# design 1

**src/rtl/enc148_pkg.sv**
```systemverilog
// enc148_pkg: shared types and helpers for the clocked 74LS148-style encoder.
//   state_t   : two-state present/acknowledge FSM encoding
//   N_REQ     : number of request lines
//   IDX_W     : width of the encoded index
//   SYNC_RESET_VAL : value synchroniser flops take in reset (inactive level)
//   prio_idx  : index of the highest-priority set bit of a request vector
package enc148_pkg;

   typedef enum logic {
      IDLE    = 1'b0,
      PRESENT = 1'b1
   } state_t;

   localparam int unsigned N_REQ          = 8;
   localparam int unsigned IDX_W          = 3;
   localparam logic        SYNC_RESET_VAL = 1'b1;

   // prio_high7 = 1: bit 7 wins (74LS148 order); 0: bit 0 wins.
   // The scan direction makes the last set bit visited the winner.
   function automatic logic [IDX_W-1:0] prio_idx(input logic [N_REQ-1:0] pend,
                                                 input logic             prio_high7);
      logic [IDX_W-1:0] r;
      r = '0;
      if (prio_high7) begin
         for (int unsigned k = 0; k < N_REQ; k++)
            if (pend[k]) r = IDX_W'(k);
      end else begin
         for (int unsigned k = N_REQ; k > 0; k--)
            if (pend[k-1]) r = IDX_W'(k-1);
      end
      return r;
   endfunction

endpackage

```
**src/rtl/encode_74ls148_seq_sync_bit_n.sv**
```systemverilog
// sync_bit_n: SYNC_STAGES-deep single-bit synchroniser for active-low lines.
//   clk : system clock, rising edge
//   rst : asynchronous active-high reset; all stages reset to 1 (inactive)
//   d   : asynchronous input
//   q   : synchronised output (last stage)
// SYNC_STAGES legal range 1..4.
module sync_bit_n
   import enc148_pkg::*;
#(
   parameter int unsigned SYNC_STAGES = 2
) (
   input  logic clk,
   input  logic rst,
   input  logic d,
   output logic q
);

   logic [SYNC_STAGES-1:0] sr;

   always_ff @(posedge clk or posedge rst) begin
      if (rst) begin
         sr <= {SYNC_STAGES{SYNC_RESET_VAL}};
      end else begin
         sr[0] <= d;
         for (int unsigned k = 1; k < SYNC_STAGES; k++)
            sr[k] <= sr[k-1];
      end
   end

   assign q = sr[SYNC_STAGES-1];

endmodule

```
**src/rtl/encode_74ls148_seq.sv**
```systemverilog
// encode_74ls148_seq: clocked 8-to-3 priority encoder with 74LS148 pin polarity.
// Requests are synchronised, latched into sticky pending bits, and presented
// one at a time by a present/acknowledge FSM.
//   clk   : system clock, rising edge
//   rst   : asynchronous active-high reset
//   I_n   : active-low request lines (asynchronous)
//   EI_n  : active-low enable input (asynchronous)
//   ack   : consumer acknowledges the presented code (synchronous)
//   A_n   : active-low encoded index of the presented request (registered)
//   GS_n  : active-low group select, low while a code is presented (registered)
//   EO_n  : active-low cascade enable for a lower-priority device (registered)
//   valid : active-high copy of ~GS_n (registered)
// Build option: ENC148_EDGE_DETECT_EN -- pend bits set only on a synchronised
// falling edge of each request line instead of on its low level.
module encode_74ls148_seq
   import enc148_pkg::*;
#(
   parameter int unsigned SYNC_STAGES = 2,
   parameter bit          PRIO_HIGH7  = 1'b1
) (
   input  logic       clk,
   input  logic       rst,
   input  logic [7:0] I_n,
   input  logic       EI_n,
   input  logic       ack,
   output logic [2:0] A_n,
   output logic       GS_n,
   output logic       EO_n,
   output logic       valid
);

   logic [N_REQ-1:0] is_s;
   logic             eis;
   logic [N_REQ-1:0] pend;
   logic [N_REQ-1:0] set_v;
   logic [N_REQ-1:0] clr_v;
   logic [IDX_W-1:0] idx;
   logic [IDX_W-1:0] win;
   state_t           state;

   for (genvar g = 0; g < N_REQ; g++) begin : g_sync
      sync_bit_n #(.SYNC_STAGES(SYNC_STAGES)) u_sync (
         .clk (clk),
         .rst (rst),
         .d   (I_n[g]),
         .q   (is_s[g])
      );
   end

   sync_bit_n #(.SYNC_STAGES(SYNC_STAGES)) u_sync_ei (
      .clk (clk),
      .rst (rst),
      .d   (EI_n),
      .q   (eis)
   );

`ifdef ENC148_EDGE_DETECT_EN
   logic [N_REQ-1:0] is_prev;

   always_ff @(posedge clk or posedge rst) begin
      if (rst) is_prev <= {N_REQ{SYNC_RESET_VAL}};
      else     is_prev <= is_s;
   end

   always_comb begin
      set_v = is_prev & ~is_s & {N_REQ{~eis}};
   end
`else
   always_comb begin
      set_v = ~is_s & {N_REQ{~eis}};
   end
`endif

   always_comb begin
      clr_v = '0;
      if (state == PRESENT && ack) clr_v[idx] = 1'b1;
      win = prio_idx(pend, PRIO_HIGH7);
   end

   always_ff @(posedge clk or posedge rst) begin
      if (rst) begin
         state <= IDLE;
         pend  <= '0;
         idx   <= '0;
         A_n   <= '1;
         GS_n  <= 1'b1;
         EO_n  <= 1'b1;
         valid <= 1'b0;
      end else begin
         // Set is OR-ed after the clear so a still-asserted line is re-pended.
         pend <= (pend & ~clr_v) | set_v;
         EO_n <= ~(~eis && pend == '0 && state == IDLE && set_v == '0);
         case (state)
            IDLE: begin
               if (pend != '0 && !eis) begin
                  idx   <= win;
                  A_n   <= ~win;
                  GS_n  <= 1'b0;
                  valid <= 1'b1;
                  state <= PRESENT;
               end
            end
            PRESENT: begin
               if (ack) begin
                  A_n   <= '1;
                  GS_n  <= 1'b1;
                  valid <= 1'b0;
                  state <= IDLE;
               end
            end
            default: state <= IDLE;
         endcase
      end
   end

endmodule

```
**config.mk**
```make
export PLATFORM = sky130hd
export DESIGN_NAME = encode_74ls148_seq
export DESIGN_NICKNAME = d
export VERILOG_FILES = /design/src/rtl/enc148_pkg.sv /design/src/rtl/encode_74ls148_seq_sync_bit_n.sv /design/src/rtl/encode_74ls148_seq.sv
export SDC_FILE = /design/constraint.sdc
export NUM_CORES = 1
export LEC_CHECK = 0
export ABC_AREA = 1
export CORE_AREA = 3 3 59 47
export CTS_BUF_LIST = sky130_fd_sc_hd__clkbuf_8
export DETAILED_ROUTE_END_ITERATION = 10
export DIE_AREA = 0 0 62 50
export PLACE_DENSITY = 0.93
export REMOVE_ABC_BUFFERS = 1
export SYNTH_ARGS = -nofsm -noshare
export SYNTH_HDL_FRONTEND = slang
export SYNTH_SLANG_ARGS = --single-unit
```
**constraint.sdc**
```tcl
create_clock -name clk -period 2.9 [get_ports clk]
set_input_delay 0.435 -clock clk [delete_from_list [all_inputs] [get_ports clk]]
set_output_delay 0.435 -clock clk [all_outputs]
set_load 0.005 [all_outputs]
```
Design 1, wire density map:
Scale: 4 px per um. The die is cut into 12 by 10 equal tiles; dark purple is low, yellow is high, scaled to the fullest tile. Values are wire area over tile area, all layers added.
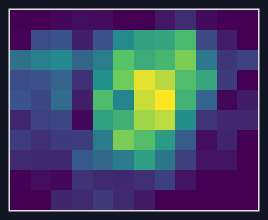
nearly empty tiles: 20%
tiles over half the peak: 20%
mean over tiles: 0.13
densest ninth of the die: center
emptiest ninth of the die: lower right
fullest tile: 0.47
GRT Total Usage: 19.1%
final WL: 2370 um
drt wl/cell: 13.5 um
Vias: 886

Design 1, cell classes on the final placement:
Scale: 10 px per um.
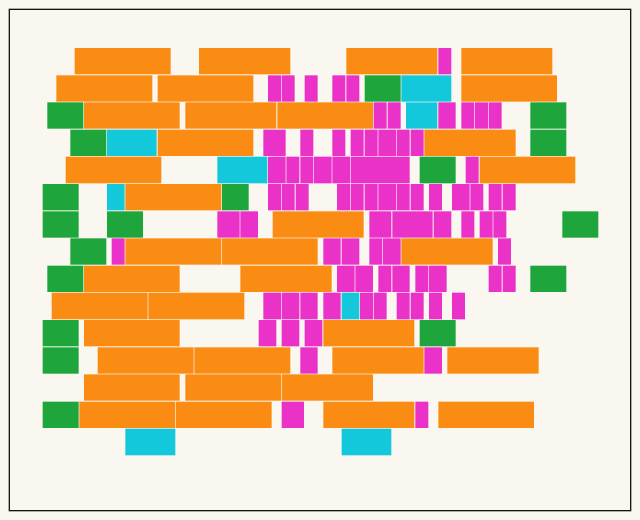
legend:
  registers:
    color: orange
    cells: 36
    share_of_their_area: 60%
  clock drivers and dummy loads:
    color: cyan
    cells: 8
    share_of_their_area: 5.6%
  remaining buffers and delay cells:
    color: green
    cells: 18
    share_of_their_area: 11%
  remaining logic cells:
    color: magenta
    cells: 80
    share_of_their_area: 23%
row cnt: 15
Finished Cell Area: 1600 um2
Final Core Density: 70.4%
core area: 2270 um2

-- Yosys cell counts --
library cell,instances,area [um2]
o22ai_1,1,6.26
nor2_4,1,11.3
nand3_1,2,10.0
nand2_2,1,6.26
nand4_1,1,6.26
nor4_1,1,6.26
o21ai_1,2,10.0
nor2_1,11,41.3
dfstp_2,23,604
clkbuf_1,1,3.75
inv_1,15,56.3
a21oi_1,3,15.0
nand2_1,22,82.6
dfrtp_1,13,325
o21ai_4,1,16.3
o21ai_0,18,90.1
inv_2,1,3.75
==> results.cfg <==
; yosys + openroad results
[status]
status = finished clean

[setup_path]
cp.arrival_ns = 1.34
ff2ff_setup_slack_ns = 1.57
timing.critical_path.buf_inv = 1
slowest_delay_ns = 0.54

[die]
fp_util_pct = 57.0
chip_area_um2 = 3100

[placement]
pre_cts_slack_ns = 1.18

[sta]
slew_viol_final = 0
fin_crit_sh_pct = 61.1

[logic_synthesis]
fa_ha_area_share_pct = 0
yosys.area_share.simple_pct = 12.7

[pwr]
power_leader = registers

[final_layout]
comb_area_um2 = 302

[clock_network]
holdBufCountCts = 0

[global_route]
grt_pass1_vias = 887

# design 2

Design 2, clock wiring as the flow saved it:
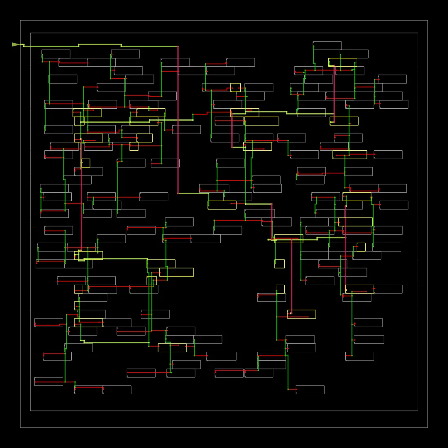
Design 2, M4 wires:
Scale: 3 px per um. Supply wires on this layer in gray.
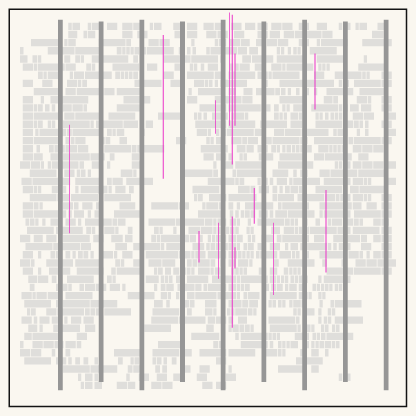
Design 2, zoomed window:
Window x 74 to 124, y 74 to 124 um. Cells in gray, sequential cells in the stronger gray; small squares are vias.
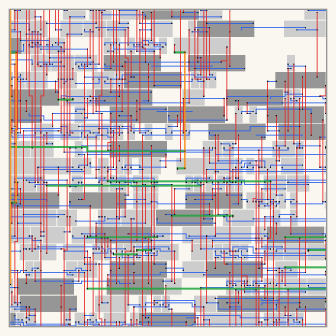
File: src/rtl/gpioemu_host.sv
`default_nettype none
// ============================================================================
//  Module   : gpioemu_host
//  Purpose  : Bus initiator for the gpioemu slave register interface. One
//             accepted command runs a full multiply job: write A1 and A2,
//             write GO, poll STATUS until done (or give up), read W twice
//             and COUNT once, then present everything as one response.
//  Ports    : clk, n_reset (async, active-low)
//             cmd_valid/cmd_ready/cmd_a1/cmd_a2      - job request handshake
//             res_valid/res_ready/res_w/res_count/
//             res_status/res_timeout                 - job response handshake
//             saddress/srd/swr/sdata_out/sdata_in    - peripheral bus
//  Revision : 1.0 - initial release
// ============================================================================
module gpioemu_host #(
   parameter int         STROBE_CYCLES = 2,
   parameter int         POLL_GAP      = 4,
   parameter int         POLL_MAX      = 255,
   parameter logic [1:0] DONE_VALUE    = 2'b11
) (
   input  logic        clk,
   input  logic        n_reset,
   input  logic        cmd_valid,
   output logic        cmd_ready,
   input  logic [23:0] cmd_a1,
   input  logic [23:0] cmd_a2,
   output logic        res_valid,
   input  logic        res_ready,
   output logic [31:0] res_w,
   output logic [23:0] res_count,
   output logic [1:0]  res_status,
   output logic        res_timeout,
   output logic [15:0] saddress,
   output logic        srd,
   output logic        swr,
   output logic [31:0] sdata_out,
   input  logic [31:0] sdata_in
);

   localparam logic [15:0] ADDR_A1  = 16'h037F;
   localparam logic [15:0] ADDR_A2  = 16'h0388;
   localparam logic [15:0] ADDR_GO  = 16'h03A0;
   localparam logic [15:0] ADDR_W   = 16'h0390;
   localparam logic [15:0] ADDR_CNT = 16'h0398;

   // step: 0 = SETUP, 1..STROBE_CYCLES = STROBE, STROBE_CYCLES+1 = HOLD
   localparam int          SW         = $clog2(STROBE_CYCLES + 2) + 1;
   localparam logic [SW-1:0] STB_LAST  = SW'(STROBE_CYCLES);
   localparam int          GW         = $clog2(POLL_GAP + 2) + 1;
   localparam logic [GW-1:0] GAP_LAST  = GW'((POLL_GAP > 0) ? POLL_GAP - 1 : 0);
   localparam logic [8:0]  POLL_LIMIT = 9'(POLL_MAX);

   typedef enum logic [3:0] {
      IDLE, WR_A1, WR_A2, WR_GO, POLL, POLL_WAIT, RD_W0, RD_W1, RD_CNT, RESP
   } state_t;

   state_t        state;
   logic [SW-1:0] step;
   logic [GW-1:0] gap;
   logic [7:0]    poll_cnt;
   logic [23:0]   a2_q;
   logic          is_write;
   logic [8:0]    poll_next;

   always_comb begin
      is_write  = (state == WR_A1) || (state == WR_A2) || (state == WR_GO);
      poll_next = {1'b0, poll_cnt} + 9'd1;
   end

   always_ff @(posedge clk or negedge n_reset) begin
      if (!n_reset) begin
         state       <= IDLE;
         step        <= '0;
         gap         <= '0;
         poll_cnt    <= 8'd0;
         a2_q        <= 24'd0;
         cmd_ready   <= 1'b1;
         res_valid   <= 1'b0;
         res_w       <= 32'd0;
         res_count   <= 24'd0;
         res_status  <= 2'd0;
         res_timeout <= 1'b0;
         saddress    <= 16'd0;
         srd         <= 1'b0;
         swr         <= 1'b0;
         sdata_out   <= 32'd0;
      end else begin
         case (state)
            IDLE: begin
               if (cmd_valid) begin
                  // Results are cleared here so a timeout response carries zeros.
                  a2_q        <= cmd_a2;
                  poll_cnt    <= 8'd0;
                  cmd_ready   <= 1'b0;
                  res_w       <= 32'd0;
                  res_count   <= 24'd0;
                  res_status  <= 2'd0;
                  res_timeout <= 1'b0;
                  step        <= '0;
                  state       <= WR_A1;
                  saddress    <= ADDR_A1;
                  sdata_out   <= {8'h00, cmd_a1};
               end
            end

            RESP: begin
               if (res_ready) begin
                  res_valid <= 1'b0;
                  cmd_ready <= 1'b1;
                  state     <= IDLE;
               end
            end

            POLL_WAIT: begin
               // Address is still STATUS from the previous poll.
               if (gap == GAP_LAST) begin
                  state <= POLL;
               end else begin
                  gap <= gap + 1'b1;
               end
            end

            default: begin
               if (step == '0) begin
                  swr  <= is_write;
                  srd  <= !is_write;
                  step <= step + 1'b1;
               end else if (step < STB_LAST) begin
                  step <= step + 1'b1;
               end else if (step == STB_LAST) begin
                  swr  <= 1'b0;
                  srd  <= 1'b0;
                  step <= step + 1'b1;
                  case (state)
                     POLL:    res_status <= sdata_in[1:0];
                     RD_W1:   res_w      <= sdata_in;
                     RD_CNT:  res_count  <= sdata_in[23:0];
                     default: ;
                  endcase
               end else begin
                  // HOLD: next access starts with its SETUP on the following cycle.
                  step <= '0;
                  case (state)
                     WR_A1: begin
                        state     <= WR_A2;
                        saddress  <= ADDR_A2;
                        sdata_out <= {8'h00, a2_q};
                     end
                     WR_A2: begin
                        state     <= WR_GO;
                        saddress  <= ADDR_GO;
                        sdata_out <= 32'd0;
                     end
                     WR_GO: begin
                        state <= POLL;
                     end
                     POLL: begin
                        if (res_status == DONE_VALUE) begin
                           state    <= RD_W0;
                           saddress <= ADDR_W;
                        end else if (poll_next == POLL_LIMIT) begin
                           poll_cnt    <= poll_next[7:0];
                           res_timeout <= 1'b1;
                           res_valid   <= 1'b1;
                           state       <= RESP;
                        end else begin
                           poll_cnt <= poll_next[7:0];
                           gap      <= '0;
                           state    <= (POLL_GAP == 0) ? POLL : POLL_WAIT;
                        end
                     end
                     // W only updates on a read strobe, so the first read is stale.
                     RD_W0: begin
                        state <= RD_W1;
                     end
                     RD_W1: begin
                        state    <= RD_CNT;
                        saddress <= ADDR_CNT;
                     end
                     RD_CNT: begin
                        res_valid <= 1'b1;
                        state     <= RESP;
                     end
                     default: begin
                        state <= IDLE;
                     end
                  endcase
               end
            end
         endcase
      end
   end

endmodule
`default_nettype wire

File: config.mk
export PLATFORM = sky130hd
export DESIGN_NAME = gpioemu_host
export DESIGN_NICKNAME = d
export VERILOG_FILES = /design/src/rtl/gpioemu_host.sv
export SDC_FILE = /design/constraint.sdc
export NUM_CORES = 1
export LEC_CHECK = 0
export ABC_AREA = 1
export CAP_MARGIN = 20
export CORE_MARGIN = 3
export CORE_UTILIZATION = 40
export CTS_BUF_LIST = sky130_fd_sc_hd__clkbuf_8 sky130_fd_sc_hd__clkbuf_16
export DETAILED_ROUTE_END_ITERATION = 10
export GPL_TIMING_DRIVEN = 0
export PLACE_DENSITY_LB_ADDON = 0.3
export SKIP_CTS_REPAIR_TIMING = 1
export SKIP_LAST_GASP = 1
export SYNTH_ARGS = -nofsm -noshare
export SYNTH_HDL_FRONTEND = slang
export SYNTH_SLANG_ARGS = --single-unit
File: constraint.sdc
create_clock -name clk -period 1.7 [get_ports clk]
set_input_delay 0.34 -clock clk [delete_from_list [all_inputs] [get_ports clk]]
set_output_delay 0.34 -clock clk [all_outputs]
set_load 0.01 [all_outputs]
==> results.cfg <==
; yosys + openroad results
[pwr]
clkPwrFrac_pct = 19.6
p_leak_nw = 4.64
power_frac_seq_pct = 27.2

[logic_synthesis]
yosys.area_share.simple_pct = 26.6
avgSynthCellArea_um2 = 8.41
synth_flop_count = 136
ys_seq_share_pct = 53.7

[die]
tap_cells = 211

[final_layout]
nets = 1080
lay_top_cells = nand2_1 (269), clkdlybuf4s50_1 (179), dfrtp_1 (130)
largest_register_ff_count = 32
comb_area_um2 = 2780
n_all_inverters = 44
comb_share_pct = 28.7
design_area_um2 = 9680
num-nonclk-buffers = 252

[placement]
dpl.cell_count = 1159
dp_hpwl_um = 13000
place_area_um2 = 8490

[detailed_routing]
wl_met2_um = 8620
drtIter0Drc = 386

[sta]
setup_viol = 103
fin_ws_ns = -0.145
worst_hold_slack_ns = 0.451
max_freq_mhz = 542
slew_viol_final = 0

[setup_path]
critPathCapture = sdata_out[19]$_DFFE_PN0P_
cp-end-kind = flip-flop
worstPathRequired_ns = 2.02
cp_common_cell = nor2_4
r2r_cells = 11
worst-path-max-fanout = 10

[run]
cap_violations = 0
tool_warnings = 30

[status]
status = finished, violations left
violations = setup timing

[clock_network]
clockRootBuffer = clkbuf_16
## Picture notes: 'clock wiring as the flow saved it' of design 2
clk_buf instances: 18
clock sink count: 136
clk latency of the worst-skew pair: 0.43 ns
Clock Skews: 0.0131 ns
TritonCTS buffer count: 17

## Picture notes: 'M4 wires' of design 2
share of all routed wire: 2.0%
nets with wire on the layer: 9
final WL: 18,300 um
Vias: 5,830

## Picture notes: 'zoomed window' of design 2
legend:
  M1:
    color: blue
  M3:
    color: green
  M4:
    color: orange
  M2:
    color: red
sequential cells in the window: 30
most frequent: nand2_1 (67), dfrtp_1 (30), clkdlybuf4s50_1 (28)
cells with their middle in the window: 186
netlist names of flops here include: sdata_out (20), a2_q (10)

power groups by stage:
stage / Clock [mW] / Sequential [mW] / Combinational (mW)
floorplan: 0 / 5.81 / 4.98
global placement: 0 / 5.48 / 8.96
finish: 3.96 / 5.52 / 10.8
global route: 4.16 / 5.69 / 11.8
CTS: 4.03 / 5.50 / 9.14
detailed placement: 0 / 5.52 / 9.10
layer usage:
layer  vias up  track usage [%]
li1       2875                -
met1      2709             24.9
met2       212             33.3
met3        32             8.85
met4         2             6.94
met5         -                0

# design 3

File: src/rtl/mcu_report_sched.sv
// Arbitrates the single MCU report frame transmitter among N_REQ sources:
// latches request pulses, grants one source at a time, then forces an idle gap.
module mcu_report_sched #(
  parameter int N_REQ          = 6,
  parameter bit URGENT0        = 1'b1,
  parameter int GAP_CYCLES     = 4800,
  parameter int TIMEOUT_CYCLES = 2400000
) (
  input  logic             clk,
  input  logic             rst,
  input  logic             sched_en,
  input  logic [N_REQ-1:0] req,
  input  logic [N_REQ-1:0] done,
  output logic [N_REQ-1:0] grant,
  output logic [N_REQ-1:0] ack,
  output logic [N_REQ-1:0] drop,
  output logic [N_REQ-1:0] pending,
  output logic             busy
);

  // state        | meaning
  // S_IDLE       | no frame open; grants the next winner when enabled
  // S_GRANT_WAIT | one source enabled; waiting for its done or the timeout
  // S_GAP        | enforced idle time between frames

  localparam int TW = (TIMEOUT_CYCLES > 1) ? $clog2(TIMEOUT_CYCLES) : 1;
  localparam int GW = (GAP_CYCLES > 1) ? $clog2(GAP_CYCLES) : 1;
  localparam int IW = (N_REQ > 1) ? $clog2(N_REQ) : 1;

  typedef enum logic [1:0] {S_IDLE, S_GRANT_WAIT, S_GAP} state_t;

  state_t           state_q, state_d;
  logic [N_REQ-1:0] grant_q, grant_d;
  logic [N_REQ-1:0] ack_q, ack_d;
  logic [N_REQ-1:0] drop_q, drop_d;
  logic [N_REQ-1:0] pending_q, pending_d;
  logic [N_REQ-1:0] clr;
  logic [IW-1:0]    last_q, last_d;
  logic [TW-1:0]    tmo_q, tmo_d;
  logic [GW-1:0]    gap_q, gap_d;
  logic [IW-1:0]    win;
  logic [N_REQ-1:0] win_oh;
  logic             found;
  int               idx;

  // Winner: urgent index 0 first, else first pending bit after last_served.
  always_comb begin
    win   = '0;
    found = 1'b0;
    idx   = 0;
    if (URGENT0 && pending_q[0]) begin
      found = 1'b1;
    end
    for (int k = 1; k <= N_REQ; k++) begin
      idx = int'(last_q) + k;
      if (idx >= N_REQ) idx = idx - N_REQ;
      if (!found && pending_q[IW'(idx)]) begin
        win   = IW'(idx);
        found = 1'b1;
      end
    end
    win_oh = N_REQ'(1) << win;
  end

  always_comb begin
    state_d = state_q;
    grant_d = grant_q;
    ack_d   = '0;
    drop_d  = '0;
    clr     = '0;
    last_d  = last_q;
    tmo_d   = tmo_q;
    gap_d   = gap_q;
    case (state_q)
      S_IDLE: begin
        if (sched_en && (|pending_q)) begin
          grant_d = win_oh;
          clr     = win_oh;
          last_d  = win;
          tmo_d   = '0;
          state_d = S_GRANT_WAIT;
        end
      end
      S_GRANT_WAIT: begin
        // done has priority over a timeout expiring on the same edge
        if (|(done & grant_q)) begin
          ack_d   = grant_q;
          grant_d = '0;
          gap_d   = '0;
          state_d = S_GAP;
        end else if (tmo_q == TW'(TIMEOUT_CYCLES - 1)) begin
          drop_d  = grant_q;
          grant_d = '0;
          gap_d   = '0;
          state_d = S_GAP;
        end else begin
          tmo_d = tmo_q + TW'(1);
        end
      end
      S_GAP: begin
        if (gap_q == GW'(GAP_CYCLES - 1)) state_d = S_IDLE;
        else gap_d = gap_q + GW'(1);
      end
      default: state_d = S_IDLE;
    endcase
    // a request on the grant edge survives the clear and is served later
    pending_d = (pending_q & ~clr) | req;
  end

  always_ff @(posedge clk) begin
    if (!rst) begin
      state_q   <= S_IDLE;
      grant_q   <= '0;
      ack_q     <= '0;
      drop_q    <= '0;
      pending_q <= '0;
      last_q    <= IW'(N_REQ - 1);
      tmo_q     <= '0;
      gap_q     <= '0;
    end else begin
      state_q   <= state_d;
      grant_q   <= grant_d;
      ack_q     <= ack_d;
      drop_q    <= drop_d;
      pending_q <= pending_d;
      last_q    <= last_d;
      tmo_q     <= tmo_d;
      gap_q     <= gap_d;
    end
  end

  assign grant   = grant_q;
  assign ack     = ack_q;
  assign drop    = drop_q;
  assign pending = pending_q;
  assign busy    = (state_q != S_IDLE);

endmodule

File: config.mk
export PLATFORM = sky130hd
export DESIGN_NAME = mcu_report_sched
export DESIGN_NICKNAME = d
export VERILOG_FILES = /design/src/rtl/mcu_report_sched.sv
export SDC_FILE = /design/constraint.sdc
export NUM_CORES = 1
export LEC_CHECK = 0
export CORE_MARGIN = 2
export CORE_UTILIZATION = 30
export CTS_CLUSTER_DIAMETER = 30
export DETAILED_ROUTE_END_ITERATION = 12
export PLACE_DENSITY = 0.51
export SLEW_MARGIN = 5
export SYNTH_ARGS = -nofsm -noshare
export SYNTH_HDL_FRONTEND = slang
export SYNTH_SLANG_ARGS = --single-unit
File: constraint.sdc
create_clock -name clk -period 4.4 [get_ports clk]
set_clock_uncertainty 0.15 [all_clocks]
set_input_delay 0.88 -clock clk [delete_from_list [all_inputs] [get_ports clk]]
set_output_delay 0.88 -clock clk [all_outputs]
set_load 0.01 [all_outputs]
Design 3, M4 wires:
Scale: 3 px per um. Supply wires on this layer in gray.
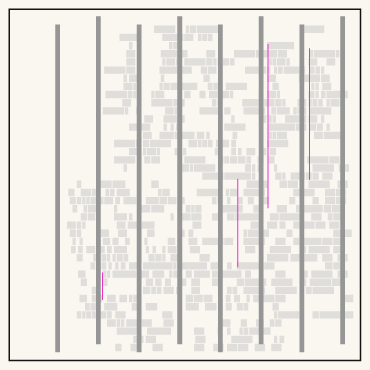
longest straight run: 54.4 um
main direction: vertical
nets with wire on the layer: 3
wire length on this layer: 136 um
share of all routed wire: 1.5%
Vias: 3,332
final WL: 9340 um

==> results.cfg <==
; yosys + openroad results
[status]
status = finished clean

[sta]
max_slew_margin_pct = 39.5
hold_viol = 0
worst_hold_slack_ns = 0.337
finalCriticalPeriod_ns = 4.03

[global_route]
grt-ovfl-total = 0
grt_max_degree = 22

[placement]
dp_hpwl_um = 7010
pre_cts_slack_ns = 0.431

[setup_path]
r2r_cells = 10
r2r-start = last_q[2]$_SDFFE_PN1P_
timing.critical_path.buf_inv = 1

[logic_synthesis]
ys_cells = 443
netlist_area_um2 = 3800
top_area_share_pct = 33.7
yosysUniqueCellTypes = 72

[detailed_routing]
wl_met2_um = 4320
wl_met1_um = 4580

[pwr]
powerDensity_nw_per_um2 = 698
power_clock_mw = 0.647

[final_layout]
dominant-cell-class = logic gates
num-nonclk-buffers = 48
comb_share_pct = 50.8
antenna_cells = 0
seq_cells = 64

[clock_network]
cts_tree = yes
insertion_delay_ns = 0.33

[die]
die_w_um = 117
==> cell usage in the layout, fill, tap and decap left out, drive strengths merged, types with 3 or more instances in the layout <==
cell	count
dfxtp	64
nor2	52
clkdlybuf4s50	39
nand2	35
o21ai	21
xnor2	19
a21oi	19
inv	18
and2	17
xor2	17
nand3	15
nor3	15
ha	13
clkbuf	12
mux2i	10
buf	9
nand4	8
nor4	7
a31oi	7
nand2b	6
nor2b	5
and3	5
and4	5
or3	5
a32o	5
a211oi	5
a2111oi	4
a22oi	3
or4	3
and3b	3
nand3b	3
a311oi	3
a211o	3
o211ai	3

# design 4

**src/rtl/hazard_ctrl_pkg.sv**
```systemverilog
// ---------------------------------------------------------------------------
// hazard_ctrl_pkg : shared types and stage-control encodings for hazard_ctrl
// Revision 1.0
// ---------------------------------------------------------------------------
`default_nettype none

package hazard_ctrl_pkg;

   localparam int c_REG_W_DEF     = 4;
   localparam int c_CNT_W_DEF     = 16;
   localparam int c_DRAIN_CYC_DEF = 3;

   typedef enum logic [1:0] {
      ST_RUN       = 2'd0,
      ST_DMEM_WAIT = 2'd1,
      ST_DRAIN     = 2'd2,
      ST_HALTED    = 2'd3
   } state_e;

   typedef struct packed {
      logic pc_write;
      logic ifid_write;
      logic ifid_flush;
      logic idex_flush;
      logic exmem_write;
      logic memwb_flush;
      logic halted;
   } ctrl_t;

   localparam ctrl_t c_CTRL_RUN      = '{pc_write:1'b1, ifid_write:1'b1, ifid_flush:1'b0,
                                         idex_flush:1'b0, exmem_write:1'b1, memwb_flush:1'b0,
                                         halted:1'b0};
   localparam ctrl_t c_CTRL_FREEZE   = '{pc_write:1'b0, ifid_write:1'b0, ifid_flush:1'b0,
                                         idex_flush:1'b0, exmem_write:1'b0, memwb_flush:1'b1,
                                         halted:1'b0};
   localparam ctrl_t c_CTRL_BUBBLE   = '{pc_write:1'b0, ifid_write:1'b0, ifid_flush:1'b0,
                                         idex_flush:1'b1, exmem_write:1'b1, memwb_flush:1'b0,
                                         halted:1'b0};
   localparam ctrl_t c_CTRL_REDIRECT = '{pc_write:1'b1, ifid_write:1'b1, ifid_flush:1'b1,
                                         idex_flush:1'b0, exmem_write:1'b1, memwb_flush:1'b0,
                                         halted:1'b0};
   // HLT entry and I-fetch stall share one pattern: IF/ID takes a NOP, PC holds.
   localparam ctrl_t c_CTRL_IFSTALL  = '{pc_write:1'b0, ifid_write:1'b1, ifid_flush:1'b1,
                                         idex_flush:1'b0, exmem_write:1'b1, memwb_flush:1'b0,
                                         halted:1'b0};
   localparam ctrl_t c_CTRL_DRAIN    = '{pc_write:1'b0, ifid_write:1'b0, ifid_flush:1'b1,
                                         idex_flush:1'b0, exmem_write:1'b1, memwb_flush:1'b0,
                                         halted:1'b0};
   localparam ctrl_t c_CTRL_HALTED   = '{pc_write:1'b0, ifid_write:1'b0, ifid_flush:1'b0,
                                         idex_flush:1'b0, exmem_write:1'b0, memwb_flush:1'b0,
                                         halted:1'b1};
   localparam ctrl_t c_CTRL_RESET    = '{pc_write:1'b0, ifid_write:1'b0, ifid_flush:1'b1,
                                         idex_flush:1'b1, exmem_write:1'b0, memwb_flush:1'b0,
                                         halted:1'b0};

endpackage

`default_nettype wire

```
**src/rtl/hazard_ctrl_if.sv**
```systemverilog
// ---------------------------------------------------------------------------
// hazard_ctrl_if : pipeline-status inputs and stage-control outputs of the sequencer
// Revision 1.0
// ---------------------------------------------------------------------------
`default_nettype none

interface hazard_ctrl_if #(
   parameter int REG_W = 4,
   parameter int CNT_W = 16
);
   logic [REG_W-1:0] IFID_Rs;
   logic [REG_W-1:0] IFID_Rt;
   logic             IFID_UsesRs;
   logic             IFID_UsesRt;
   logic             IFID_IsBranch;
   logic             IFID_IsBR;
   logic             IFID_Halt;
   logic             ID_BranchTaken;
   logic             IDEX_MemRead;
   logic             IDEX_RegWrite;
   logic             IDEX_WritesFlg;
   logic [REG_W-1:0] IDEX_Rd;
   logic             EXMem_MemRead;
   logic [REG_W-1:0] EXMem_Rd;
   logic             IMem_Stall;
   logic             DMem_Stall;

   logic             PC_Write;
   logic             IFID_Write;
   logic             IFID_Flush;
   logic             IDEX_Flush;
   logic             EXMem_Write;
   logic             MemWB_Flush;
   logic             Halted;
   logic [CNT_W-1:0] StallCount;

   modport master (
      output IFID_Rs, IFID_Rt, IFID_UsesRs, IFID_UsesRt, IFID_IsBranch, IFID_IsBR,
             IFID_Halt, ID_BranchTaken, IDEX_MemRead, IDEX_RegWrite, IDEX_WritesFlg,
             IDEX_Rd, EXMem_MemRead, EXMem_Rd, IMem_Stall, DMem_Stall,
      input  PC_Write, IFID_Write, IFID_Flush, IDEX_Flush, EXMem_Write, MemWB_Flush,
             Halted, StallCount
   );

   modport slave (
      input  IFID_Rs, IFID_Rt, IFID_UsesRs, IFID_UsesRt, IFID_IsBranch, IFID_IsBR,
             IFID_Halt, ID_BranchTaken, IDEX_MemRead, IDEX_RegWrite, IDEX_WritesFlg,
             IDEX_Rd, EXMem_MemRead, EXMem_Rd, IMem_Stall, DMem_Stall,
      output PC_Write, IFID_Write, IFID_Flush, IDEX_Flush, EXMem_Write, MemWB_Flush,
             Halted, StallCount
   );
endinterface

`default_nettype wire

```
**src/rtl/hazard_ctrl_detect.sv**
```systemverilog
// ---------------------------------------------------------------------------
// hazard_ctrl_detect : combinational load-use / branch-flag / BR-register hazard compare
// Revision 1.0
// ---------------------------------------------------------------------------
`default_nettype none

module hazard_ctrl_detect #(
   parameter int REG_W = 4
) (
   input  wire logic [REG_W-1:0] ifid_rs_i,
   input  wire logic [REG_W-1:0] ifid_rt_i,
   input  wire logic             ifid_uses_rs_i,
   input  wire logic             ifid_uses_rt_i,
   input  wire logic             ifid_is_branch_i,
   input  wire logic             ifid_is_br_i,
   input  wire logic             idex_mem_read_i,
   input  wire logic             idex_reg_write_i,
   input  wire logic             idex_writes_flg_i,
   input  wire logic [REG_W-1:0] idex_rd_i,
   input  wire logic             exmem_mem_read_i,
   input  wire logic [REG_W-1:0] exmem_rd_i,
   output logic                  lu_o,
   output logic                  bf_o,
   output logic                  br_o
);
   logic w_rs_hit_ex;
   logic w_rt_hit_ex;
   logic w_br_hit_ex;
   logic w_br_hit_mem;

   // Register 0 is hardwired, so it never creates a dependency.
   assign w_rs_hit_ex  = ifid_uses_rs_i & (ifid_rs_i == idex_rd_i);
   assign w_rt_hit_ex  = ifid_uses_rt_i & (ifid_rt_i == idex_rd_i);
   assign lu_o         = idex_mem_read_i & (idex_rd_i != '0) & (w_rs_hit_ex | w_rt_hit_ex);

   assign bf_o         = ifid_is_branch_i & idex_writes_flg_i;

   assign w_br_hit_ex  = idex_reg_write_i & (idex_rd_i == ifid_rs_i);
   assign w_br_hit_mem = exmem_mem_read_i & (exmem_rd_i == ifid_rs_i);
   assign br_o         = ifid_is_br_i & (ifid_rs_i != '0) & (w_br_hit_ex | w_br_hit_mem);

endmodule

`default_nettype wire

```
**src/rtl/hazard_ctrl.sv**
```systemverilog
// ---------------------------------------------------------------------------
// hazard_ctrl : 5-stage pipeline sequencer (stall, flush, freeze, drain, stall counter)
// Revision 1.0
// ---------------------------------------------------------------------------
`default_nettype none

module hazard_ctrl
   import hazard_ctrl_pkg::*;
#(
   parameter int REG_W     = c_REG_W_DEF,
   parameter int CNT_W     = c_CNT_W_DEF,
   parameter int DRAIN_CYC = c_DRAIN_CYC_DEF
) (
   input  wire logic        clk,
   input  wire logic        rst,
   hazard_ctrl_if.slave     pipe
);
   localparam int             c_DC_W       = (DRAIN_CYC < 2) ? 1 : $clog2(DRAIN_CYC + 1);
   localparam logic [c_DC_W-1:0] c_DRAIN_LOAD = c_DC_W'(DRAIN_CYC);

   state_e             state_q, state_d;
   logic [c_DC_W-1:0]  drain_q, drain_d;
   logic [CNT_W-1:0]   stall_q;
   ctrl_t              w_ctrl;
   logic               w_lu, w_bf, w_br, w_hazard, w_count;

   hazard_ctrl_detect #(
      .REG_W (REG_W)
   ) u_detect (
      .ifid_rs_i         (pipe.IFID_Rs),
      .ifid_rt_i         (pipe.IFID_Rt),
      .ifid_uses_rs_i    (pipe.IFID_UsesRs),
      .ifid_uses_rt_i    (pipe.IFID_UsesRt),
      .ifid_is_branch_i  (pipe.IFID_IsBranch),
      .ifid_is_br_i      (pipe.IFID_IsBR),
      .idex_mem_read_i   (pipe.IDEX_MemRead),
      .idex_reg_write_i  (pipe.IDEX_RegWrite),
      .idex_writes_flg_i (pipe.IDEX_WritesFlg),
      .idex_rd_i         (pipe.IDEX_Rd),
      .exmem_mem_read_i  (pipe.EXMem_MemRead),
      .exmem_rd_i        (pipe.EXMem_Rd),
      .lu_o              (w_lu),
      .bf_o              (w_bf),
      .br_o              (w_br)
   );

   assign w_hazard = w_lu | w_bf | w_br;

   always_comb begin
      w_ctrl  = c_CTRL_RUN;
      state_d = state_q;
      drain_d = drain_q;
      case (state_q)
         // DMEM_WAIT behaves like RUN once memory releases, so hazards are re-evaluated.
         ST_RUN, ST_DMEM_WAIT: begin
            if (pipe.DMem_Stall) begin
               w_ctrl  = c_CTRL_FREEZE;
               state_d = ST_DMEM_WAIT;
            end else if (w_hazard) begin
               w_ctrl  = c_CTRL_BUBBLE;
               state_d = ST_RUN;
            end else if (pipe.IFID_Halt) begin
               w_ctrl  = c_CTRL_IFSTALL;
               drain_d = c_DRAIN_LOAD;
               state_d = ST_DRAIN;
            end else if (pipe.IFID_IsBranch & pipe.ID_BranchTaken) begin
               w_ctrl  = c_CTRL_REDIRECT;
               state_d = ST_RUN;
            end else if (pipe.IMem_Stall) begin
               w_ctrl  = c_CTRL_IFSTALL;
               state_d = ST_RUN;
            end else begin
               w_ctrl  = c_CTRL_RUN;
               state_d = ST_RUN;
            end
         end
         ST_DRAIN: begin
            if (pipe.DMem_Stall) begin
               w_ctrl = c_CTRL_FREEZE;
            end else begin
               w_ctrl = c_CTRL_DRAIN;
               if (drain_q <= c_DC_W'(1)) begin
                  drain_d = '0;
                  state_d = ST_HALTED;
               end else begin
                  drain_d = drain_q - c_DC_W'(1);
               end
            end
         end
         ST_HALTED: begin
            w_ctrl = c_CTRL_HALTED;
         end
         default: begin
            w_ctrl  = c_CTRL_RESET;
            state_d = ST_RUN;
         end
      endcase
      if (rst) begin
         w_ctrl = c_CTRL_RESET;
      end
   end

   assign w_count = ~w_ctrl.pc_write & (state_q != ST_HALTED) & (stall_q != '1);

   always_ff @(posedge clk or posedge rst) begin
      if (rst) begin
         state_q <= ST_RUN;
         drain_q <= '0;
         stall_q <= '0;
      end else begin
         state_q <= state_d;
         drain_q <= drain_d;
         if (w_count) begin
            stall_q <= stall_q + CNT_W'(1);
         end
      end
   end

   assign pipe.PC_Write    = w_ctrl.pc_write;
   assign pipe.IFID_Write  = w_ctrl.ifid_write;
   assign pipe.IFID_Flush  = w_ctrl.ifid_flush;
   assign pipe.IDEX_Flush  = w_ctrl.idex_flush;
   assign pipe.EXMem_Write = w_ctrl.exmem_write;
   assign pipe.MemWB_Flush = w_ctrl.memwb_flush;
   assign pipe.Halted      = w_ctrl.halted;
   assign pipe.StallCount  = stall_q;

endmodule

`default_nettype wire

```
**src/flat_wrapper.sv**
```systemverilog
// flat-port wrapper written by rule: the top's interface ports become plain ports
module hazard_ctrl_flat import hazard_ctrl_pkg::*;
#(
   parameter int REG_W     = c_REG_W_DEF,
   parameter int CNT_W     = c_CNT_W_DEF,
   parameter int DRAIN_CYC = c_DRAIN_CYC_DEF
)
  (clk, rst, pipe_IFID_Rs, pipe_IFID_Rt, pipe_IFID_UsesRs, pipe_IFID_UsesRt, pipe_IFID_IsBranch, pipe_IFID_IsBR, pipe_IFID_Halt, pipe_ID_BranchTaken, pipe_IDEX_MemRead, pipe_IDEX_RegWrite, pipe_IDEX_WritesFlg, pipe_IDEX_Rd, pipe_EXMem_MemRead, pipe_EXMem_Rd, pipe_IMem_Stall, pipe_DMem_Stall, pipe_PC_Write, pipe_IFID_Write, pipe_IFID_Flush, pipe_IDEX_Flush, pipe_EXMem_Write, pipe_MemWB_Flush, pipe_Halted, pipe_StallCount);
  hazard_ctrl_if #(.REG_W(REG_W), .CNT_W(CNT_W)) pipe_i ();
  input  wire logic clk;
  input  wire logic rst;
  input wire logic [$bits(pipe_i.IFID_Rs)-1:0] pipe_IFID_Rs;
  input wire logic [$bits(pipe_i.IFID_Rt)-1:0] pipe_IFID_Rt;
  input wire logic [$bits(pipe_i.IFID_UsesRs)-1:0] pipe_IFID_UsesRs;
  input wire logic [$bits(pipe_i.IFID_UsesRt)-1:0] pipe_IFID_UsesRt;
  input wire logic [$bits(pipe_i.IFID_IsBranch)-1:0] pipe_IFID_IsBranch;
  input wire logic [$bits(pipe_i.IFID_IsBR)-1:0] pipe_IFID_IsBR;
  input wire logic [$bits(pipe_i.IFID_Halt)-1:0] pipe_IFID_Halt;
  input wire logic [$bits(pipe_i.ID_BranchTaken)-1:0] pipe_ID_BranchTaken;
  input wire logic [$bits(pipe_i.IDEX_MemRead)-1:0] pipe_IDEX_MemRead;
  input wire logic [$bits(pipe_i.IDEX_RegWrite)-1:0] pipe_IDEX_RegWrite;
  input wire logic [$bits(pipe_i.IDEX_WritesFlg)-1:0] pipe_IDEX_WritesFlg;
  input wire logic [$bits(pipe_i.IDEX_Rd)-1:0] pipe_IDEX_Rd;
  input wire logic [$bits(pipe_i.EXMem_MemRead)-1:0] pipe_EXMem_MemRead;
  input wire logic [$bits(pipe_i.EXMem_Rd)-1:0] pipe_EXMem_Rd;
  input wire logic [$bits(pipe_i.IMem_Stall)-1:0] pipe_IMem_Stall;
  input wire logic [$bits(pipe_i.DMem_Stall)-1:0] pipe_DMem_Stall;
  output wire logic [$bits(pipe_i.PC_Write)-1:0] pipe_PC_Write;
  output wire logic [$bits(pipe_i.IFID_Write)-1:0] pipe_IFID_Write;
  output wire logic [$bits(pipe_i.IFID_Flush)-1:0] pipe_IFID_Flush;
  output wire logic [$bits(pipe_i.IDEX_Flush)-1:0] pipe_IDEX_Flush;
  output wire logic [$bits(pipe_i.EXMem_Write)-1:0] pipe_EXMem_Write;
  output wire logic [$bits(pipe_i.MemWB_Flush)-1:0] pipe_MemWB_Flush;
  output wire logic [$bits(pipe_i.Halted)-1:0] pipe_Halted;
  output wire logic [$bits(pipe_i.StallCount)-1:0] pipe_StallCount;
  assign pipe_i.IFID_Rs = pipe_IFID_Rs;
  assign pipe_i.IFID_Rt = pipe_IFID_Rt;
  assign pipe_i.IFID_UsesRs = pipe_IFID_UsesRs;
  assign pipe_i.IFID_UsesRt = pipe_IFID_UsesRt;
  assign pipe_i.IFID_IsBranch = pipe_IFID_IsBranch;
  assign pipe_i.IFID_IsBR = pipe_IFID_IsBR;
  assign pipe_i.IFID_Halt = pipe_IFID_Halt;
  assign pipe_i.ID_BranchTaken = pipe_ID_BranchTaken;
  assign pipe_i.IDEX_MemRead = pipe_IDEX_MemRead;
  assign pipe_i.IDEX_RegWrite = pipe_IDEX_RegWrite;
  assign pipe_i.IDEX_WritesFlg = pipe_IDEX_WritesFlg;
  assign pipe_i.IDEX_Rd = pipe_IDEX_Rd;
  assign pipe_i.EXMem_MemRead = pipe_EXMem_MemRead;
  assign pipe_i.EXMem_Rd = pipe_EXMem_Rd;
  assign pipe_i.IMem_Stall = pipe_IMem_Stall;
  assign pipe_i.DMem_Stall = pipe_DMem_Stall;
  assign pipe_PC_Write = pipe_i.PC_Write;
  assign pipe_IFID_Write = pipe_i.IFID_Write;
  assign pipe_IFID_Flush = pipe_i.IFID_Flush;
  assign pipe_IDEX_Flush = pipe_i.IDEX_Flush;
  assign pipe_EXMem_Write = pipe_i.EXMem_Write;
  assign pipe_MemWB_Flush = pipe_i.MemWB_Flush;
  assign pipe_Halted = pipe_i.Halted;
  assign pipe_StallCount = pipe_i.StallCount;
  hazard_ctrl #(.REG_W(REG_W), .CNT_W(CNT_W), .DRAIN_CYC(DRAIN_CYC)) u_core (.clk(clk), .rst(rst), .pipe(pipe_i));
endmodule
```
**config.mk**
```make
export PLATFORM = sky130hd
export DESIGN_NAME = hazard_ctrl_flat
export DESIGN_NICKNAME = d
export VERILOG_FILES = /design/src/rtl/hazard_ctrl_pkg.sv /design/src/rtl/hazard_ctrl_if.sv /design/src/rtl/hazard_ctrl_detect.sv /design/src/rtl/hazard_ctrl.sv /design/src/flat_wrapper.sv
export SDC_FILE = /design/constraint.sdc
export NUM_CORES = 1
export LEC_CHECK = 0
export CORE_UTILIZATION = 30
export DETAILED_ROUTE_END_ITERATION = 16
export GPL_TIMING_DRIVEN = 1
export RECOVER_POWER = 50
export SYNTH_ARGS = -nofsm -noshare
export SYNTH_HDL_FRONTEND = slang
export SYNTH_SLANG_ARGS = --single-unit
```
**constraint.sdc**
```tcl
create_clock -name clk -period 1.6 [get_ports clk]
set_input_delay 0.16 -clock clk [delete_from_list [all_inputs] [get_ports clk]]
set_output_delay 0.16 -clock clk [all_outputs]
set_load 0.05 [all_outputs]
```
Design 4, the metal 3 layer:
Scale: 8 px per um.
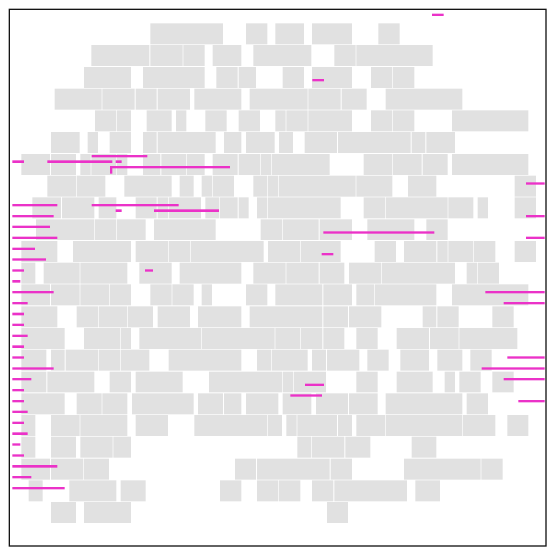
longest straight run: 14.7 um
nets with wire on the layer: 46
Vias: 1,471
final WL: 4260 um
met3 usage in global routing: 2.05%

[worst reg2reg max path: stages (launching register included)]
cell and delay, ns:
dfrtp_1 0.39, nor2_2 0.12, nand2_2 0.07, a211o_1 0.28, nor4_4 0.19, buf_4 0.17, buf_6 0.13, nor2_4 0.04
mux2_4 0.29
[flip-flops by register name (all words and copies together), names as in the netlist]
register,count
u_core.pipe.StallCount,16
u_core.state_q,2
u_core.drain_q,2
[layout make-up]
type,instances,area (um2)
clock buffers,4,55.1
fillers,307,1260
inverters,2,8.76
multi-input cells,111,1080
flip-flops and latches,20,512
well taps,50,62.6
repair buffers,110,1050
==> results.cfg <==
; yosys + openroad results
[clock_network]
clockRootBuffer = clkbuf_8
cts-buffers-inserted = 3
cts_resized = 78
clk_path_buf_depth = 2

[global_route]
busiest_layer = met2
grt_usage_pct = 20.1
met2_usage_pct = 37.8
grt_max_degree = 23

[status]
violations = setup timing
status = finished, violations left

[sta]
finalCriticalPeriod_ns = 1.89
slew_viol_final = 0
max_freq_mhz = 529
setup_viol = 20
finClkSkew_ns = 0.00411
fin_ws_ns = -0.291
rsz0062_at_grt = yes

[final_layout]
fin_util_pct = 68.7
design_area_um2 = 2770
syn_to_final_growth_pct = 119
layout.cells.non_filler = 297
drive_above_1_share_pct = 63.6

[setup_path]
worstPathRequired_ns = 1.44
ff2ff_setup_slack_ns = -0.20
r2r-start = u_core.state_q[1]$_DFFE_PP0P_
cp.arrival_ns = 1.73

[logic_synthesis]
ys_dominant_reg_cell = dfrtp_1
aoi_share_pct = 9.80
ys_seq_share_pct = 39.6
edf_count = 0
async_flop_share_pct = 100
ys_top_cells_by_area = dfrtp_1 (40%), xor2_1 (11%), xnor2_1 (6.2%), nand3_1 (4.8%), nor3_1 (4.8%)
synth_flop_count = 20
avgSynthCellArea_um2 = 9.16

[die]
die_y_um = 66.9

[detailed_routing]
wl_met2_um = 2380

[placement]
portBuffers = 52

# design 5

Design 5, the metal 3 layer:
Scale: 6 px per um.
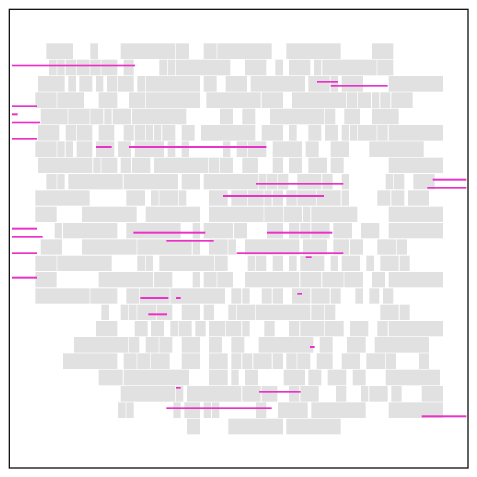
==> config.mk <==
export PLATFORM = sky130hd
export DESIGN_NAME = teclado_emulador_flat
export DESIGN_NICKNAME = d
export VERILOG_FILES = /design/src/rtl/teclado_emulador_if.sv /design/src/rtl/teclado_emulador.sv /design/src/flat_wrapper.sv
export SDC_FILE = /design/constraint.sdc
export NUM_CORES = 1
export LEC_CHECK = 0
export CORE_MARGIN = 4
export CORE_UTILIZATION = 61
export CTS_BUF_LIST = sky130_fd_sc_hd__clkbuf_8
export CTS_CLUSTER_SIZE = 14
export DETAILED_ROUTE_END_ITERATION = 10
export HOLD_SLACK_MARGIN = 0.15
export PLACE_DENSITY = 0.82
export SLEW_MARGIN = 20
export SYNTH_ARGS = -nofsm -noshare
export SYNTH_HDL_FRONTEND = slang
export SYNTH_SLANG_ARGS = --single-unit
==> constraint.sdc <==
create_clock -name clk -period 2.78 [get_ports clk]
set_input_delay 0.278 -clock clk [delete_from_list [all_inputs] [get_ports clk]]
set_output_delay 0.278 -clock clk [all_outputs]
set_load 0.02 [all_outputs]
==> src/rtl/teclado_emulador_if.sv <==
// rtl/teclado_emulador_if.sv - keypad emulator bus: row drive, key request, column sense, status
//  FILAS     row drive from the scanner (one-hot, active-high)
//  start     one-cycle key-press request
//  key_code  key to press, 0x0-0xF
//  COLUMNAS  column sense back to the scanner (active-high)
//  busy      press/release sequence in progress
//  done      one-cycle pulse at the end of the sequence
//  overrun   one-cycle pulse when a request is dropped
//  slave  : emulator side
//  master : scanner / requester side
interface teclado_emulador_if;
  logic [3:0] FILAS;
  logic       start;
  logic [3:0] key_code;
  logic [3:0] COLUMNAS;
  logic       busy;
  logic       done;
  logic       overrun;

  modport slave (
    input  FILAS, start, key_code,
    output COLUMNAS, busy, done, overrun
  );

  modport master (
    output FILAS, start, key_code,
    input  COLUMNAS, busy, done, overrun
  );
endinterface

==> src/rtl/teclado_emulador.sv <==
// rtl/teclado_emulador.sv - 4x4 matrix keypad emulator with contact bounce and hold timing
//  clk  system clock
//  rst  asynchronous reset, active-low
//  bus  teclado_emulador_if.slave (FILAS, start, key_code in; COLUMNAS, busy, done, overrun out)
module teclado_emulador #(
  parameter int HOLD_CYCLES    = 2_500_000,
  parameter int GAP_CYCLES     = 2_500_000,
  parameter int BOUNCE_TOGGLES = 4,
  parameter int BOUNCE_PERIOD  = 50_000
) (
  input  logic                  clk,
  input  logic                  rst,
  teclado_emulador_if.slave     bus
);

  localparam int MAX_HG = (HOLD_CYCLES > GAP_CYCLES) ? HOLD_CYCLES : GAP_CYCLES;
  localparam int MAX_ALL = (MAX_HG > BOUNCE_PERIOD) ? MAX_HG : BOUNCE_PERIOD;
  localparam int CW = $clog2(MAX_ALL) + 1;
  localparam int TW = $clog2(BOUNCE_TOGGLES + 1) + 1;

  localparam logic [2:0] IDLE       = 3'd0;
  localparam logic [2:0] BOUNCE_IN  = 3'd1;
  localparam logic [2:0] HOLD       = 3'd2;
  localparam logic [2:0] BOUNCE_OUT = 3'd3;
  localparam logic [2:0] GAP        = 3'd4;

  localparam logic [CW-1:0] HOLD_LAST   = CW'(HOLD_CYCLES - 1);
  localparam logic [CW-1:0] GAP_LAST    = CW'(GAP_CYCLES - 1);
  localparam logic [CW-1:0] PERIOD_LAST = CW'(BOUNCE_PERIOD - 1);
  localparam logic [TW-1:0] TOG_LAST    = TW'(BOUNCE_TOGGLES - 1);
  localparam bit            HAS_BOUNCE  = (BOUNCE_TOGGLES > 0);

  logic [2:0]    state;
  logic [CW-1:0] cnt;
  logic [TW-1:0] tog;
  logic          contact;
  logic [3:0]    row_tgt;
  logic [3:0]    col_tgt;
  logic [3:0]    filas_m;
  logic [3:0]    filas_s;
  logic [3:0]    columnas_q;
  logic          busy_q;
  logic          overrun_q;

  // Returns {row_onehot, col_onehot} for a key code.
  function automatic logic [7:0] decode_key(input logic [3:0] k);
    case (k)
      4'h1: decode_key = {4'b0001, 4'b0001};
      4'h2: decode_key = {4'b0001, 4'b0010};
      4'h3: decode_key = {4'b0001, 4'b0100};
      4'hA: decode_key = {4'b0001, 4'b1000};
      4'h4: decode_key = {4'b0010, 4'b0001};
      4'h5: decode_key = {4'b0010, 4'b0010};
      4'h6: decode_key = {4'b0010, 4'b0100};
      4'hB: decode_key = {4'b0010, 4'b1000};
      4'h7: decode_key = {4'b0100, 4'b0001};
      4'h8: decode_key = {4'b0100, 4'b0010};
      4'h9: decode_key = {4'b0100, 4'b0100};
      4'hC: decode_key = {4'b0100, 4'b1000};
      4'hE: decode_key = {4'b1000, 4'b0001};
      4'h0: decode_key = {4'b1000, 4'b0010};
      4'hF: decode_key = {4'b1000, 4'b0100};
      default: decode_key = {4'b1000, 4'b1000}; // 4'hD
    endcase
  endfunction

  // Row drive is asynchronous to our clock.
  always_ff @(posedge clk or negedge rst) begin
    if (!rst) begin
      filas_m <= 4'b0000;
      filas_s <= 4'b0000;
    end else begin
      filas_m <= bus.FILAS;
      filas_s <= filas_m;
    end
  end

  // row_tgt is one-hot, so an idle or multi-row drive never matches.
  always_ff @(posedge clk or negedge rst) begin
    if (!rst) begin
      columnas_q <= 4'b0000;
    end else begin
      columnas_q <= (contact && (filas_s == row_tgt)) ? col_tgt : 4'b0000;
    end
  end

  always_ff @(posedge clk or negedge rst) begin
    if (!rst) begin
      state     <= IDLE;
      cnt       <= '0;
      tog       <= '0;
      contact   <= 1'b0;
      row_tgt   <= 4'b0000;
      col_tgt   <= 4'b0000;
      busy_q    <= 1'b0;
      overrun_q <= 1'b0;
    end else begin
      overrun_q <= bus.start && (state != IDLE);
      case (state)
        IDLE: begin
          if (bus.start) begin
            {row_tgt, col_tgt} <= decode_key(bus.key_code);
            cnt     <= '0;
            tog     <= '0;
            contact <= 1'b1;
            busy_q  <= 1'b1;
            state   <= HAS_BOUNCE ? BOUNCE_IN : HOLD;
          end
        end
        BOUNCE_IN, BOUNCE_OUT: begin
          if (cnt == PERIOD_LAST) begin
            cnt     <= '0;
            contact <= ~contact;
            // An even toggle count leaves contact at its phase-entry level.
            if (tog == TOG_LAST) begin
              tog   <= '0;
              state <= (state == BOUNCE_IN) ? HOLD : GAP;
            end else begin
              tog <= tog + 1'b1;
            end
          end else begin
            cnt <= cnt + 1'b1;
          end
        end
        HOLD: begin
          if (cnt == HOLD_LAST) begin
            cnt     <= '0;
            contact <= 1'b0;
            state   <= HAS_BOUNCE ? BOUNCE_OUT : GAP;
          end else begin
            cnt <= cnt + 1'b1;
          end
        end
        GAP: begin
          if (cnt == GAP_LAST) begin
            cnt    <= '0;
            busy_q <= 1'b0;
            state  <= IDLE;
          end else begin
            cnt <= cnt + 1'b1;
          end
        end
        default: begin
          state   <= IDLE;
          cnt     <= '0;
          contact <= 1'b0;
          busy_q  <= 1'b0;
        end
      endcase
    end
  end

  // done is high during the last GAP cycle, while the FSM is still busy, so a
  // start in that same cycle is counted as an overrun.
  assign bus.done     = (state == GAP) && (cnt == GAP_LAST);
  assign bus.COLUMNAS = columnas_q;
  assign bus.busy     = busy_q;
  assign bus.overrun  = overrun_q;

endmodule

==> src/flat_wrapper.sv <==
// flat-port wrapper written by rule: the top's interface ports become plain ports
module teclado_emulador_flat 
#(
  parameter int HOLD_CYCLES    = 2_500_000,
  parameter int GAP_CYCLES     = 2_500_000,
  parameter int BOUNCE_TOGGLES = 4,
  parameter int BOUNCE_PERIOD  = 50_000
)
  (clk, rst, bus_FILAS, bus_start, bus_key_code, bus_COLUMNAS, bus_busy, bus_done, bus_overrun);
  teclado_emulador_if bus_i ();
  input  logic clk;
  input  logic rst;
  input wire logic [$bits(bus_i.FILAS)-1:0] bus_FILAS;
  input wire logic [$bits(bus_i.start)-1:0] bus_start;
  input wire logic [$bits(bus_i.key_code)-1:0] bus_key_code;
  output wire logic [$bits(bus_i.COLUMNAS)-1:0] bus_COLUMNAS;
  output wire logic [$bits(bus_i.busy)-1:0] bus_busy;
  output wire logic [$bits(bus_i.done)-1:0] bus_done;
  output wire logic [$bits(bus_i.overrun)-1:0] bus_overrun;
  assign bus_i.FILAS = bus_FILAS;
  assign bus_i.start = bus_start;
  assign bus_i.key_code = bus_key_code;
  assign bus_COLUMNAS = bus_i.COLUMNAS;
  assign bus_busy = bus_i.busy;
  assign bus_done = bus_i.done;
  assign bus_overrun = bus_i.overrun;
  teclado_emulador #(.HOLD_CYCLES(HOLD_CYCLES), .GAP_CYCLES(GAP_CYCLES), .BOUNCE_TOGGLES(BOUNCE_TOGGLES), .BOUNCE_PERIOD(BOUNCE_PERIOD)) u_core (.clk(clk), .rst(rst), .bus(bus_i));
endmodule
==> results.cfg <==
; yosys + openroad results
[status]
status = finished clean

[final_layout]
design_area_um2 = 3190
layout.cells.non_filler = 368
antenna_cells = 0
final_common_cell = dfrtp_1
lay_top_cells = dfrtp_1 (53), nand2_1 (36), a21oi_1 (24)
drive_above_1_share_pct = 9.18
nets = 333

[setup_path]
slowest_delay_ns = 0.60
cp-start-kind = flip-flop
ff2ff_setup_slack_ns = 0.32
worstPathRequired_ns = 2.50

[logic_synthesis]
fa_ha_area_share_pct = 2.64
synth_warnings = 0
synth_cells = 295
yosysTopAreaCell = dfrtp_1
synth_nets = 312
edf_count = 0
netlist_area_um2 = 2840
netlist_top_cells_count = dfrtp_1 (53), nand2_1 (36), a21oi_1 (24)

[sta]
hold_viol = 0
tns_ns = 0

[pwr]
power_mw = 1.66
p_leak_nw = 1.40
internal_power_mw = 1.22
p_comb_share_pct = 13.6
power_switching_mw = 0.443
power_frac_seq_pct = 55.9
power_clock_mw = 0.507
clkPwrFrac_pct = 30.5

[clock_network]
clk_path_buf_depth = 2

[die]
rows = 24
die_y_um = 76.2
core_area_um2 = 4440

[detailed_routing]
drtIter0Drc = 207

[hold_path]
holdPathEnd = u_core.filas_s[1]$_DFF_PN0_

[global_route]
grt_usage_pct = 21.6
grt_use_met1_pct = 28.5
busiest_layer = met2
grt_pass1_vias = 2209

[placement]
pre_cts_slack_ns = 0.287
portBuffers = 17
## Picture notes: 'the metal 3 layer' of design 5
nets with wire on the layer: 24
longest straight run: 22.5 um
main direction: horizontal
final WL: 5820 um
Vias: 2,284
met3 usage in global routing: 4.49%

cell type report:
type                            count  area, um2
Multi-Input combinational cell    224       1440
Sequential cell                    53       1330
Fill cell                         343       1250
Timing Repair Buffer               26        235
Clock buffer                        5       68.8
Tap cell                           52       65.1
Clock inverter                      2       35.0
Inverter                            6       22.5
state kept, by name, indices dropped and copies added, names as in the netlist:
register / count
u_core.bus.COLUMNAS: 4
u_core.bus.busy: 1
u_core.bus.overrun: 1
u_core.cnt: 23
u_core.col_tgt: 4
u_core.contact: 1
u_core.filas_m: 4
u_core.filas_s: 4
u_core.row_tgt: 4
u_core.state: 3
u_core.tog: 4

# design 6

Design 6, the metal 3 layer:
Scale: 8 px per um.
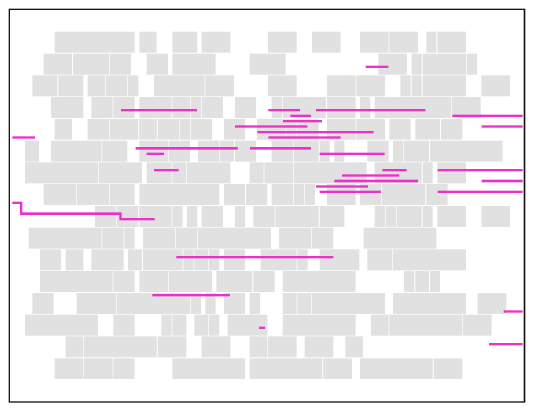
Design 6, wire density map:
Scale: 4 px per um. The die is cut into 13 by 10 equal tiles; dark purple is low, yellow is high, scaled to the fullest tile. Values are wire area over tile area, all layers added.
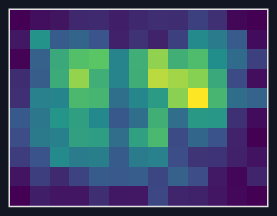
Design 6, pin map:
Scale: 6 px per um. Pins as bars across the die edge, other pins in gray.
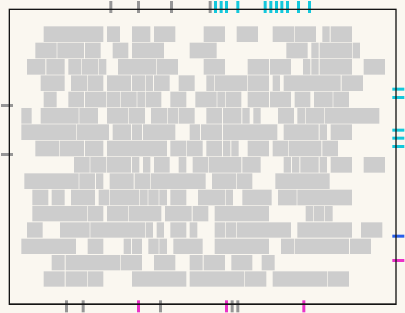
[src/rtl/eval_arbiter.sv]
// Round-robin scheduler that shares one registered evaluator
// Z = (d[0] & d[1]) | d[2] | d[3] among NREQ requesters.
// A transaction takes two cycles: GRANT latches the operand, then ACK presents
// the result. Back-to-back grants skip IDLE while other requests are pending.
module eval_arbiter #(
  parameter int unsigned NREQ = 4
) (
  input  logic              clk,
  input  logic              rst_n,
  input  logic [NREQ-1:0]   req,
  input  logic [4*NREQ-1:0] data,
  output logic [NREQ-1:0]   gnt,
  output logic [NREQ-1:0]   ack,
  output logic              z,
  output logic              busy
);

  localparam int unsigned PtrW = (NREQ > 1) ? $clog2(NREQ) : 1;

  typedef enum logic [1:0] {StIdle, StGrant, StAck} state_e;

  state_e          state_q, state_d;
  logic [PtrW-1:0] ptr_q, ptr_d;
  logic [PtrW-1:0] win_q, win_d;
  logic [3:0]      op_q, op_d;
  logic            z_q, z_d;
  logic [NREQ-1:0] gnt_q, gnt_d;
  logic [NREQ-1:0] ack_q, ack_d;

  logic [NREQ-1:0] cand;
  logic            hi_found, lo_found, found, take;
  logic [PtrW-1:0] pick_hi, pick_lo, pick;
  logic [3:0]      op_hi, op_lo, pick_op;

  // Candidate requests: the requester being acknowledged cannot win again.
  always_comb begin
    cand = req;
    if (state_q == StAck) begin
      cand = req & ~(NREQ'(1) << win_q);
    end
  end

  // Round-robin search: lowest index at or above the pointer, else lowest below it.
  always_comb begin
    hi_found = 1'b0;
    lo_found = 1'b0;
    pick_hi  = '0;
    pick_lo  = '0;
    op_hi    = '0;
    op_lo    = '0;
    // Descending scan so the last hit in each half is its lowest index.
    for (int j = int'(NREQ) - 1; j >= 0; j--) begin
      if (cand[j]) begin
        if (j >= int'(ptr_q)) begin
          hi_found = 1'b1;
          pick_hi  = PtrW'(j);
          op_hi    = data[4*j +: 4];
        end else begin
          lo_found = 1'b1;
          pick_lo  = PtrW'(j);
          op_lo    = data[4*j +: 4];
        end
      end
    end
    found   = hi_found | lo_found;
    pick    = hi_found ? pick_hi : pick_lo;
    pick_op = hi_found ? op_hi : op_lo;
  end

  // A new winner is taken from IDLE or straight out of ACK.
  assign take = found && ((state_q == StIdle) || (state_q == StAck));

  // State register.
  always_ff @(posedge clk or negedge rst_n) begin
    if (!rst_n) begin
      state_q <= StIdle;
    end else begin
      state_q <= state_d;
    end
  end

  // Next-state logic.
  always_comb begin
    state_d = state_q;
    unique case (state_q)
      StIdle:  state_d = found ? StGrant : StIdle;
      StGrant: state_d = StAck;
      StAck:   state_d = found ? StGrant : StIdle;
      default: state_d = StIdle;
    endcase
  end

  // Datapath and output next values.
  always_comb begin
    ptr_d = ptr_q;
    win_d = win_q;
    op_d  = op_q;
    z_d   = z_q;
    gnt_d = gnt_q;
    ack_d = '0;
    if (take) begin
      win_d = pick;
      op_d  = pick_op;
      ptr_d = (pick == PtrW'(NREQ - 1)) ? '0 : pick + PtrW'(1);
      gnt_d = NREQ'(1) << pick;
    end else if (state_q == StAck) begin
      gnt_d = '0;
    end
    if (state_q == StGrant) begin
      // Evaluate the latched operand only; data is not re-sampled here.
      z_d   = (op_q[0] & op_q[1]) | op_q[2] | op_q[3];
      ack_d = gnt_q;
    end
  end

  // Datapath and output registers.
  always_ff @(posedge clk or negedge rst_n) begin
    if (!rst_n) begin
      ptr_q <= '0;
      win_q <= '0;
      op_q  <= '0;
      z_q   <= 1'b0;
      gnt_q <= '0;
      ack_q <= '0;
    end else begin
      ptr_q <= ptr_d;
      win_q <= win_d;
      op_q  <= op_d;
      z_q   <= z_d;
      gnt_q <= gnt_d;
      ack_q <= ack_d;
    end
  end

  assign gnt  = gnt_q;
  assign ack  = ack_q;
  assign z    = z_q;
  assign busy = (state_q != StIdle);

endmodule

[config.mk]
export PLATFORM = sky130hd
export DESIGN_NAME = eval_arbiter
export DESIGN_NICKNAME = d
export VERILOG_FILES = /design/src/rtl/eval_arbiter.sv
export SDC_FILE = /design/constraint.sdc
export NUM_CORES = 1
export LEC_CHECK = 0
export CORE_ASPECT_RATIO = 0.75
export CORE_MARGIN = 1.5
export CORE_UTILIZATION = 43
export DETAILED_ROUTE_END_ITERATION = 10
export PLACE_DENSITY_LB_ADDON = 0.1
export SYNTH_ARGS = -nofsm -noshare
export SYNTH_HDL_FRONTEND = slang
export SYNTH_SLANG_ARGS = --single-unit
[constraint.sdc]
create_clock -name clk -period 1.82 [get_ports clk]
set_input_delay 0.455 -clock clk [delete_from_list [all_inputs] [get_ports clk]]
set_output_delay 0.455 -clock clk [all_outputs]
set_load 0.02 [all_outputs]
==> results.cfg <==
; yosys + openroad results
[status]
status = finished, violations left
violations = setup timing

[pwr]
p_sw_share_pct = 40.5
clkPwrFrac_pct = 10.3
power_switching_mw = 1.15

[final_layout]
final_common_cell = buf_4
syn_to_final_growth_pct = 64.4
fin_util_pct = 75.2
n_fill_cell = 174
antenna_cells = 0

[hold_path]
whs_path_depth = 1
holdPathEnd = ack[1]$_DFF_PN0_

[setup_path]
cp.arrival_ns = 2.14
worstPathRequired_ns = 1.96

[placement]
gp_congestion = 0.833
pre_cts_slack_ns = -0.363

[sta]
max_freq_mhz = 500
fin_ws_ns = -0.179
setup_viol = 11

[logic_synthesis]
yosysTopAreaCell = dfrtp_1
edf_count = 0
netlist_area_um2 = 1210
synth_nets = 152
top_cell = nand2_1
netlist_top_cells_count = nand2_1 (21), dfrtp_1 (19), inv_1 (8)
synth.mux.area_fraction_pct = 3.00

[clock_network]
post_cts_buffers = 3

[die]
core_area_um2 = 2640
ioPinCount = 32
Notes on 'the metal 3 layer' of design 6 above:
nets with wire on the layer: 27
main direction: horizontal
share of all routed wire: 6.4%
met3 usage in global routing: 4.85%
Vias: 1,268
final WL: 3550 um

Notes on 'wire density map' of design 6 above:
emptiest ninth of the die: lower right
nearly empty tiles: 6.2%
tiles over half the peak: 24%
mean over tiles: 0.18
GRT Total Usage: 22.8%
drt wl/cell: 15.6 um

Notes on 'pin map' of design 6 above:
legend:
  z:
    color: blue
    pins: 1
    direction: output
    edge: right
  data:
    color: cyan
    pins: 16
    direction: input
    edge: 11 top, 5 right
  ack:
    color: magenta
    pins: 4
    direction: output
    edge: 3 bottom, 1 right
die x size: 64.2 um
I/O Buffers: 31
Chip Height: 48.9 um

[critical path: stages (launching register included)]
cell and delay (ns):
dfrtp_1 0.40, or4b_4 0.56, a32o_1 0.29, a21oi_2 0.13, o22a_4 0.18, ha_1 0.22
nand2_1 0.05, o21ai_1 0.05
[layout make-up]
cell class / count / area [um2] / share of cell area [%]
multi-input combinational: 95 / 802 / 40.4
clock inverter: 1 / 5.00 / 0.252
sequential: 19 / 475 / 23.9
clock buffer: 3 / 41.3 / 2.08
tap: 36 / 45.0 / 2.27
timing repair buffer: 66 / 588 / 29.6
inverter: 8 / 30.0 / 1.51

# design 7

Design 7, clock wiring as the flow saved it:
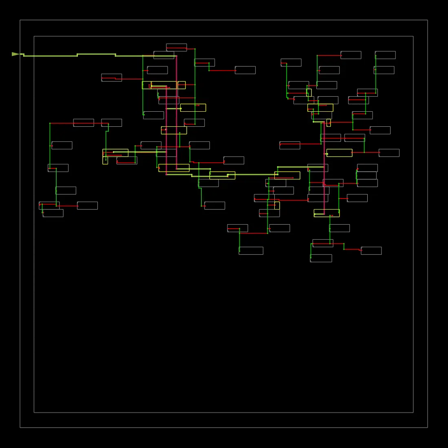
Design 7, the metal 3 layer:
Scale: 3 px per um.
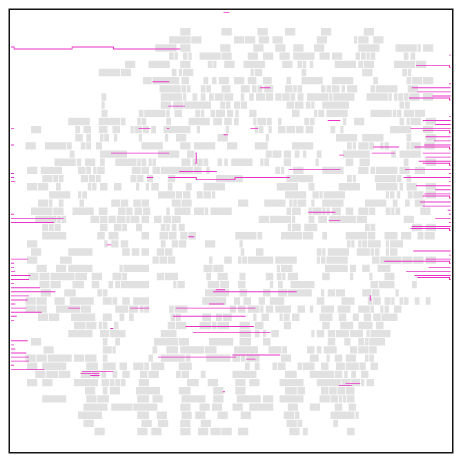
Design 7, zoomed window:
Window x 85 to 135, y 85 to 135 um. Cells in gray, sequential cells in the stronger gray; small squares are vias.
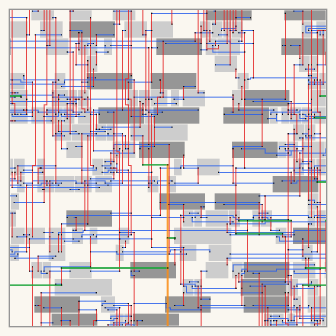
--- config.mk ---
export PLATFORM = sky130hd
export DESIGN_NAME = cordic_request_scheduler
export DESIGN_NICKNAME = d
export VERILOG_FILES = /design/src/rtl/cordic_request_scheduler.sv
export SDC_FILE = /design/constraint.sdc
export NUM_CORES = 1
export LEC_CHECK = 0
export ABC_CLOCK_PERIOD_IN_PS = 4160
export CORE_MARGIN = 5
export CORE_UTILIZATION = 30
export DETAILED_ROUTE_END_ITERATION = 7
export PLACE_DENSITY_LB_ADDON = 0.08
export SYNTH_ARGS = -nofsm -noshare
export SYNTH_HDL_FRONTEND = slang
export SYNTH_SLANG_ARGS = --single-unit
--- constraint.sdc ---
create_clock -name clock_i -period 4.16 [get_ports clock_i]
set_clock_uncertainty 0.05 [all_clocks]
set_input_delay 1.248 -clock clock_i [delete_from_list [all_inputs] [get_ports clock_i]]
set_output_delay 1.248 -clock clock_i [all_outputs]
set_load 0.01 [all_outputs]
--- src/rtl/cordic_request_scheduler.sv ---
// Round-robin front end for one shared iterative sin/cos CORDIC core: folds full-circle
// angles into the core's +/-90 degree range, guards each run with a watchdog, and returns tagged results.
module cordic_request_scheduler #(
    parameter  int NUM_REQ = 4,
    parameter  int ID_W    = 2,
    parameter  int TIMEOUT = 40,
    localparam int DATA_W  = 16
) (
    input  logic                        clock_i,
    input  logic                        reset_ni,
    input  logic [NUM_REQ-1:0]          req_valid_i,
    input  logic [DATA_W*NUM_REQ-1:0]   req_angle_i,
    output logic [NUM_REQ-1:0]          req_ready_o,
    output logic                        core_start_o,
    output logic [DATA_W-1:0]           core_angle_o,
    input  logic                        core_done_i,
    input  logic signed [DATA_W-1:0]    core_sine_i,
    input  logic signed [DATA_W-1:0]    core_cosine_i,
    output logic                        res_valid_o,
    output logic [ID_W-1:0]             res_id_o,
    output logic signed [DATA_W-1:0]    res_sine_o,
    output logic signed [DATA_W-1:0]    res_cosine_o,
    output logic                        res_err_o,
    input  logic                        res_ready_i,
    output logic                        busy_o
);

    localparam int TMR_W = $clog2(TIMEOUT + 1);

    typedef enum logic [1:0] {
        IDLE   = 2'd0,
        LAUNCH = 2'd1,
        WAIT   = 2'd2,
        RESP   = 2'd3
    } state_t;

    state_t                    state_q, state_d;
    logic [ID_W-1:0]           last_grant_q, last_grant_d;
    logic [ID_W-1:0]           id_q, id_d;
    logic [DATA_W-1:0]         angle_q, angle_d;
    logic                      flip_q, flip_d;
    logic [TMR_W-1:0]          timer_q, timer_d;
    logic signed [DATA_W-1:0]  sine_q, sine_d;
    logic signed [DATA_W-1:0]  cosine_q, cosine_d;
    logic                      err_q, err_d;

    logic [NUM_REQ-1:0]        grant_oh;
    logic [ID_W-1:0]           grant_id;
    logic [DATA_W-1:0]         grant_angle;
    logic [DATA_W:0]           folded;

    // Angles beyond +/-90 degrees are reflected through +/-180; cosine changes sign, sine does not.
    function automatic logic [DATA_W:0] fold_angle(input logic signed [DATA_W-1:0] a);
        logic signed [DATA_W-1:0] qtr_pos;
        logic signed [DATA_W-1:0] qtr_neg;
        qtr_pos = 16'sh4000;
        qtr_neg = -16'sh4000;
        if (a > qtr_pos || a < qtr_neg) begin
            return {1'b1, 16'h8000 - a};
        end
        return {1'b0, a};
    endfunction

    function automatic logic signed [DATA_W-1:0] neg_sat(input logic signed [DATA_W-1:0] v);
        if (v == {1'b1, {(DATA_W-1){1'b0}}}) begin
            return {1'b0, {(DATA_W-1){1'b1}}};
        end
        return -v;
    endfunction

    always_comb begin
        int  idx;
        logic found;
        idx         = 0;
        found       = 1'b0;
        grant_oh    = '0;
        grant_id    = '0;
        grant_angle = '0;
        for (int k = 1; k <= NUM_REQ; k++) begin
            idx = int'(last_grant_q) + k;
            if (idx >= NUM_REQ) begin
                idx = idx - NUM_REQ;
            end
            if (!found && req_valid_i[idx]) begin
                found         = 1'b1;
                grant_oh[idx] = 1'b1;
                grant_id      = ID_W'(idx);
                grant_angle   = req_angle_i[DATA_W*idx +: DATA_W];
            end
        end
    end

    assign folded = fold_angle(grant_angle);

    always_comb begin
        state_d      = state_q;
        last_grant_d = last_grant_q;
        id_d         = id_q;
        angle_d      = angle_q;
        flip_d       = flip_q;
        timer_d      = timer_q;
        sine_d       = sine_q;
        cosine_d     = cosine_q;
        err_d        = err_q;
        case (state_q)
            IDLE: begin
                if (|grant_oh) begin
                    last_grant_d = grant_id;
                    id_d         = grant_id;
                    angle_d      = folded[DATA_W-1:0];
                    flip_d       = folded[DATA_W];
                    state_d      = LAUNCH;
                end
            end
            LAUNCH: begin
                timer_d = '0;
                state_d = WAIT;
            end
            WAIT: begin
                timer_d = timer_q + TMR_W'(1);
                // A completion in the final watchdog cycle still counts as success.
                if (core_done_i) begin
                    sine_d   = core_sine_i;
                    cosine_d = flip_q ? neg_sat(core_cosine_i) : core_cosine_i;
                    err_d    = 1'b0;
                    state_d  = RESP;
                end else if (timer_q == TMR_W'(TIMEOUT - 1)) begin
                    sine_d   = '0;
                    cosine_d = '0;
                    err_d    = 1'b1;
                    state_d  = RESP;
                end
            end
            RESP: begin
                if (res_ready_i) begin
                    state_d = IDLE;
                end
            end
            default: state_d = IDLE;
        endcase
    end

    always_ff @(posedge clock_i) begin
        if (!reset_ni) begin
            state_q      <= IDLE;
            last_grant_q <= ID_W'(NUM_REQ - 1);
            id_q         <= '0;
            angle_q      <= '0;
            flip_q       <= 1'b0;
            timer_q      <= '0;
            sine_q       <= '0;
            cosine_q     <= '0;
            err_q        <= 1'b0;
        end else begin
            state_q      <= state_d;
            last_grant_q <= last_grant_d;
            id_q         <= id_d;
            angle_q      <= angle_d;
            flip_q       <= flip_d;
            timer_q      <= timer_d;
            sine_q       <= sine_d;
            cosine_q     <= cosine_d;
            err_q        <= err_d;
        end
    end

    // Grant is combinational in IDLE but suppressed while reset is held.
    assign req_ready_o  = (state_q == IDLE && reset_ni) ? grant_oh : '0;
    assign core_start_o = (state_q == LAUNCH);
    assign core_angle_o = angle_q;
    assign res_valid_o  = (state_q == RESP);
    assign res_id_o     = id_q;
    assign res_sine_o   = sine_q;
    assign res_cosine_o = cosine_q;
    assign res_err_o    = err_q;
    assign busy_o       = (state_q != IDLE);

endmodule

==> results.cfg <==
; yosys + openroad results
[status]
status = finished clean

[final_layout]
syn_to_final_growth_pct = 46.2
drive_above_1_share_pct = 22.2
fin_util_pct = 44.4

[sta]
worst_hold_slack_ns = 0.400
setup_viol = 0
slew_viol_final = 0
max_slew_margin_pct = 42.8

[logic_synthesis]
ys_seq_share_pct = 21.9
async_flop_share_pct = 0
avgSynthCellArea_um2 = 8.61

[placement]
place_area_um2 = 7900
portBuffers = 161

[detailed_routing]
met3WireLength_um = 942
drt-vias-per-instance = 5.40

[setup_path]
timing.critical_path.buf_inv = 3
cp-start-kind = input pin
cp-end-kind = primary output

[pwr]
peakVddDrop_uv = 359

[clock_network]
cts_resized = 36

[global_route]
grt_max_degree = 59
## Picture notes: 'clock wiring as the flow saved it' of design 7
TritonCTS buffer count: 9
clock sink count: 62

## Picture notes: 'the metal 3 layer' of design 7
longest straight run: 27.6 um
main direction: horizontal
final WL: 19,800 um
met3 usage in global routing: 3.30%
Vias: 5,951

## Picture notes: 'zoomed window' of design 7
legend:
  M4:
    color: orange
  M2:
    color: red
  M1:
    color: blue
  M3:
    color: green
netlist names of flops here include: res_sine_o (15), res_cosine_o (7), timer_q (3)
cells with their middle in the window: 146
sequential cells in the window: 26
most frequent: dfxtp_1 (26), nand2_1 (23), a21oi_1 (22)

-- worst paths after layout --
path                                   to  slack, ns                          from  cells past startpoint
min           res_sine_o[11]$_SDFFE_PN0P_       0.40   res_sine_o[11]$_SDFFE_PN0P_                      2
min reg2reg   res_sine_o[11]$_SDFFE_PN0P_       0.40   res_sine_o[11]$_SDFFE_PN0P_                      2
max                        req_ready_o[0]       0.09                req_valid_i[2]                      7
max reg2reg  core_angle_o[9]$_SDFFE_PN0P_       0.34  last_grant_q[1]$_SDFFE_PN1P_                     15

# design 8

Design 8, pin map:
Scale: 4 px per um. Pins as bars across the die edge, other pins in gray.
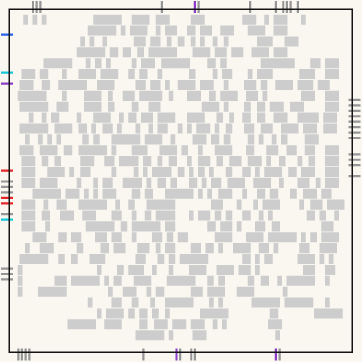
Design 8, clock wiring as the flow saved it:
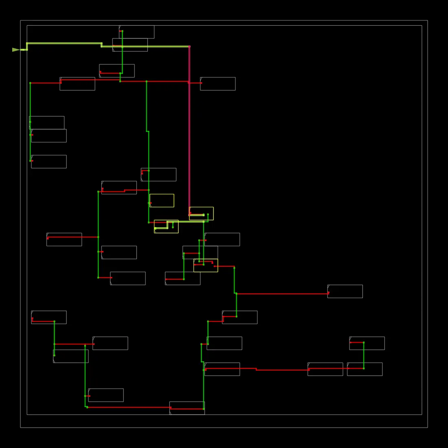
$ cat src/rtl/fractal_sync_cnt_local_rf.sv
// Local barrier counter register file: per-entry arrival counting and thresholds.
// Define FRACTAL_SYNC_CNT_RF_TIMEOUT_EN to add per-entry idle timeouts.
module fractal_sync_cnt_local_rf #(
  parameter int unsigned N_REGS    = 4,
  parameter int unsigned ID_WIDTH  = 3,
  parameter int unsigned N_PORTS   = 4,
  parameter int unsigned CNT_WIDTH = 3,
  parameter int unsigned TO_WIDTH  = 8,
  localparam int unsigned IDX_W =
    (N_REGS > 1) ? $clog2(N_REGS) : 1,
  localparam int unsigned SUM_W =
    CNT_WIDTH + $clog2(N_PORTS + 1),
  localparam int unsigned LI_W = ID_WIDTH - 1
) (
  input  logic                               clk_i,
  input  logic                               rst_i,
  input  logic [N_PORTS-1:0][ID_WIDTH-1:0]   id_i,
  input  logic [N_PORTS-1:0]                 check_i,
  output logic [N_PORTS-1:0]                 present_o,
  output logic [N_PORTS-1:0]                 ignore_o,
  output logic [N_PORTS-1:0]                 id_err_o,
  output logic [N_PORTS-1:0]                 ovf_err_o,
  input  logic                               cfg_we_i,
  input  logic [IDX_W-1:0]                   cfg_idx_i,
  input  logic [CNT_WIDTH-1:0]               cfg_thr_i,
  output logic                               cfg_err_o,
  output logic [N_REGS-1:0]                  busy_o,
  output logic [N_REGS-1:0]                  timeout_o
);

  logic [N_REGS-1:0][CNT_WIDTH-1:0] cnt_q;
  logic [N_REGS-1:0][CNT_WIDTH-1:0] thr_q;
  logic [N_REGS-1:0][CNT_WIDTH-1:0] cnt_d;
  logic [N_REGS-1:0][SUM_W-1:0]     k;
  logic [N_REGS-1:0][SUM_W-1:0]     sum;
  logic [N_REGS-1:0]                busy_q;
  logic [N_REGS-1:0]                fire;
  logic [N_REGS-1:0]                seen;
  logic [N_PORTS-1:0][LI_W-1:0]     lidx;
  logic [N_PORTS-1:0]               vld;
  logic [N_PORTS-1:0]               id_lsb;
  logic                             cfg_ok;
  logic                             cfg_hit;
  logic                             unused_id_lsb;

  always_comb begin
    present_o = '0;
    ignore_o  = '0;
    ovf_err_o = '0;
    seen      = '0;
    cfg_hit   = 1'b0;
    for (int p = 0; p < N_PORTS; p++) begin
      lidx[p]     = id_i[p][ID_WIDTH-1:1];
      id_lsb[p]   = id_i[p][0];
      id_err_o[p] = 32'(lidx[p]) >= 32'(N_REGS);
      vld[p]      = check_i[p] & ~id_err_o[p] & ~rst_i;
    end
    for (int e = 0; e < N_REGS; e++) begin
      k[e] = '0;
      for (int p = 0; p < N_PORTS; p++) begin
        if (vld[p] && 32'(lidx[p]) == 32'(e))
          k[e] = k[e] + SUM_W'(1);
      end
      // a timing-out entry restarts from zero
      sum[e] = (fire[e] ? SUM_W'(0) : SUM_W'(cnt_q[e]))
             + k[e];
      cnt_d[e] = (sum[e] >= SUM_W'(thr_q[e])) ?
                 '0 : sum[e][CNT_WIDTH-1:0];
      for (int p = 0; p < N_PORTS; p++) begin
        if (vld[p] && 32'(lidx[p]) == 32'(e)) begin
          if (sum[e] == SUM_W'(thr_q[e])) begin
            present_o[p] = ~seen[e];
            ignore_o[p]  = seen[e];
          end else if (sum[e] > SUM_W'(thr_q[e])) begin
            ovf_err_o[p] = 1'b1;
          end
          seen[e] = 1'b1;
        end
      end
      if (32'(cfg_idx_i) == 32'(e) &&
          cnt_q[e] == '0 && k[e] == '0)
        cfg_hit = 1'b1;
    end
    cfg_ok = cfg_we_i & cfg_hit & ~rst_i &
             (cfg_thr_i >= CNT_WIDTH'(2));
    cfg_err_o = cfg_we_i & ~cfg_ok & ~rst_i;
  end

  assign unused_id_lsb = ^id_lsb;

  always_ff @(posedge clk_i) begin
    if (rst_i) begin
      cnt_q  <= '0;
      busy_q <= '0;
      for (int e = 0; e < N_REGS; e++)
        thr_q[e] <= CNT_WIDTH'(2);
    end else begin
      for (int e = 0; e < N_REGS; e++) begin
        cnt_q[e]  <= cnt_d[e];
        busy_q[e] <= cnt_d[e] != '0;
        if (cfg_ok && 32'(cfg_idx_i) == 32'(e))
          thr_q[e] <= cfg_thr_i;
      end
    end
  end

  assign busy_o = busy_q & {N_REGS{~rst_i}};

`ifdef FRACTAL_SYNC_CNT_RF_TIMEOUT_EN
  logic [N_REGS-1:0][TO_WIDTH-1:0] to_q;

  always_comb begin
    for (int e = 0; e < N_REGS; e++)
      fire[e] = ~rst_i & (cnt_q[e] != '0) & (&to_q[e]);
  end

  always_ff @(posedge clk_i) begin
    for (int e = 0; e < N_REGS; e++) begin
      if (rst_i || fire[e] || cnt_q[e] == '0 || k[e] != '0)
        to_q[e] <= '0;
      else
        to_q[e] <= to_q[e] + TO_WIDTH'(1);
    end
  end

  assign timeout_o = fire;
`else
  logic [TO_WIDTH-1:0] unused_to;

  assign unused_to = '0;
  assign fire      = '0;
  assign timeout_o = '0;
`endif

endmodule

$ cat config.mk
export PLATFORM = sky130hd
export DESIGN_NAME = fractal_sync_cnt_local_rf
export DESIGN_NICKNAME = d
export VERILOG_FILES = /design/src/rtl/fractal_sync_cnt_local_rf.sv
export SDC_FILE = /design/constraint.sdc
export NUM_CORES = 1
export LEC_CHECK = 0
export CELL_PAD_IN_SITES_DETAIL_PLACEMENT = 1
export CELL_PAD_IN_SITES_GLOBAL_PLACEMENT = 1
export CORE_UTILIZATION = 44
export DETAILED_ROUTE_END_ITERATION = 10
export PLACE_DENSITY = 0.86
export RECOVER_POWER = 100
export SKIP_CTS_REPAIR_TIMING = 1
export SLEW_MARGIN = 20
export SYNTH_ARGS = -nofsm -noshare
export SYNTH_HDL_FRONTEND = slang
export SYNTH_SLANG_ARGS = --single-unit
$ cat constraint.sdc
create_clock -name clk_i -period 8.45 [get_ports clk_i]
set_input_delay 0.845 -clock clk_i [delete_from_list [all_inputs] [get_ports clk_i]]
set_output_delay 0.845 -clock clk_i [all_outputs]
set_load 0.01 [all_outputs]
==> results.cfg <==
; yosys + openroad results
[setup_path]
critPathCapture = ignore_o[1]
timing.critical_path.buf_inv = 7
worst-path-max-fanout = 36

[clock_network]
clk_path_buf_depth = 2
cts_tree = yes
htree_levels = 1

[logic_synthesis]
yosysTopAreaCell = dfxtp_1
synth_flop_count = 28
yosysChipArea_um2 = 3060
top_area_share_pct = 18.3
netlist_area_um2 = 3060
synth.mux.area_fraction_pct = 2.66
aoi_share_pct = 17.8
async_flop_share_pct = 0

[detailed_routing]
drtIter0Drc = 119
wl_per_cell_um = 18.2
vias = 2982

[final_layout]
top_regs = cnt_q x12, thr_q x12, busy_q x4
design_area_um2 = 3440
clock_area_share_pct = 1.60

[die]
chip_area_um2 = 7290

[sta]
slew_viol_final = 0
setup_viol = 0

[global_route]
met2_usage_pct = 47.1
grt_pass1_wl_um = 14600

[hold_path]
whs_path_depth = 1

[pwr]
powerDensity_nw_per_um2 = 109

[status]
status = finished clean
About 'pin map' of design 8:
legend:
  cfg_thr_i:
    color: red
    pins: 3
    direction: input
    edge: left
  cfg_idx_i:
    color: cyan
    pins: 2
    direction: input
    edge: left
  busy_o:
    color: purple
    pins: 4
    direction: output
    edge: 2 bottom, 1 left, 1 top
  clk_i:
    color: blue
    pins: 1
    direction: input
    edge: left
all pins by edge: 14 left, 12 top, 12 right, 11 bottom
Chip Height: 85.4 um
die x size: 85.4 um

About 'clock wiring as the flow saved it' of design 8:
clock sink count: 28
clk latency of the worst-skew pair: 0.28 ns
clk_buf instances: 4
registers: 28

==> cell usage after synthesis, drive strengths merged, types with 3 or more instances <==
cell and count:
a21o 4, o311a 3, and4bb 4, ha 39, clkbuf 8, o22ai 4, o211ai 7, nand2b 4
nor2 31, o21ai 11, nand3 14, nand4bb 4, nand4 4, dfxtp 28, a31oi 5, nor4b 3
or3 4, nand2 29, a21oi 12, xnor2 6, a221o 4, mux2i 7, xor2 9, nor2b 11
buf 14, a22oi 4, o2111ai 4, inv 48, nor3 12, nor4 4, a211o 3, nor3b 3
fa 4

# design 9

Design 9, M4 wires:
Scale: 1.5 px per um. Supply wires on this layer in gray.
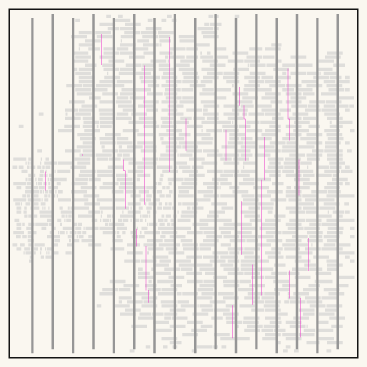
Design 9, zoomed window:
Window x 148 to 198, y 148 to 198 um. Cells in gray, sequential cells in the stronger gray; small squares are vias.
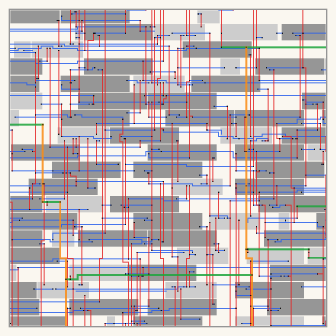
File: config.mk
export PLATFORM = sky130hd
export DESIGN_NAME = ddr_read_buffer
export DESIGN_NICKNAME = d
export VERILOG_FILES = /design/src/rtl/ddr_read_buffer.sv
export SDC_FILE = /design/constraint.sdc
export NUM_CORES = 1
export LEC_CHECK = 0
export ABC_CLOCK_PERIOD_IN_PS = 4620
export CAP_MARGIN = 25
export CORE_MARGIN = 1
export CORE_UTILIZATION = 40
export DETAILED_ROUTE_END_ITERATION = 7
export HOLD_SLACK_MARGIN = 0.15
export SYNTH_ARGS = -nofsm -noshare
export SYNTH_HDL_FRONTEND = slang
export SYNTH_SLANG_ARGS = --single-unit
File: constraint.sdc
create_clock -name clk133_90 -period 4.62 [get_ports clk133_90]
set_input_delay 0.924 -clock clk133_90 [delete_from_list [all_inputs] [get_ports clk133_90]]
set_output_delay 0.924 -clock clk133_90 [all_outputs]
set_load 0.03 [all_outputs]
File: src/rtl/ddr_read_buffer.sv
// ddr_read_buffer
// Read-return buffer that sits after the DDR controller in the clk133_90
// capture domain. Assembled 32-bit read words go into a small show-ahead
// FIFO. The FIFO feeds the pixel pipeline over a valid/ready handshake.
// Burst requests to the controller are credit based: a request is only raised
// when the words it will return are guaranteed to fit alongside everything
// already buffered or still in flight.
//
// Ports:
//   clk133_90  rising-edge clock
//   rst        asynchronous active-high reset
//   enable     permits new burst requests
//   flush      discard buffered and in-flight data
//   inData     read word from the controller
//   inValid    inData valid this cycle
//   burstReq   request one burst of BURST_WORDS words
//   burstAck   controller accepted the request
//   outData    head-of-FIFO word
//   outValid   outData valid
//   outReady   consumer takes outData when outValid && outReady
//   level      current FIFO occupancy, 0..DEPTH
//   overflow   sticky: a word was dropped because the FIFO was full
//   protoErr   sticky: a word arrived without outstanding credit
module ddr_read_buffer #(
  parameter int DEPTH       = 16,
  parameter int ADDR_W      = 4,
  parameter int BURST_WORDS = 4
) (
  input  logic            clk133_90,
  input  logic            rst,
  input  logic            enable,
  input  logic            flush,
  input  logic [31:0]     inData,
  input  logic            inValid,
  output logic            burstReq,
  input  logic            burstAck,
  output logic [31:0]     outData,
  output logic            outValid,
  input  logic            outReady,
  output logic [ADDR_W:0] level,
  output logic            overflow,
  output logic            protoErr
);

  typedef enum logic [1:0] {
    IDLE  = 2'd0,
    REQ   = 2'd1,
    DRAIN = 2'd2
  } state_t;

  localparam logic [ADDR_W:0]   DEPTH_C = (ADDR_W + 1)'(DEPTH);
  localparam logic [ADDR_W:0]   BURST_C = (ADDR_W + 1)'(BURST_WORDS);
  localparam logic [ADDR_W:0]   ONE_C   = (ADDR_W + 1)'(1);
  localparam logic [ADDR_W-1:0] PTR_ONE = (ADDR_W)'(1);

  state_t              state_q, state_d;
  logic [31:0]         mem_q [DEPTH];
  logic [31:0]         mem_d [DEPTH];
  logic [ADDR_W-1:0]   wr_ptr_q, wr_ptr_d;
  logic [ADDR_W-1:0]   rd_ptr_q, rd_ptr_d;
  logic [ADDR_W:0]     count_q, count_d;
  logic [ADDR_W:0]     pending_q, pending_d;
  logic                overflow_q, overflow_d;
  logic                proto_err_q, proto_err_d;

  logic                credit, accept, full, push, pop, drop;
  logic [ADDR_W+1:0]   room_sum;

  assign outData  = mem_q[rd_ptr_q];
  assign outValid = (count_q != '0);
  assign level    = count_q;
  assign overflow = overflow_q;
  assign protoErr = proto_err_q;

  // Datapath: push/pop decisions, pointer and occupancy updates, and the
  // credit counter. The ack is credited on the registered REQ state rather
  // than on burstReq, so an ack that lands in a flush cycle still counts.
  always_comb begin
    credit   = burstAck && (state_q == REQ);
    pop      = outValid && outReady && !flush;
    accept   = inValid && !flush && (state_q != DRAIN);
    full     = (count_q == DEPTH_C);
    // A pop in the same cycle frees the slot, so a full FIFO still accepts.
    push     = accept && (!full || pop);
    drop     = accept && full && !pop;

    mem_d    = mem_q;
    wr_ptr_d = wr_ptr_q;
    rd_ptr_d = rd_ptr_q;
    count_d  = count_q;

    if (push) begin
      mem_d[wr_ptr_q] = inData;
      wr_ptr_d        = wr_ptr_q + PTR_ONE;
    end
    if (pop) begin
      rd_ptr_d = rd_ptr_q + PTR_ONE;
    end
    if (push && !pop) begin
      count_d = count_q + ONE_C;
    end else if (pop && !push) begin
      count_d = count_q - ONE_C;
    end
    if (flush) begin
      wr_ptr_d = '0;
      rd_ptr_d = '0;
      count_d  = '0;
    end

    // Adding the credit first keeps ack+word in one cycle at BURST_WORDS-1
    // even when nothing was outstanding; the decrement saturates at zero.
    pending_d = pending_q;
    if (credit) begin
      pending_d = pending_d + BURST_C;
    end
    if (inValid && (pending_d != '0)) begin
      pending_d = pending_d - ONE_C;
    end

    overflow_d  = overflow_q || drop;
    proto_err_d = proto_err_q ||
                  (inValid && (pending_q == '0) && (state_q != DRAIN));
  end

  // Request FSM. The sum is one bit wider than the counters so that
  // count + pending + BURST_WORDS cannot wrap when the buffer is committed.
  always_comb begin
    state_d  = state_q;
    burstReq = 1'b0;
    room_sum = {1'b0, count_q} + {1'b0, pending_q} + {1'b0, BURST_C};

    unique case (state_q)
      IDLE: begin
        if (enable && !flush && (room_sum <= {1'b0, DEPTH_C})) begin
          state_d = REQ;
        end
      end
      REQ: begin
        burstReq = !flush;
        if (burstAck) begin
          state_d = IDLE;
        end
      end
      DRAIN: begin
        if (pending_d == '0) begin
          state_d = IDLE;
        end
      end
      default: state_d = IDLE;
    endcase

    if (flush) begin
      state_d = (pending_d != '0) ? DRAIN : IDLE;
    end
  end

  // Control registers. The async reset returns every register to its idle
  // value immediately, including the sticky flags.
  always_ff @(posedge clk133_90 or posedge rst) begin
    if (rst) begin
      state_q     <= IDLE;
      wr_ptr_q    <= '0;
      rd_ptr_q    <= '0;
      count_q     <= '0;
      pending_q   <= '0;
      overflow_q  <= 1'b0;
      proto_err_q <= 1'b0;
    end else begin
      state_q     <= state_d;
      wr_ptr_q    <= wr_ptr_d;
      rd_ptr_q    <= rd_ptr_d;
      count_q     <= count_d;
      pending_q   <= pending_d;
      overflow_q  <= overflow_d;
      proto_err_q <= proto_err_d;
    end
  end

  // Storage array. Its contents are don't-care after reset because
  // outValid masks them.
  always_ff @(posedge clk133_90) begin
    mem_q <= mem_d;
  end

endmodule

==> results.cfg <==
; yosys + openroad results
[logic_synthesis]
synth_warnings = 0
synth_nets = 981
yosys.area_share.simple_pct = 2.08
ys_cells = 919
avgSynthCellArea_um2 = 22.9

[detailed_routing]
first_pass_iters = 5

[die]
tap_cells = 680
fp_util_pct = 40.8

[final_layout]
n_clock_buffer = 68
comb_share_pct = 19.9
max_flop_register = mem_q

[pwr]
peakVddDrop_uv = 458

[global_route]
met2_usage_pct = 28.2
grt_use_met1_pct = 23.9

[setup_path]
cpLargestDelayFamily = multiplexers

[status]
status = finished clean

[placement]
pre_cts_slack_ns = 0.667

[clock_network]
cts_resized = 0
clockRootBuffer = clkbuf_16
About 'M4 wires' of design 9:
wire length on this layer: 717 um
longest straight run: 92.5 um
share of all routed wire: 1.6%
Vias: 9,684
final WL: 44,700 um

About 'zoomed window' of design 9:
legend:
  M4:
    color: orange
  M2:
    color: red
  M1:
    color: blue
  M3:
    color: green
sequential cells in the window: 40
netlist names of flops here include: mem_q (40)
most frequent: edfxtp_1 (40), mux4_2 (10), clkbuf_16 (5)
cells with their middle in the window: 65

[worst max-delay path by stage]
stage / startpoint / end / cells past startpoint
2_1_floorplan: inValid / mem_q[384]$_DFFE_PP_ / 5
3_3_place_gp: outReady / level[4]$_DFFE_PP0P_ / 10
3_5_place_dp: outReady / level[4]$_DFFE_PP0P_ / 10
4_1_cts: rd_ptr_q[0]$_DFFE_PP0P_ / outData[20] / 4
5_1_grt: rd_ptr_q[0]$_DFFE_PP0P_ / outData[20] / 4
6_report: rd_ptr_q[0]$_DFFE_PP0P_ / outData[20] / 4

# design 10

`src/rtl/servo_ramp.sv`:
```
// servo_ramp: slews an 8-bit PWM duty toward a handshaken target position,
// moving at most STEP counts per prescaled tick.
module servo_ramp #(
    parameter int CLK_FREQ_HZ = 12000000,
    parameter int TICK_US     = 20000,
    parameter int STEP        = 4,
    parameter int DUTY_MIN    = 0,
    parameter int DUTY_MAX    = 255,
    parameter int RESET_DUTY  = 128
) (
    input  logic       clk,
    input  logic       rst,
    input  logic [7:0] target,
    input  logic       target_valid,
    output logic       target_ready,
    output logic [7:0] duty,
    output logic       busy,
    output logic       done
);
    // multiply before dividing so sub-MHz clocks still give a nonzero interval
    localparam longint TICK_L      = longint'(CLK_FREQ_HZ) * longint'(TICK_US) / 64'sd1000000;
    localparam int     TICK_CYCLES = int'(TICK_L);
    localparam int     CW          = TICK_CYCLES > 1 ? $clog2(TICK_CYCLES) : 1;
    localparam logic [CW-1:0] LAST  = CW'(TICK_CYCLES - 1);
    localparam logic [7:0]    MIN_D = 8'(DUTY_MIN);
    localparam logic [7:0]    MAX_D = 8'(DUTY_MAX);
    localparam logic [7:0]    RST_D = 8'(RESET_DUTY);
    localparam logic [7:0]    STEP8 = 8'(STEP);
    localparam logic [8:0]    STEP9 = 9'(STEP);

    logic [CW-1:0]     cnt;
    logic [7:0]        tgt_q;
    logic [7:0]        clamped;
    logic signed [8:0] diff;
    logic [8:0]        mag;
    logic              tick;
    logic              near;

    assign target_ready = 1'b1;
    assign busy         = duty != tgt_q;
    assign tick         = cnt == LAST;
    assign clamped      = target < MIN_D ? MIN_D : (target > MAX_D ? MAX_D : target);
    assign diff         = $signed({1'b0, tgt_q}) - $signed({1'b0, duty});
    assign mag          = diff[8] ? $unsigned(-diff) : $unsigned(diff);
    assign near         = mag <= STEP9;

    always_ff @(posedge clk or posedge rst) begin
        if (rst) begin
            cnt   <= '0;
            duty  <= RST_D;
            tgt_q <= RST_D;
            done  <= 1'b0;
        end else begin
            cnt  <= tick ? '0 : cnt + CW'(1);
            done <= tick && busy && near;
            if (target_valid)
                tgt_q <= clamped;
            // step uses the pre-edge tgt_q; a same-edge transfer applies from the next tick
            if (tick && busy)
                duty <= near ? tgt_q : (diff[8] ? duty - STEP8 : duty + STEP8);
        end
    end
endmodule
```
`config.mk`:
```
export PLATFORM = sky130hd
export DESIGN_NAME = servo_ramp
export DESIGN_NICKNAME = d
export VERILOG_FILES = /design/src/rtl/servo_ramp.sv
export SDC_FILE = /design/constraint.sdc
export NUM_CORES = 1
export LEC_CHECK = 0
export ABC_AREA = 1
export CAP_MARGIN = 5
export CORE_ASPECT_RATIO = 1.25
export CORE_MARGIN = 3
export CORE_UTILIZATION = 40
export DETAILED_ROUTE_END_ITERATION = 7
export GPL_TIMING_DRIVEN = 0
export MAX_ROUTING_LAYER = met4
export PLACE_DENSITY = 0.65
export SYNTH_ARGS = -nofsm -noshare
export SYNTH_HDL_FRONTEND = slang
export SYNTH_SLANG_ARGS = --single-unit
```
`constraint.sdc`:
```
create_clock -name clk -period 2.5 [get_ports clk]
set_clock_uncertainty 0.1 [all_clocks]
set_input_delay 0.25 -clock clk [delete_from_list [all_inputs] [get_ports clk]]
set_output_delay 0.25 -clock clk [all_outputs]
set_load 0.01 [all_outputs]
```
==> results.cfg <==
; yosys + openroad results
[status]
status = finished, violations left
violations = setup timing

[detailed_routing]
routed_wl_um = 5880
drtIter0Drc = 112
dr.max_layer_used = met4
ant_nets = 0
wl_per_cell_um = 12.1

[sta]
max_freq_mhz = 380
hold_viol = 0
fin_crit_sh_pct = 105
tightest_slew_ns = 0.704
setup_viol = 8
fin_ws_ns = -0.129

[final_layout]
comb_cells = 252
regArea_um2 = 878
top_regs = cnt x18, duty x8, tgt_q x8
largest_register_ff_count = 18
num-nonclk-buffers = 41
antenna_cells = 0
seq-cell-share_pct = 26.2
final_common_cell = nand2_1

[placement]
dpl.cell_count = 461
gp_congestion = 0.832

[clock_network]
holdBufCountCts = 0
clkTransAtPathRegs_ns = 0.07

[die]
core_area_um2 = 6210
chip_area_um2 = 7460
tap_cells = 85

[setup_path]
r2r_cells = 17
startpoint = tgt_q[0]$_DFFE_PP0P_

[logic_synthesis]
top_area_share_pct = 32.0
xor_share_pct = 3.05
yosysTopAreaCell = dfrtp_1
synth_cells = 355

[pwr]
power_clock_mw = 0.524
power_frac_seq_pct = 38.0
p_comb_share_pct = 28.4
powerDensity_nw_per_um2 = 464
p_leak_nw = 1.68
peakVddDrop_uv = 411
power_leader = registers

[run]
cap_violations = 0

[global_route]
grt_pass1_vias = 2312
## timing repair
action	4_1_cts	5_1_grt
endpoints found under the setup margin	10	10
pin swaps	25	6
gates resized	20	12
setup buffers	14	3
## stage by stage
step	setup WS, ns	hold slack (ns)	util, %	total power [mW]	setup TNS [ns]
floorplan	-0.107	0.257	-	0.893	-0.174
global placement	-0.314	0.345	47.3	0.961	-1.25
detailed placement	-0.356	0.366	47.8	0.973	-1.66
CTS	-0.111	0.300	53.0	1.55	-0.267
global route	-0.271	0.319	54.1	1.66	-1.74
finish	-0.129	0.280	54.1	1.56	-0.474
Design 10, pin map:
Scale: 4 px per um. Pins as bars across the die edge, other pins in gray.
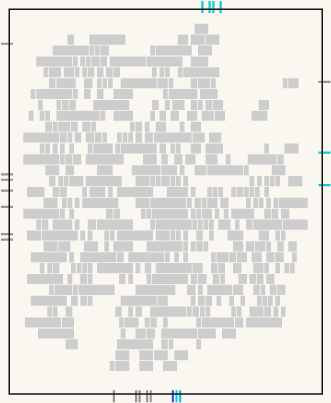
legend:
  duty:
    color: cyan
    pins: 8
    direction: output
    edge: 4 top, 2 bottom, 2 right
  done:
    color: blue
    pins: 1
    direction: output
    edge: bottom
all pins by edge: 8 bottom, 7 left, 4 top, 3 right
I/O Buffers: 20
die x size: 77.9 um
Chip Height: 95.8 um

Design 10, zoomed window:
Window x 28 to 78, y 46 to 96 um. Cells in gray, sequential cells in the stronger gray; small squares are vias.
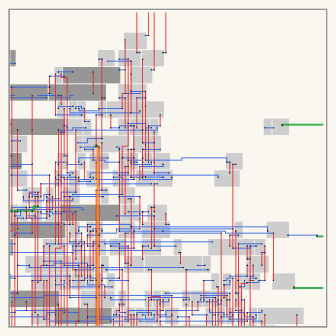
legend:
  M2:
    color: red
  M4:
    color: orange
  M1:
    color: blue
  M3:
    color: green
netlist names of flops here include: duty (6)
most frequent: nand2_1 (32), inv_1 (10), buf_4 (10)
cells with their middle in the window: 117
sequential cells in the window: 8

Design 10, cell classes on the final placement:
Scale: 6 px per um.
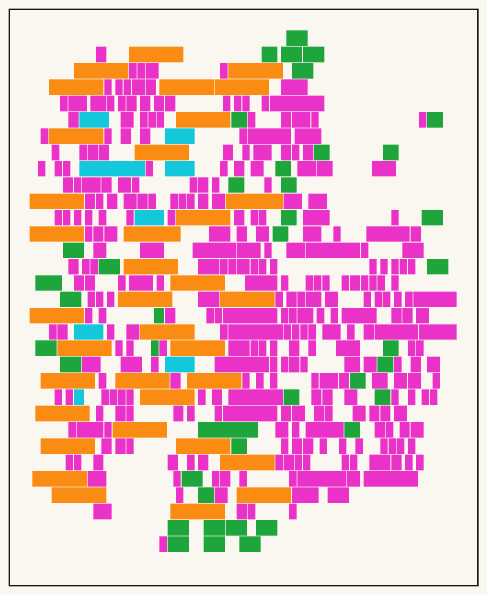
legend:
  remaining buffers and delay cells:
    color: green
    cells: 41
    share_of_their_area: 12%
  remaining logic cells:
    color: magenta
    cells: 317
    share_of_their_area: 58%
  clock drivers and dummy loads:
    color: cyan
    cells: 8
    share_of_their_area: 3.6%
  registers:
    color: orange
    cells: 35
    share_of_their_area: 27%
row cnt: 32
Finished Cell Area: 3360 um2


# design 11

### config.mk
export PLATFORM = sky130hd
export DESIGN_NAME = prog_sequencer
export DESIGN_NICKNAME = d
export VERILOG_FILES = /design/src/rtl/prog_sequencer.sv
export SDC_FILE = /design/constraint.sdc
export NUM_CORES = 1
export LEC_CHECK = 0
export CAP_MARGIN = 30
export CORE_MARGIN = 2
export CORE_UTILIZATION = 35
export DETAILED_ROUTE_END_ITERATION = 10
export PLACE_DENSITY = 0.66
export SKIP_LAST_GASP = 1
export SLEW_MARGIN = 20
export SYNTH_ARGS = -nofsm -noshare
export SYNTH_HDL_FRONTEND = slang
export SYNTH_SLANG_ARGS = --single-unit
### constraint.sdc
create_clock -name clk_i -period 2.3 [get_ports clk_i]
set_clock_uncertainty 0.05 [all_clocks]
set_input_delay 0.345 -clock clk_i [delete_from_list [all_inputs] [get_ports clk_i]]
set_output_delay 0.345 -clock clk_i [all_outputs]
set_load 0.01 [all_outputs]
### src/rtl/prog_sequencer.sv
// ============================================================================
//  Module      : prog_sequencer
//  Description : Program-flow and run controller for the 9-bit ISA core.
//                Owns the PC, entry-point selection, branching, stall,
//                halt detection, a RUN-cycle counter and a watchdog.
//  Revision    : 1.0  initial release
// ============================================================================
`default_nettype none

module prog_sequencer #(
    parameter int D          = 12,
    parameter int NPROG      = 4,
    parameter int CW         = 16,
    parameter int MAX_CYCLES = 4096,
    localparam int PSW       = (NPROG > 1) ? $clog2(NPROG) : 1
) (
    input  logic                 clk_i,
    input  logic                 reset_i,
    input  logic                 req_i,
    input  logic [PSW-1:0]       prog_sel_i,
    input  logic [NPROG*D-1:0]   entry_tbl_i,
    input  logic                 halt_i,
    input  logic                 jump_en_i,
    input  logic                 jump_abs_i,
    input  logic [D-1:0]         target_i,
    input  logic                 stall_i,
    output logic [D-1:0]         prog_ctr_o,
    output logic                 run_o,
    output logic                 busy_o,
    output logic                 done_o,
    output logic                 timeout_o,
    output logic [CW-1:0]        cycle_cnt_o
);

    typedef enum logic [1:0] {
        IDLE = 2'd0,
        LOAD = 2'd1,
        RUN  = 2'd2,
        DONE = 2'd3
    } state_t;

    state_t         state_q, state_d;
    logic [D-1:0]   pc_q, pc_d;
    logic [CW-1:0]  cnt_q, cnt_d;
    logic           to_q, to_d;
    logic [D-1:0]   entry_sel;
    logic           wd_hit;

    // Out-of-range selectors fall back to entry 0.
    always_comb begin
        entry_sel = entry_tbl_i[D-1:0];
        for (int i = 1; i < NPROG; i++) begin
            if (prog_sel_i == PSW'(i)) begin
                entry_sel = entry_tbl_i[i*D +: D];
            end
        end
    end

    assign wd_hit = (cnt_q == CW'(MAX_CYCLES - 1));

    always_comb begin
        state_d = state_q;
        pc_d    = pc_q;
        cnt_d   = cnt_q;
        to_d    = to_q;
        case (state_q)
            IDLE: begin
                if (req_i) begin
                    pc_d    = entry_sel;
                    cnt_d   = '0;
                    to_d    = 1'b0;
                    state_d = LOAD;
                end
            end
            LOAD: state_d = RUN;
            RUN: begin
                if (halt_i) begin
                    cnt_d   = cnt_q + CW'(1);
                    state_d = DONE;
                end else if (wd_hit) begin
                    // Counter holds here so MAX_CYCLES = 2^CW cannot wrap it.
                    to_d    = 1'b1;
                    state_d = DONE;
                end else begin
                    cnt_d = cnt_q + CW'(1);
                    if (!stall_i) begin
                        if (jump_en_i) begin
                            pc_d = jump_abs_i ? target_i : (pc_q + target_i);
                        end else begin
                            pc_d = pc_q + D'(1);
                        end
                    end
                end
            end
            DONE: begin
                if (!req_i) begin
                    state_d = IDLE;
                end
            end
            default: state_d = IDLE;
        endcase
    end

    always_ff @(posedge clk_i) begin
        if (reset_i) begin
            state_q <= IDLE;
            pc_q    <= '0;
            cnt_q   <= '0;
            to_q    <= 1'b0;
        end else begin
            state_q <= state_d;
            pc_q    <= pc_d;
            cnt_q   <= cnt_d;
            to_q    <= to_d;
        end
    end

    assign prog_ctr_o  = pc_q;
    assign run_o       = (state_q == RUN);
    assign busy_o      = (state_q == LOAD) || (state_q == RUN);
    assign done_o      = (state_q == DONE);
    assign timeout_o   = to_q;
    assign cycle_cnt_o = cnt_q;

endmodule

`default_nettype wire

Design 11, clock wiring as the flow saved it:
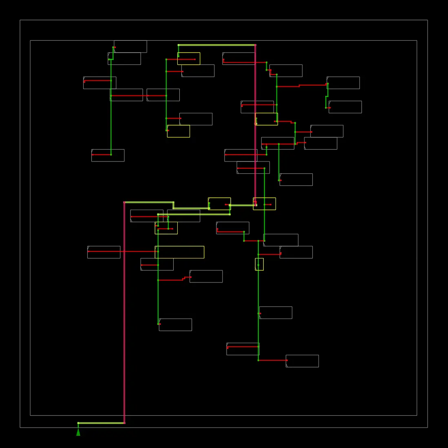
clock sink count: 31
clk latency of the worst-skew pair: 0.28 ns
Clk power: 0.563 mW
registers: 31
clk_buf instances: 6

Design 11, the metal 3 layer:
Scale: 4 px per um.
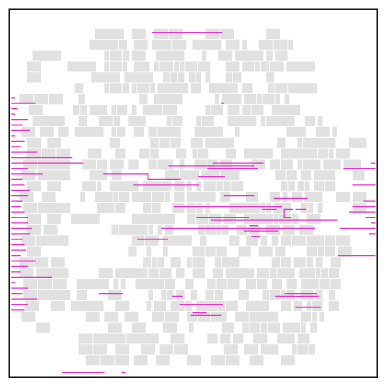
share of all routed wire: 6.5%
main direction: horizontal
nets with wire on the layer: 76
final WL: 8340 um
Vias: 2,958

==> results.cfg <==
; yosys + openroad results
[status]
status = finished clean

[final_layout]
comb_share_pct = 47.5
seq-cell-share_pct = 14.6
drive_above_1_share_pct = 17.3
num-nonclk-buffers = 143
comb_area_um2 = 2020
fin_util_pct = 58.1
antenna_cells = 0

[setup_path]
critPathKind = in -> reg
slowest_delay_ns = 0.44
worstPathRequired_ns = 2.44
r2r-start = prog_ctr_o[0]$_SDFFE_PP0P_
cpLargestDelayFamily = AND-OR/OR-AND gates
worst-path-max-fanout = 4

[detailed_routing]
wl_met1_um = 3850
dr.max_layer_used = met4
drc_errors = 0
drtIter0Drc = 208

[logic_synthesis]
aoi_share_pct = 19.5
fa_ha_area_share_pct = 8.19
ys_cells = 314
netlist_top_cells_count = nor2_1 (38), dfxtp_1 (31), nand2_1 (21), xor2_1 (21), nand3_1 (17)
synth.logic.top_family = simple AND/OR/NAND/NOR gates

[die]
die_y_um = 91.7
die_w_um = 91.7
rows = 31

[global_route]
busiest_layer = met2
grt_pass1_wl_um = 14000
grtUsageMet3_pct = 3.20

[hold_path]
whs_path_depth = 2

[sta]
worst_hold_slack_ns = 0.465
slew_viol_final = 0
tns_ns = 0
fin_crit_sh_pct = 98.3

[pwr]
p_comb_mw = 2.25

[placement]
place_area_um2 = 4080

[clock_network]
htree_levels = 2
post_cts_buffers = 1
cts_resized = 10
cts_tree = yes
[cell usage in the layout (no fill, tap or decap), types with 9 or more instances in the layout]
cell type	netlist	layout
mux4_2	12	12
xor2_1	21	21
nor2_1	38	38
clkdlybuf4s50_1	0	97
nand3_1	17	17
inv_1	9	9
a21oi_1	10	10
nand2b_1	9	9
ha_1	16	14
buf_4	0	42
dfxtp_1	31	30
nand2_1	21	21
a211oi_1	11	9
[state kept, by name, summed over array words and instances (netlist names)]
| register | count |
|---|---|
| cycle_cnt_o | 16 |
| timeout_o | 1 |
| prog_ctr_o | 12 |
| state_q | 2 |

# design 12

Design 12, M4 wires:
Scale: 1 px per um. Supply wires on this layer in gray.
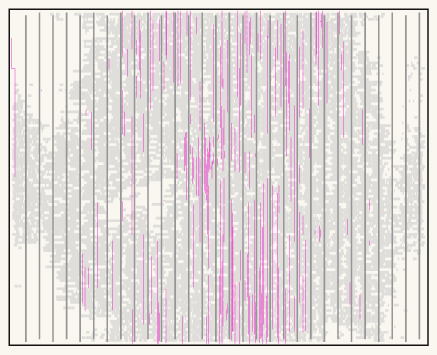
[src/rtl/pc_log_pkg.sv]
// pc_log_pkg
// Shared types and default widths for the protocol-checker status logger.
//   LOG_STATUS_W : default width of the checker status vector
//   LOG_TS_W     : default width of the free-running timestamp
//   pc_event_t   : one logged violation event (status vector plus timestamp)
//   log_state_e  : logger state (CLEAN, LOGGING, OVERFLOWED)
package pc_log_pkg;

  localparam int LOG_STATUS_W = 160;
  localparam int LOG_TS_W     = 32;

  // The event record that travels through the FIFO. The timestamp is the
  // value of the free-running counter in the cycle the event was detected.
  typedef struct packed {
    logic [LOG_STATUS_W-1:0] status;
    logic [LOG_TS_W-1:0]     timestamp;
  } pc_event_t;

  typedef enum logic [1:0] {
    CLEAN      = 2'd0,
    LOGGING    = 2'd1,
    OVERFLOWED = 2'd2
  } log_state_e;

endpackage

[src/rtl/pc_event_fifo.sv]
// pc_event_fifo
// Synchronous first-word-fall-through FIFO of pc_event_t records.
//   clk, reset : clock and asynchronous active-high reset
//   flush      : synchronous flush, empties the FIFO (wins over push/pop)
//   push       : write wr_data; dropped when full unless a pop happens too
//   pop        : discard the head entry; ignored when empty
//   wr_data    : event to enqueue
//   rd_data    : head entry, forced to zero while empty
//   full/empty : occupancy flags
module pc_event_fifo
  import pc_log_pkg::*;
#(
  parameter int DEPTH = 8
) (
  input  logic      clk,
  input  logic      reset,
  input  logic      flush,
  input  logic      push,
  input  logic      pop,
  input  pc_event_t wr_data,
  output pc_event_t rd_data,
  output logic      full,
  output logic      empty
);

  localparam int AW = $clog2(DEPTH);

  pc_event_t       mem [DEPTH];
  logic [AW:0]     wr_ptr;
  logic [AW:0]     rd_ptr;
  logic            do_pop;
  logic            do_push;

  // Pointers carry one extra wrap bit so full and empty are distinguishable
  // when the index bits coincide.
  assign empty = (wr_ptr == rd_ptr);
  assign full  = (wr_ptr[AW] != rd_ptr[AW]) && (wr_ptr[AW-1:0] == rd_ptr[AW-1:0]);

  // A push into a full FIFO is still accepted when the head leaves in the
  // same cycle, which is what gives one push and one pop per cycle.
  assign do_pop  = pop && !empty;
  assign do_push = push && (!full || do_pop);

  // Pointer update; flush simply re-aligns both pointers at zero.
  always_ff @(posedge clk or posedge reset) begin
    if (reset) begin
      wr_ptr <= '0;
      rd_ptr <= '0;
    end else if (flush) begin
      wr_ptr <= '0;
      rd_ptr <= '0;
    end else begin
      if (do_push) wr_ptr <= wr_ptr + 1'b1;
      if (do_pop)  rd_ptr <= rd_ptr + 1'b1;
    end
  end

  // Storage is not reset; stale contents are never visible because the
  // read port is masked while the FIFO is empty.
  always_ff @(posedge clk) begin
    if (do_push && !flush) mem[wr_ptr[AW-1:0]] <= wr_data;
  end

  // First-word-fall-through read port.
  assign rd_data = empty ? '0 : mem[rd_ptr[AW-1:0]];

endmodule

[src/rtl/pc_status_logger.sv]
// pc_status_logger
// Timestamps and logs violation events reported by the AXI protocol checker.
//   clk, reset    : clock and asynchronous active-high reset
//   pc_status     : checker status vector
//   pc_asserted   : checker "any violation" flag
//   clear         : synchronous clear of FIFO, first/sticky/count and state
//   evt_rd        : pop the head event (ignored when evt_valid is low)
//   evt_valid     : event FIFO non-empty
//   evt_status    : head event status vector
//   evt_time      : head event timestamp
//   first_status  : status of the first event since reset/clear
//   first_time    : timestamp of the first event
//   sticky_status : OR of all event statuses since reset/clear
//   evt_count     : number of events detected, saturating
//   overflow      : an event was dropped because the FIFO was full
//   irq           : registered evt_valid | overflow
module pc_status_logger
  import pc_log_pkg::*;
#(
  parameter int STATUS_W = LOG_STATUS_W,
  parameter int DEPTH    = 8,
  parameter int TS_W     = LOG_TS_W,
  parameter int CNT_W    = 16
) (
  input  logic                clk,
  input  logic                reset,
  input  logic [STATUS_W-1:0] pc_status,
  input  logic                pc_asserted,
  input  logic                clear,
  input  logic                evt_rd,
  output logic                evt_valid,
  output logic [STATUS_W-1:0] evt_status,
  output logic [TS_W-1:0]     evt_time,
  output logic [STATUS_W-1:0] first_status,
  output logic [TS_W-1:0]     first_time,
  output logic [STATUS_W-1:0] sticky_status,
  output logic [CNT_W-1:0]    evt_count,
  output logic                overflow,
  output logic                irq
);

  logic [TS_W-1:0]     ts_q;
  logic                asserted_q;
  logic [STATUS_W-1:0] status_q;
  logic [STATUS_W-1:0] first_status_q;
  logic [TS_W-1:0]     first_time_q;
  logic [STATUS_W-1:0] sticky_q;
  logic [CNT_W-1:0]    count_q;
  logic                irq_q;
  log_state_e          log_state;

  logic                event_det;
  logic                fifo_full;
  logic                fifo_empty;
  logic                fifo_pop;
  pc_event_t           wr_event;
  pc_event_t           head_event;

  // A held violation is a single event; a new rising flag or any change of
  // the vector while the flag stays high counts as a fresh event.
  assign event_det = pc_asserted && (!asserted_q || (pc_status != status_q));
  assign fifo_pop  = evt_rd && !fifo_empty;

  assign wr_event.status    = pc_status;
  assign wr_event.timestamp = ts_q;

  pc_event_fifo #(
    .DEPTH (DEPTH)
  ) u_fifo (
    .clk     (clk),
    .reset   (reset),
    .flush   (clear),
    .push    (event_det),
    .pop     (evt_rd),
    .wr_data (wr_event),
    .rd_data (head_event),
    .full    (fifo_full),
    .empty   (fifo_empty)
  );

  // Free-running timestamp and one-cycle input history. Neither is touched
  // by clear, so a violation held across a clear is not logged again.
  always_ff @(posedge clk or posedge reset) begin
    if (reset) begin
      ts_q       <= '0;
      asserted_q <= 1'b0;
      status_q   <= '0;
    end else begin
      ts_q       <= ts_q + 1'b1;
      asserted_q <= pc_asserted;
      status_q   <= pc_status;
    end
  end

  // Logger state plus the first/sticky/count summary registers. Clear wins
  // over a same-cycle event, which is then discarded entirely. Events that
  // the FIFO drops still contribute to sticky and count.
  always_ff @(posedge clk or posedge reset) begin
    if (reset) begin
      log_state      <= CLEAN;
      first_status_q <= '0;
      first_time_q   <= '0;
      sticky_q       <= '0;
      count_q        <= '0;
    end else if (clear) begin
      log_state      <= CLEAN;
      first_status_q <= '0;
      first_time_q   <= '0;
      sticky_q       <= '0;
      count_q        <= '0;
    end else if (event_det) begin
      sticky_q <= sticky_q | pc_status;
      if (count_q != {CNT_W{1'b1}}) count_q <= count_q + 1'b1;
      case (log_state)
        CLEAN: begin
          first_status_q <= pc_status;
          first_time_q   <= ts_q;
          log_state      <= (fifo_full && !fifo_pop) ? OVERFLOWED : LOGGING;
        end
        LOGGING: begin
          if (fifo_full && !fifo_pop) log_state <= OVERFLOWED;
        end
        OVERFLOWED: log_state <= OVERFLOWED;
        default:    log_state <= CLEAN;
      endcase
    end
  end

  // Interrupt is a registered copy of the status outputs, so it trails the
  // event by two cycles.
  always_ff @(posedge clk or posedge reset) begin
    if (reset) irq_q <= 1'b0;
    else       irq_q <= evt_valid | overflow;
  end

  assign evt_valid     = !fifo_empty;
  assign evt_status    = head_event.status;
  assign evt_time      = head_event.timestamp;
  assign first_status  = first_status_q;
  assign first_time    = first_time_q;
  assign sticky_status = sticky_q;
  assign evt_count     = count_q;
  assign overflow      = (log_state == OVERFLOWED);
  assign irq           = irq_q;

endmodule

[config.mk]
export PLATFORM = sky130hd
export DESIGN_NAME = pc_status_logger
export DESIGN_NICKNAME = d
export VERILOG_FILES = /design/src/rtl/pc_log_pkg.sv /design/src/rtl/pc_event_fifo.sv /design/src/rtl/pc_status_logger.sv
export SDC_FILE = /design/constraint.sdc
export NUM_CORES = 2
export LEC_CHECK = 0
export ABC_AREA = 0
export CORE_ASPECT_RATIO = 0.8
export CORE_MARGIN = 2
export CORE_UTILIZATION = 59
export CTS_BUF_LIST = sky130_fd_sc_hd__clkbuf_4 sky130_fd_sc_hd__clkbuf_8
export CTS_CLUSTER_DIAMETER = 150
export CTS_CLUSTER_SIZE = 40
export DETAILED_ROUTE_END_ITERATION = 7
export PLACE_DENSITY = 0.85
export SYNTH_ARGS = -nofsm -noshare
export SYNTH_HDL_FRONTEND = slang
export SYNTH_HIERARCHICAL = 1
export SYNTH_SLANG_ARGS = --single-unit
[constraint.sdc]
create_clock -name clk -period 25.2 [get_ports clk]
set_clock_uncertainty 0.1 [all_clocks]
set_input_delay 5.04 -clock clk [delete_from_list [all_inputs] [get_ports clk]]
set_output_delay 5.04 -clock clk [all_outputs]
set_load 0.005 [all_outputs]
==> results.cfg <==
; yosys + openroad results
[setup_path]
reg2reg_to = u_fifo/mem[2][143]$_DFFE_PP_
startpoint = u_fifo/rd_ptr[0]$_DFFE_PP0P_
cp_common_cell = buf_4
cp.arrival_ns = 6.72

[logic_synthesis]
avgSynthCellArea_um2 = 18.6
synth_warnings = 6
yosysUniqueCellTypes = 62
top_cell = edfxtp_1

[sta]
max_freq_mhz = 84.3
fin_ws_ns = 13.34

[final_layout]
comb_share_pct = 20.5
regArea_um2 = 60400
nonClkBufAreaFrac_pct = 9.15
num-nonclk-buffers = 856

[run]
cap_violations = 0

[status]
status = finished clean

[pwr]
peakVddDrop_uv = 79.4
p_leak_nw = 31.6
p_comb_share_pct = 22.1

[clock_network]
cts.sinks = 2108
cts_tree = yes

[global_route]
grt_max_degree = 158
grt_usage_pct = 29.0
grtUsageMet3_pct = 5.84

[hold_path]
holdPathEnd = sticky_status[147]$_DFFE_PP0P_

[detailed_routing]
drt-vias-per-instance = 6.37
About 'M4 wires' of design 12:
main direction: vertical
nets with wire on the layer: 143
share of all routed wire: 4.4%
longest straight run: 159 um
Vias: 43,700
final WL: 204,000 um

==> worst register-to-register path, stage by stage (launching register included) <==
cell	delay (ns)
dfrtp_1	0.43
xnor2_1	0.76
nand4_1	0.33
nor3_1	0.30
nand4_1	0.15
or4_4	0.62
o21ai_2	0.48
inv_6	0.31
inv_1	0.26
nor2_1	0.08
o211ai_1	0.41
nor2_4	0.36
buf_4	0.49
buf_4	0.53


## Gallery

Cell classes on the final placement.
picture 1
Scale: 8 px per um.
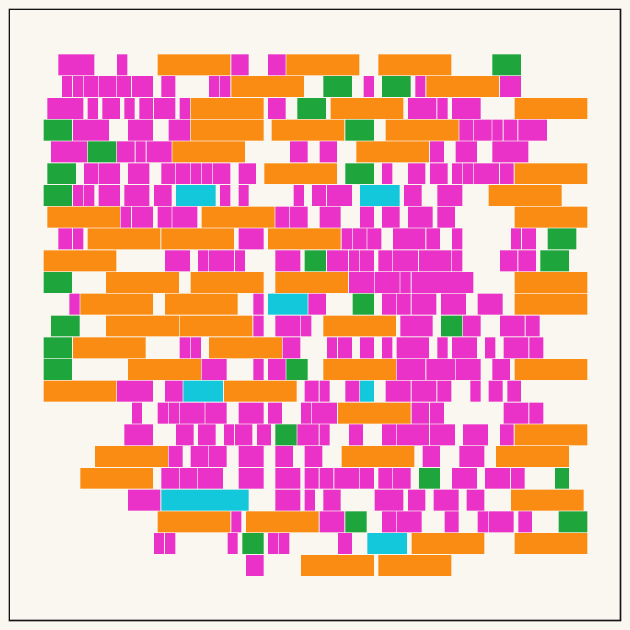
picture 2
Scale: 6 px per um.
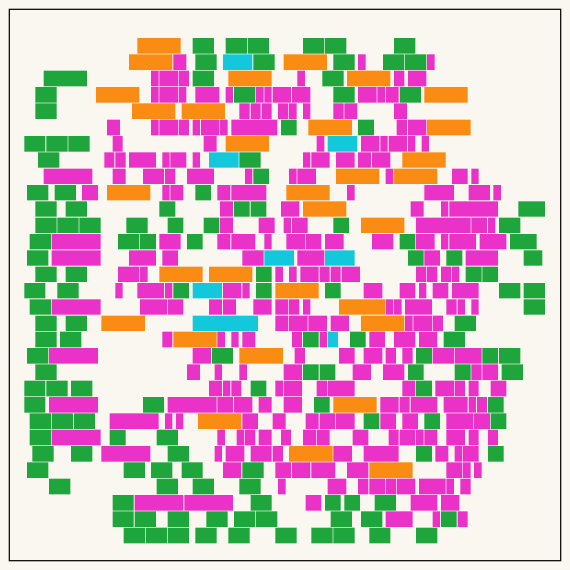
picture 3
Scale: 10 px per um.
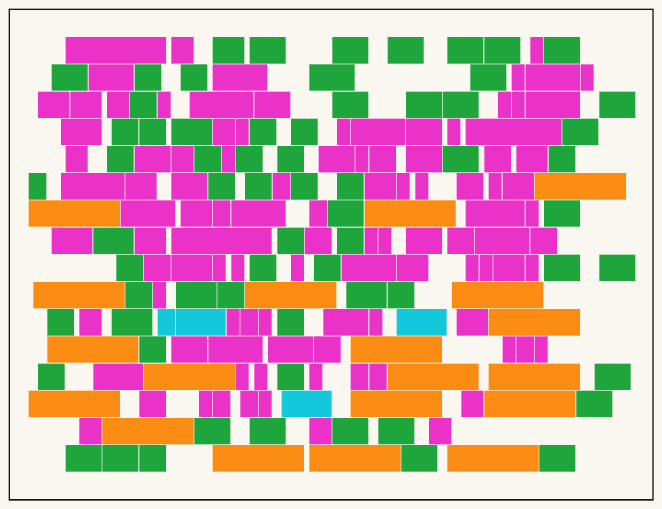
picture 4
Scale: 8 px per um.
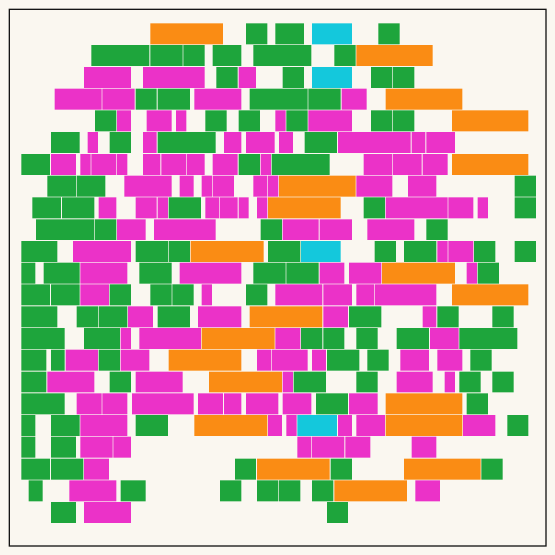
The one with the fewest cells is picture 3.
The one with the most sequential cells is picture 1.
Design 6 is picture 3.
Design 4 is picture 4.
Design 11 is picture 2.
Design 5 is picture 1.


==> gallery <==
Clock wiring as the flow saved it.
Plate I
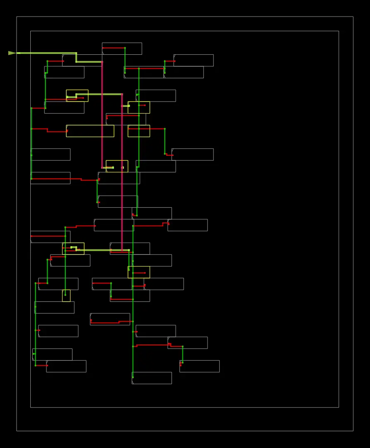
Plate II
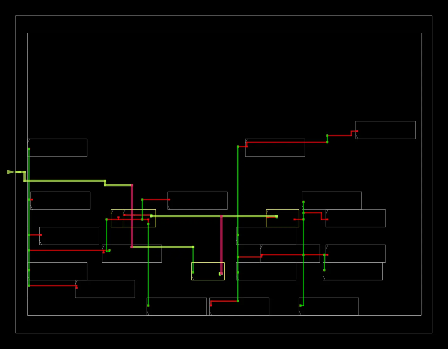
Plate III
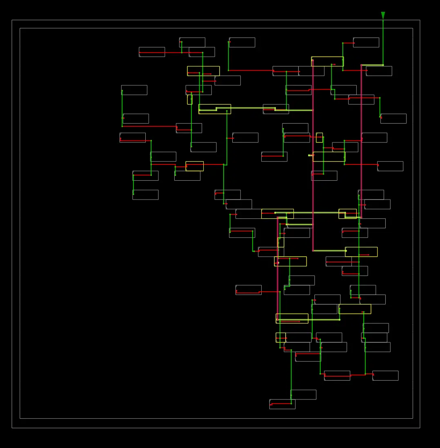
Plate IV
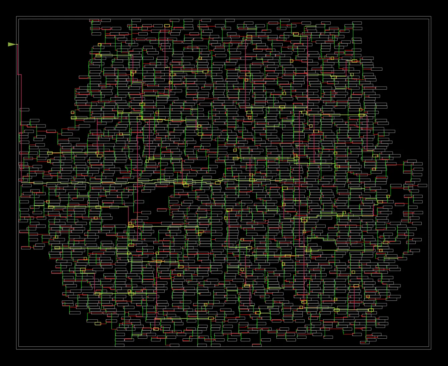
Plate V
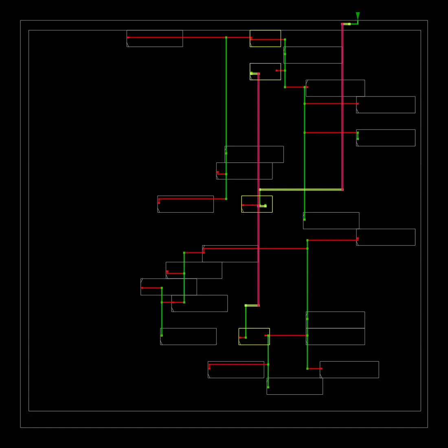
Plate VI
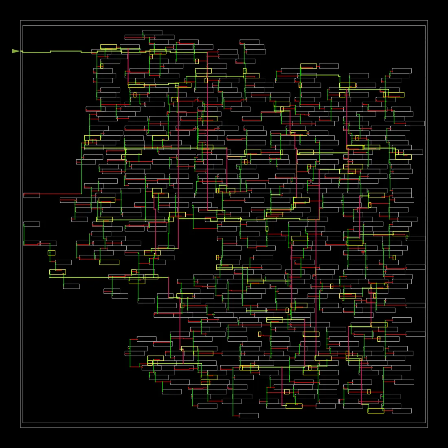
- most sequential cells: Plate IV
- most clock buffers: Plate IV
Plate I is design 10.
Plate II is design 6.
Plate IV is design 12.
Plate III is design 3.
Plate VI is design 9.
Plate V is design 4.

Power figures rest on the tool's default switching activity, not on a simulated workload.
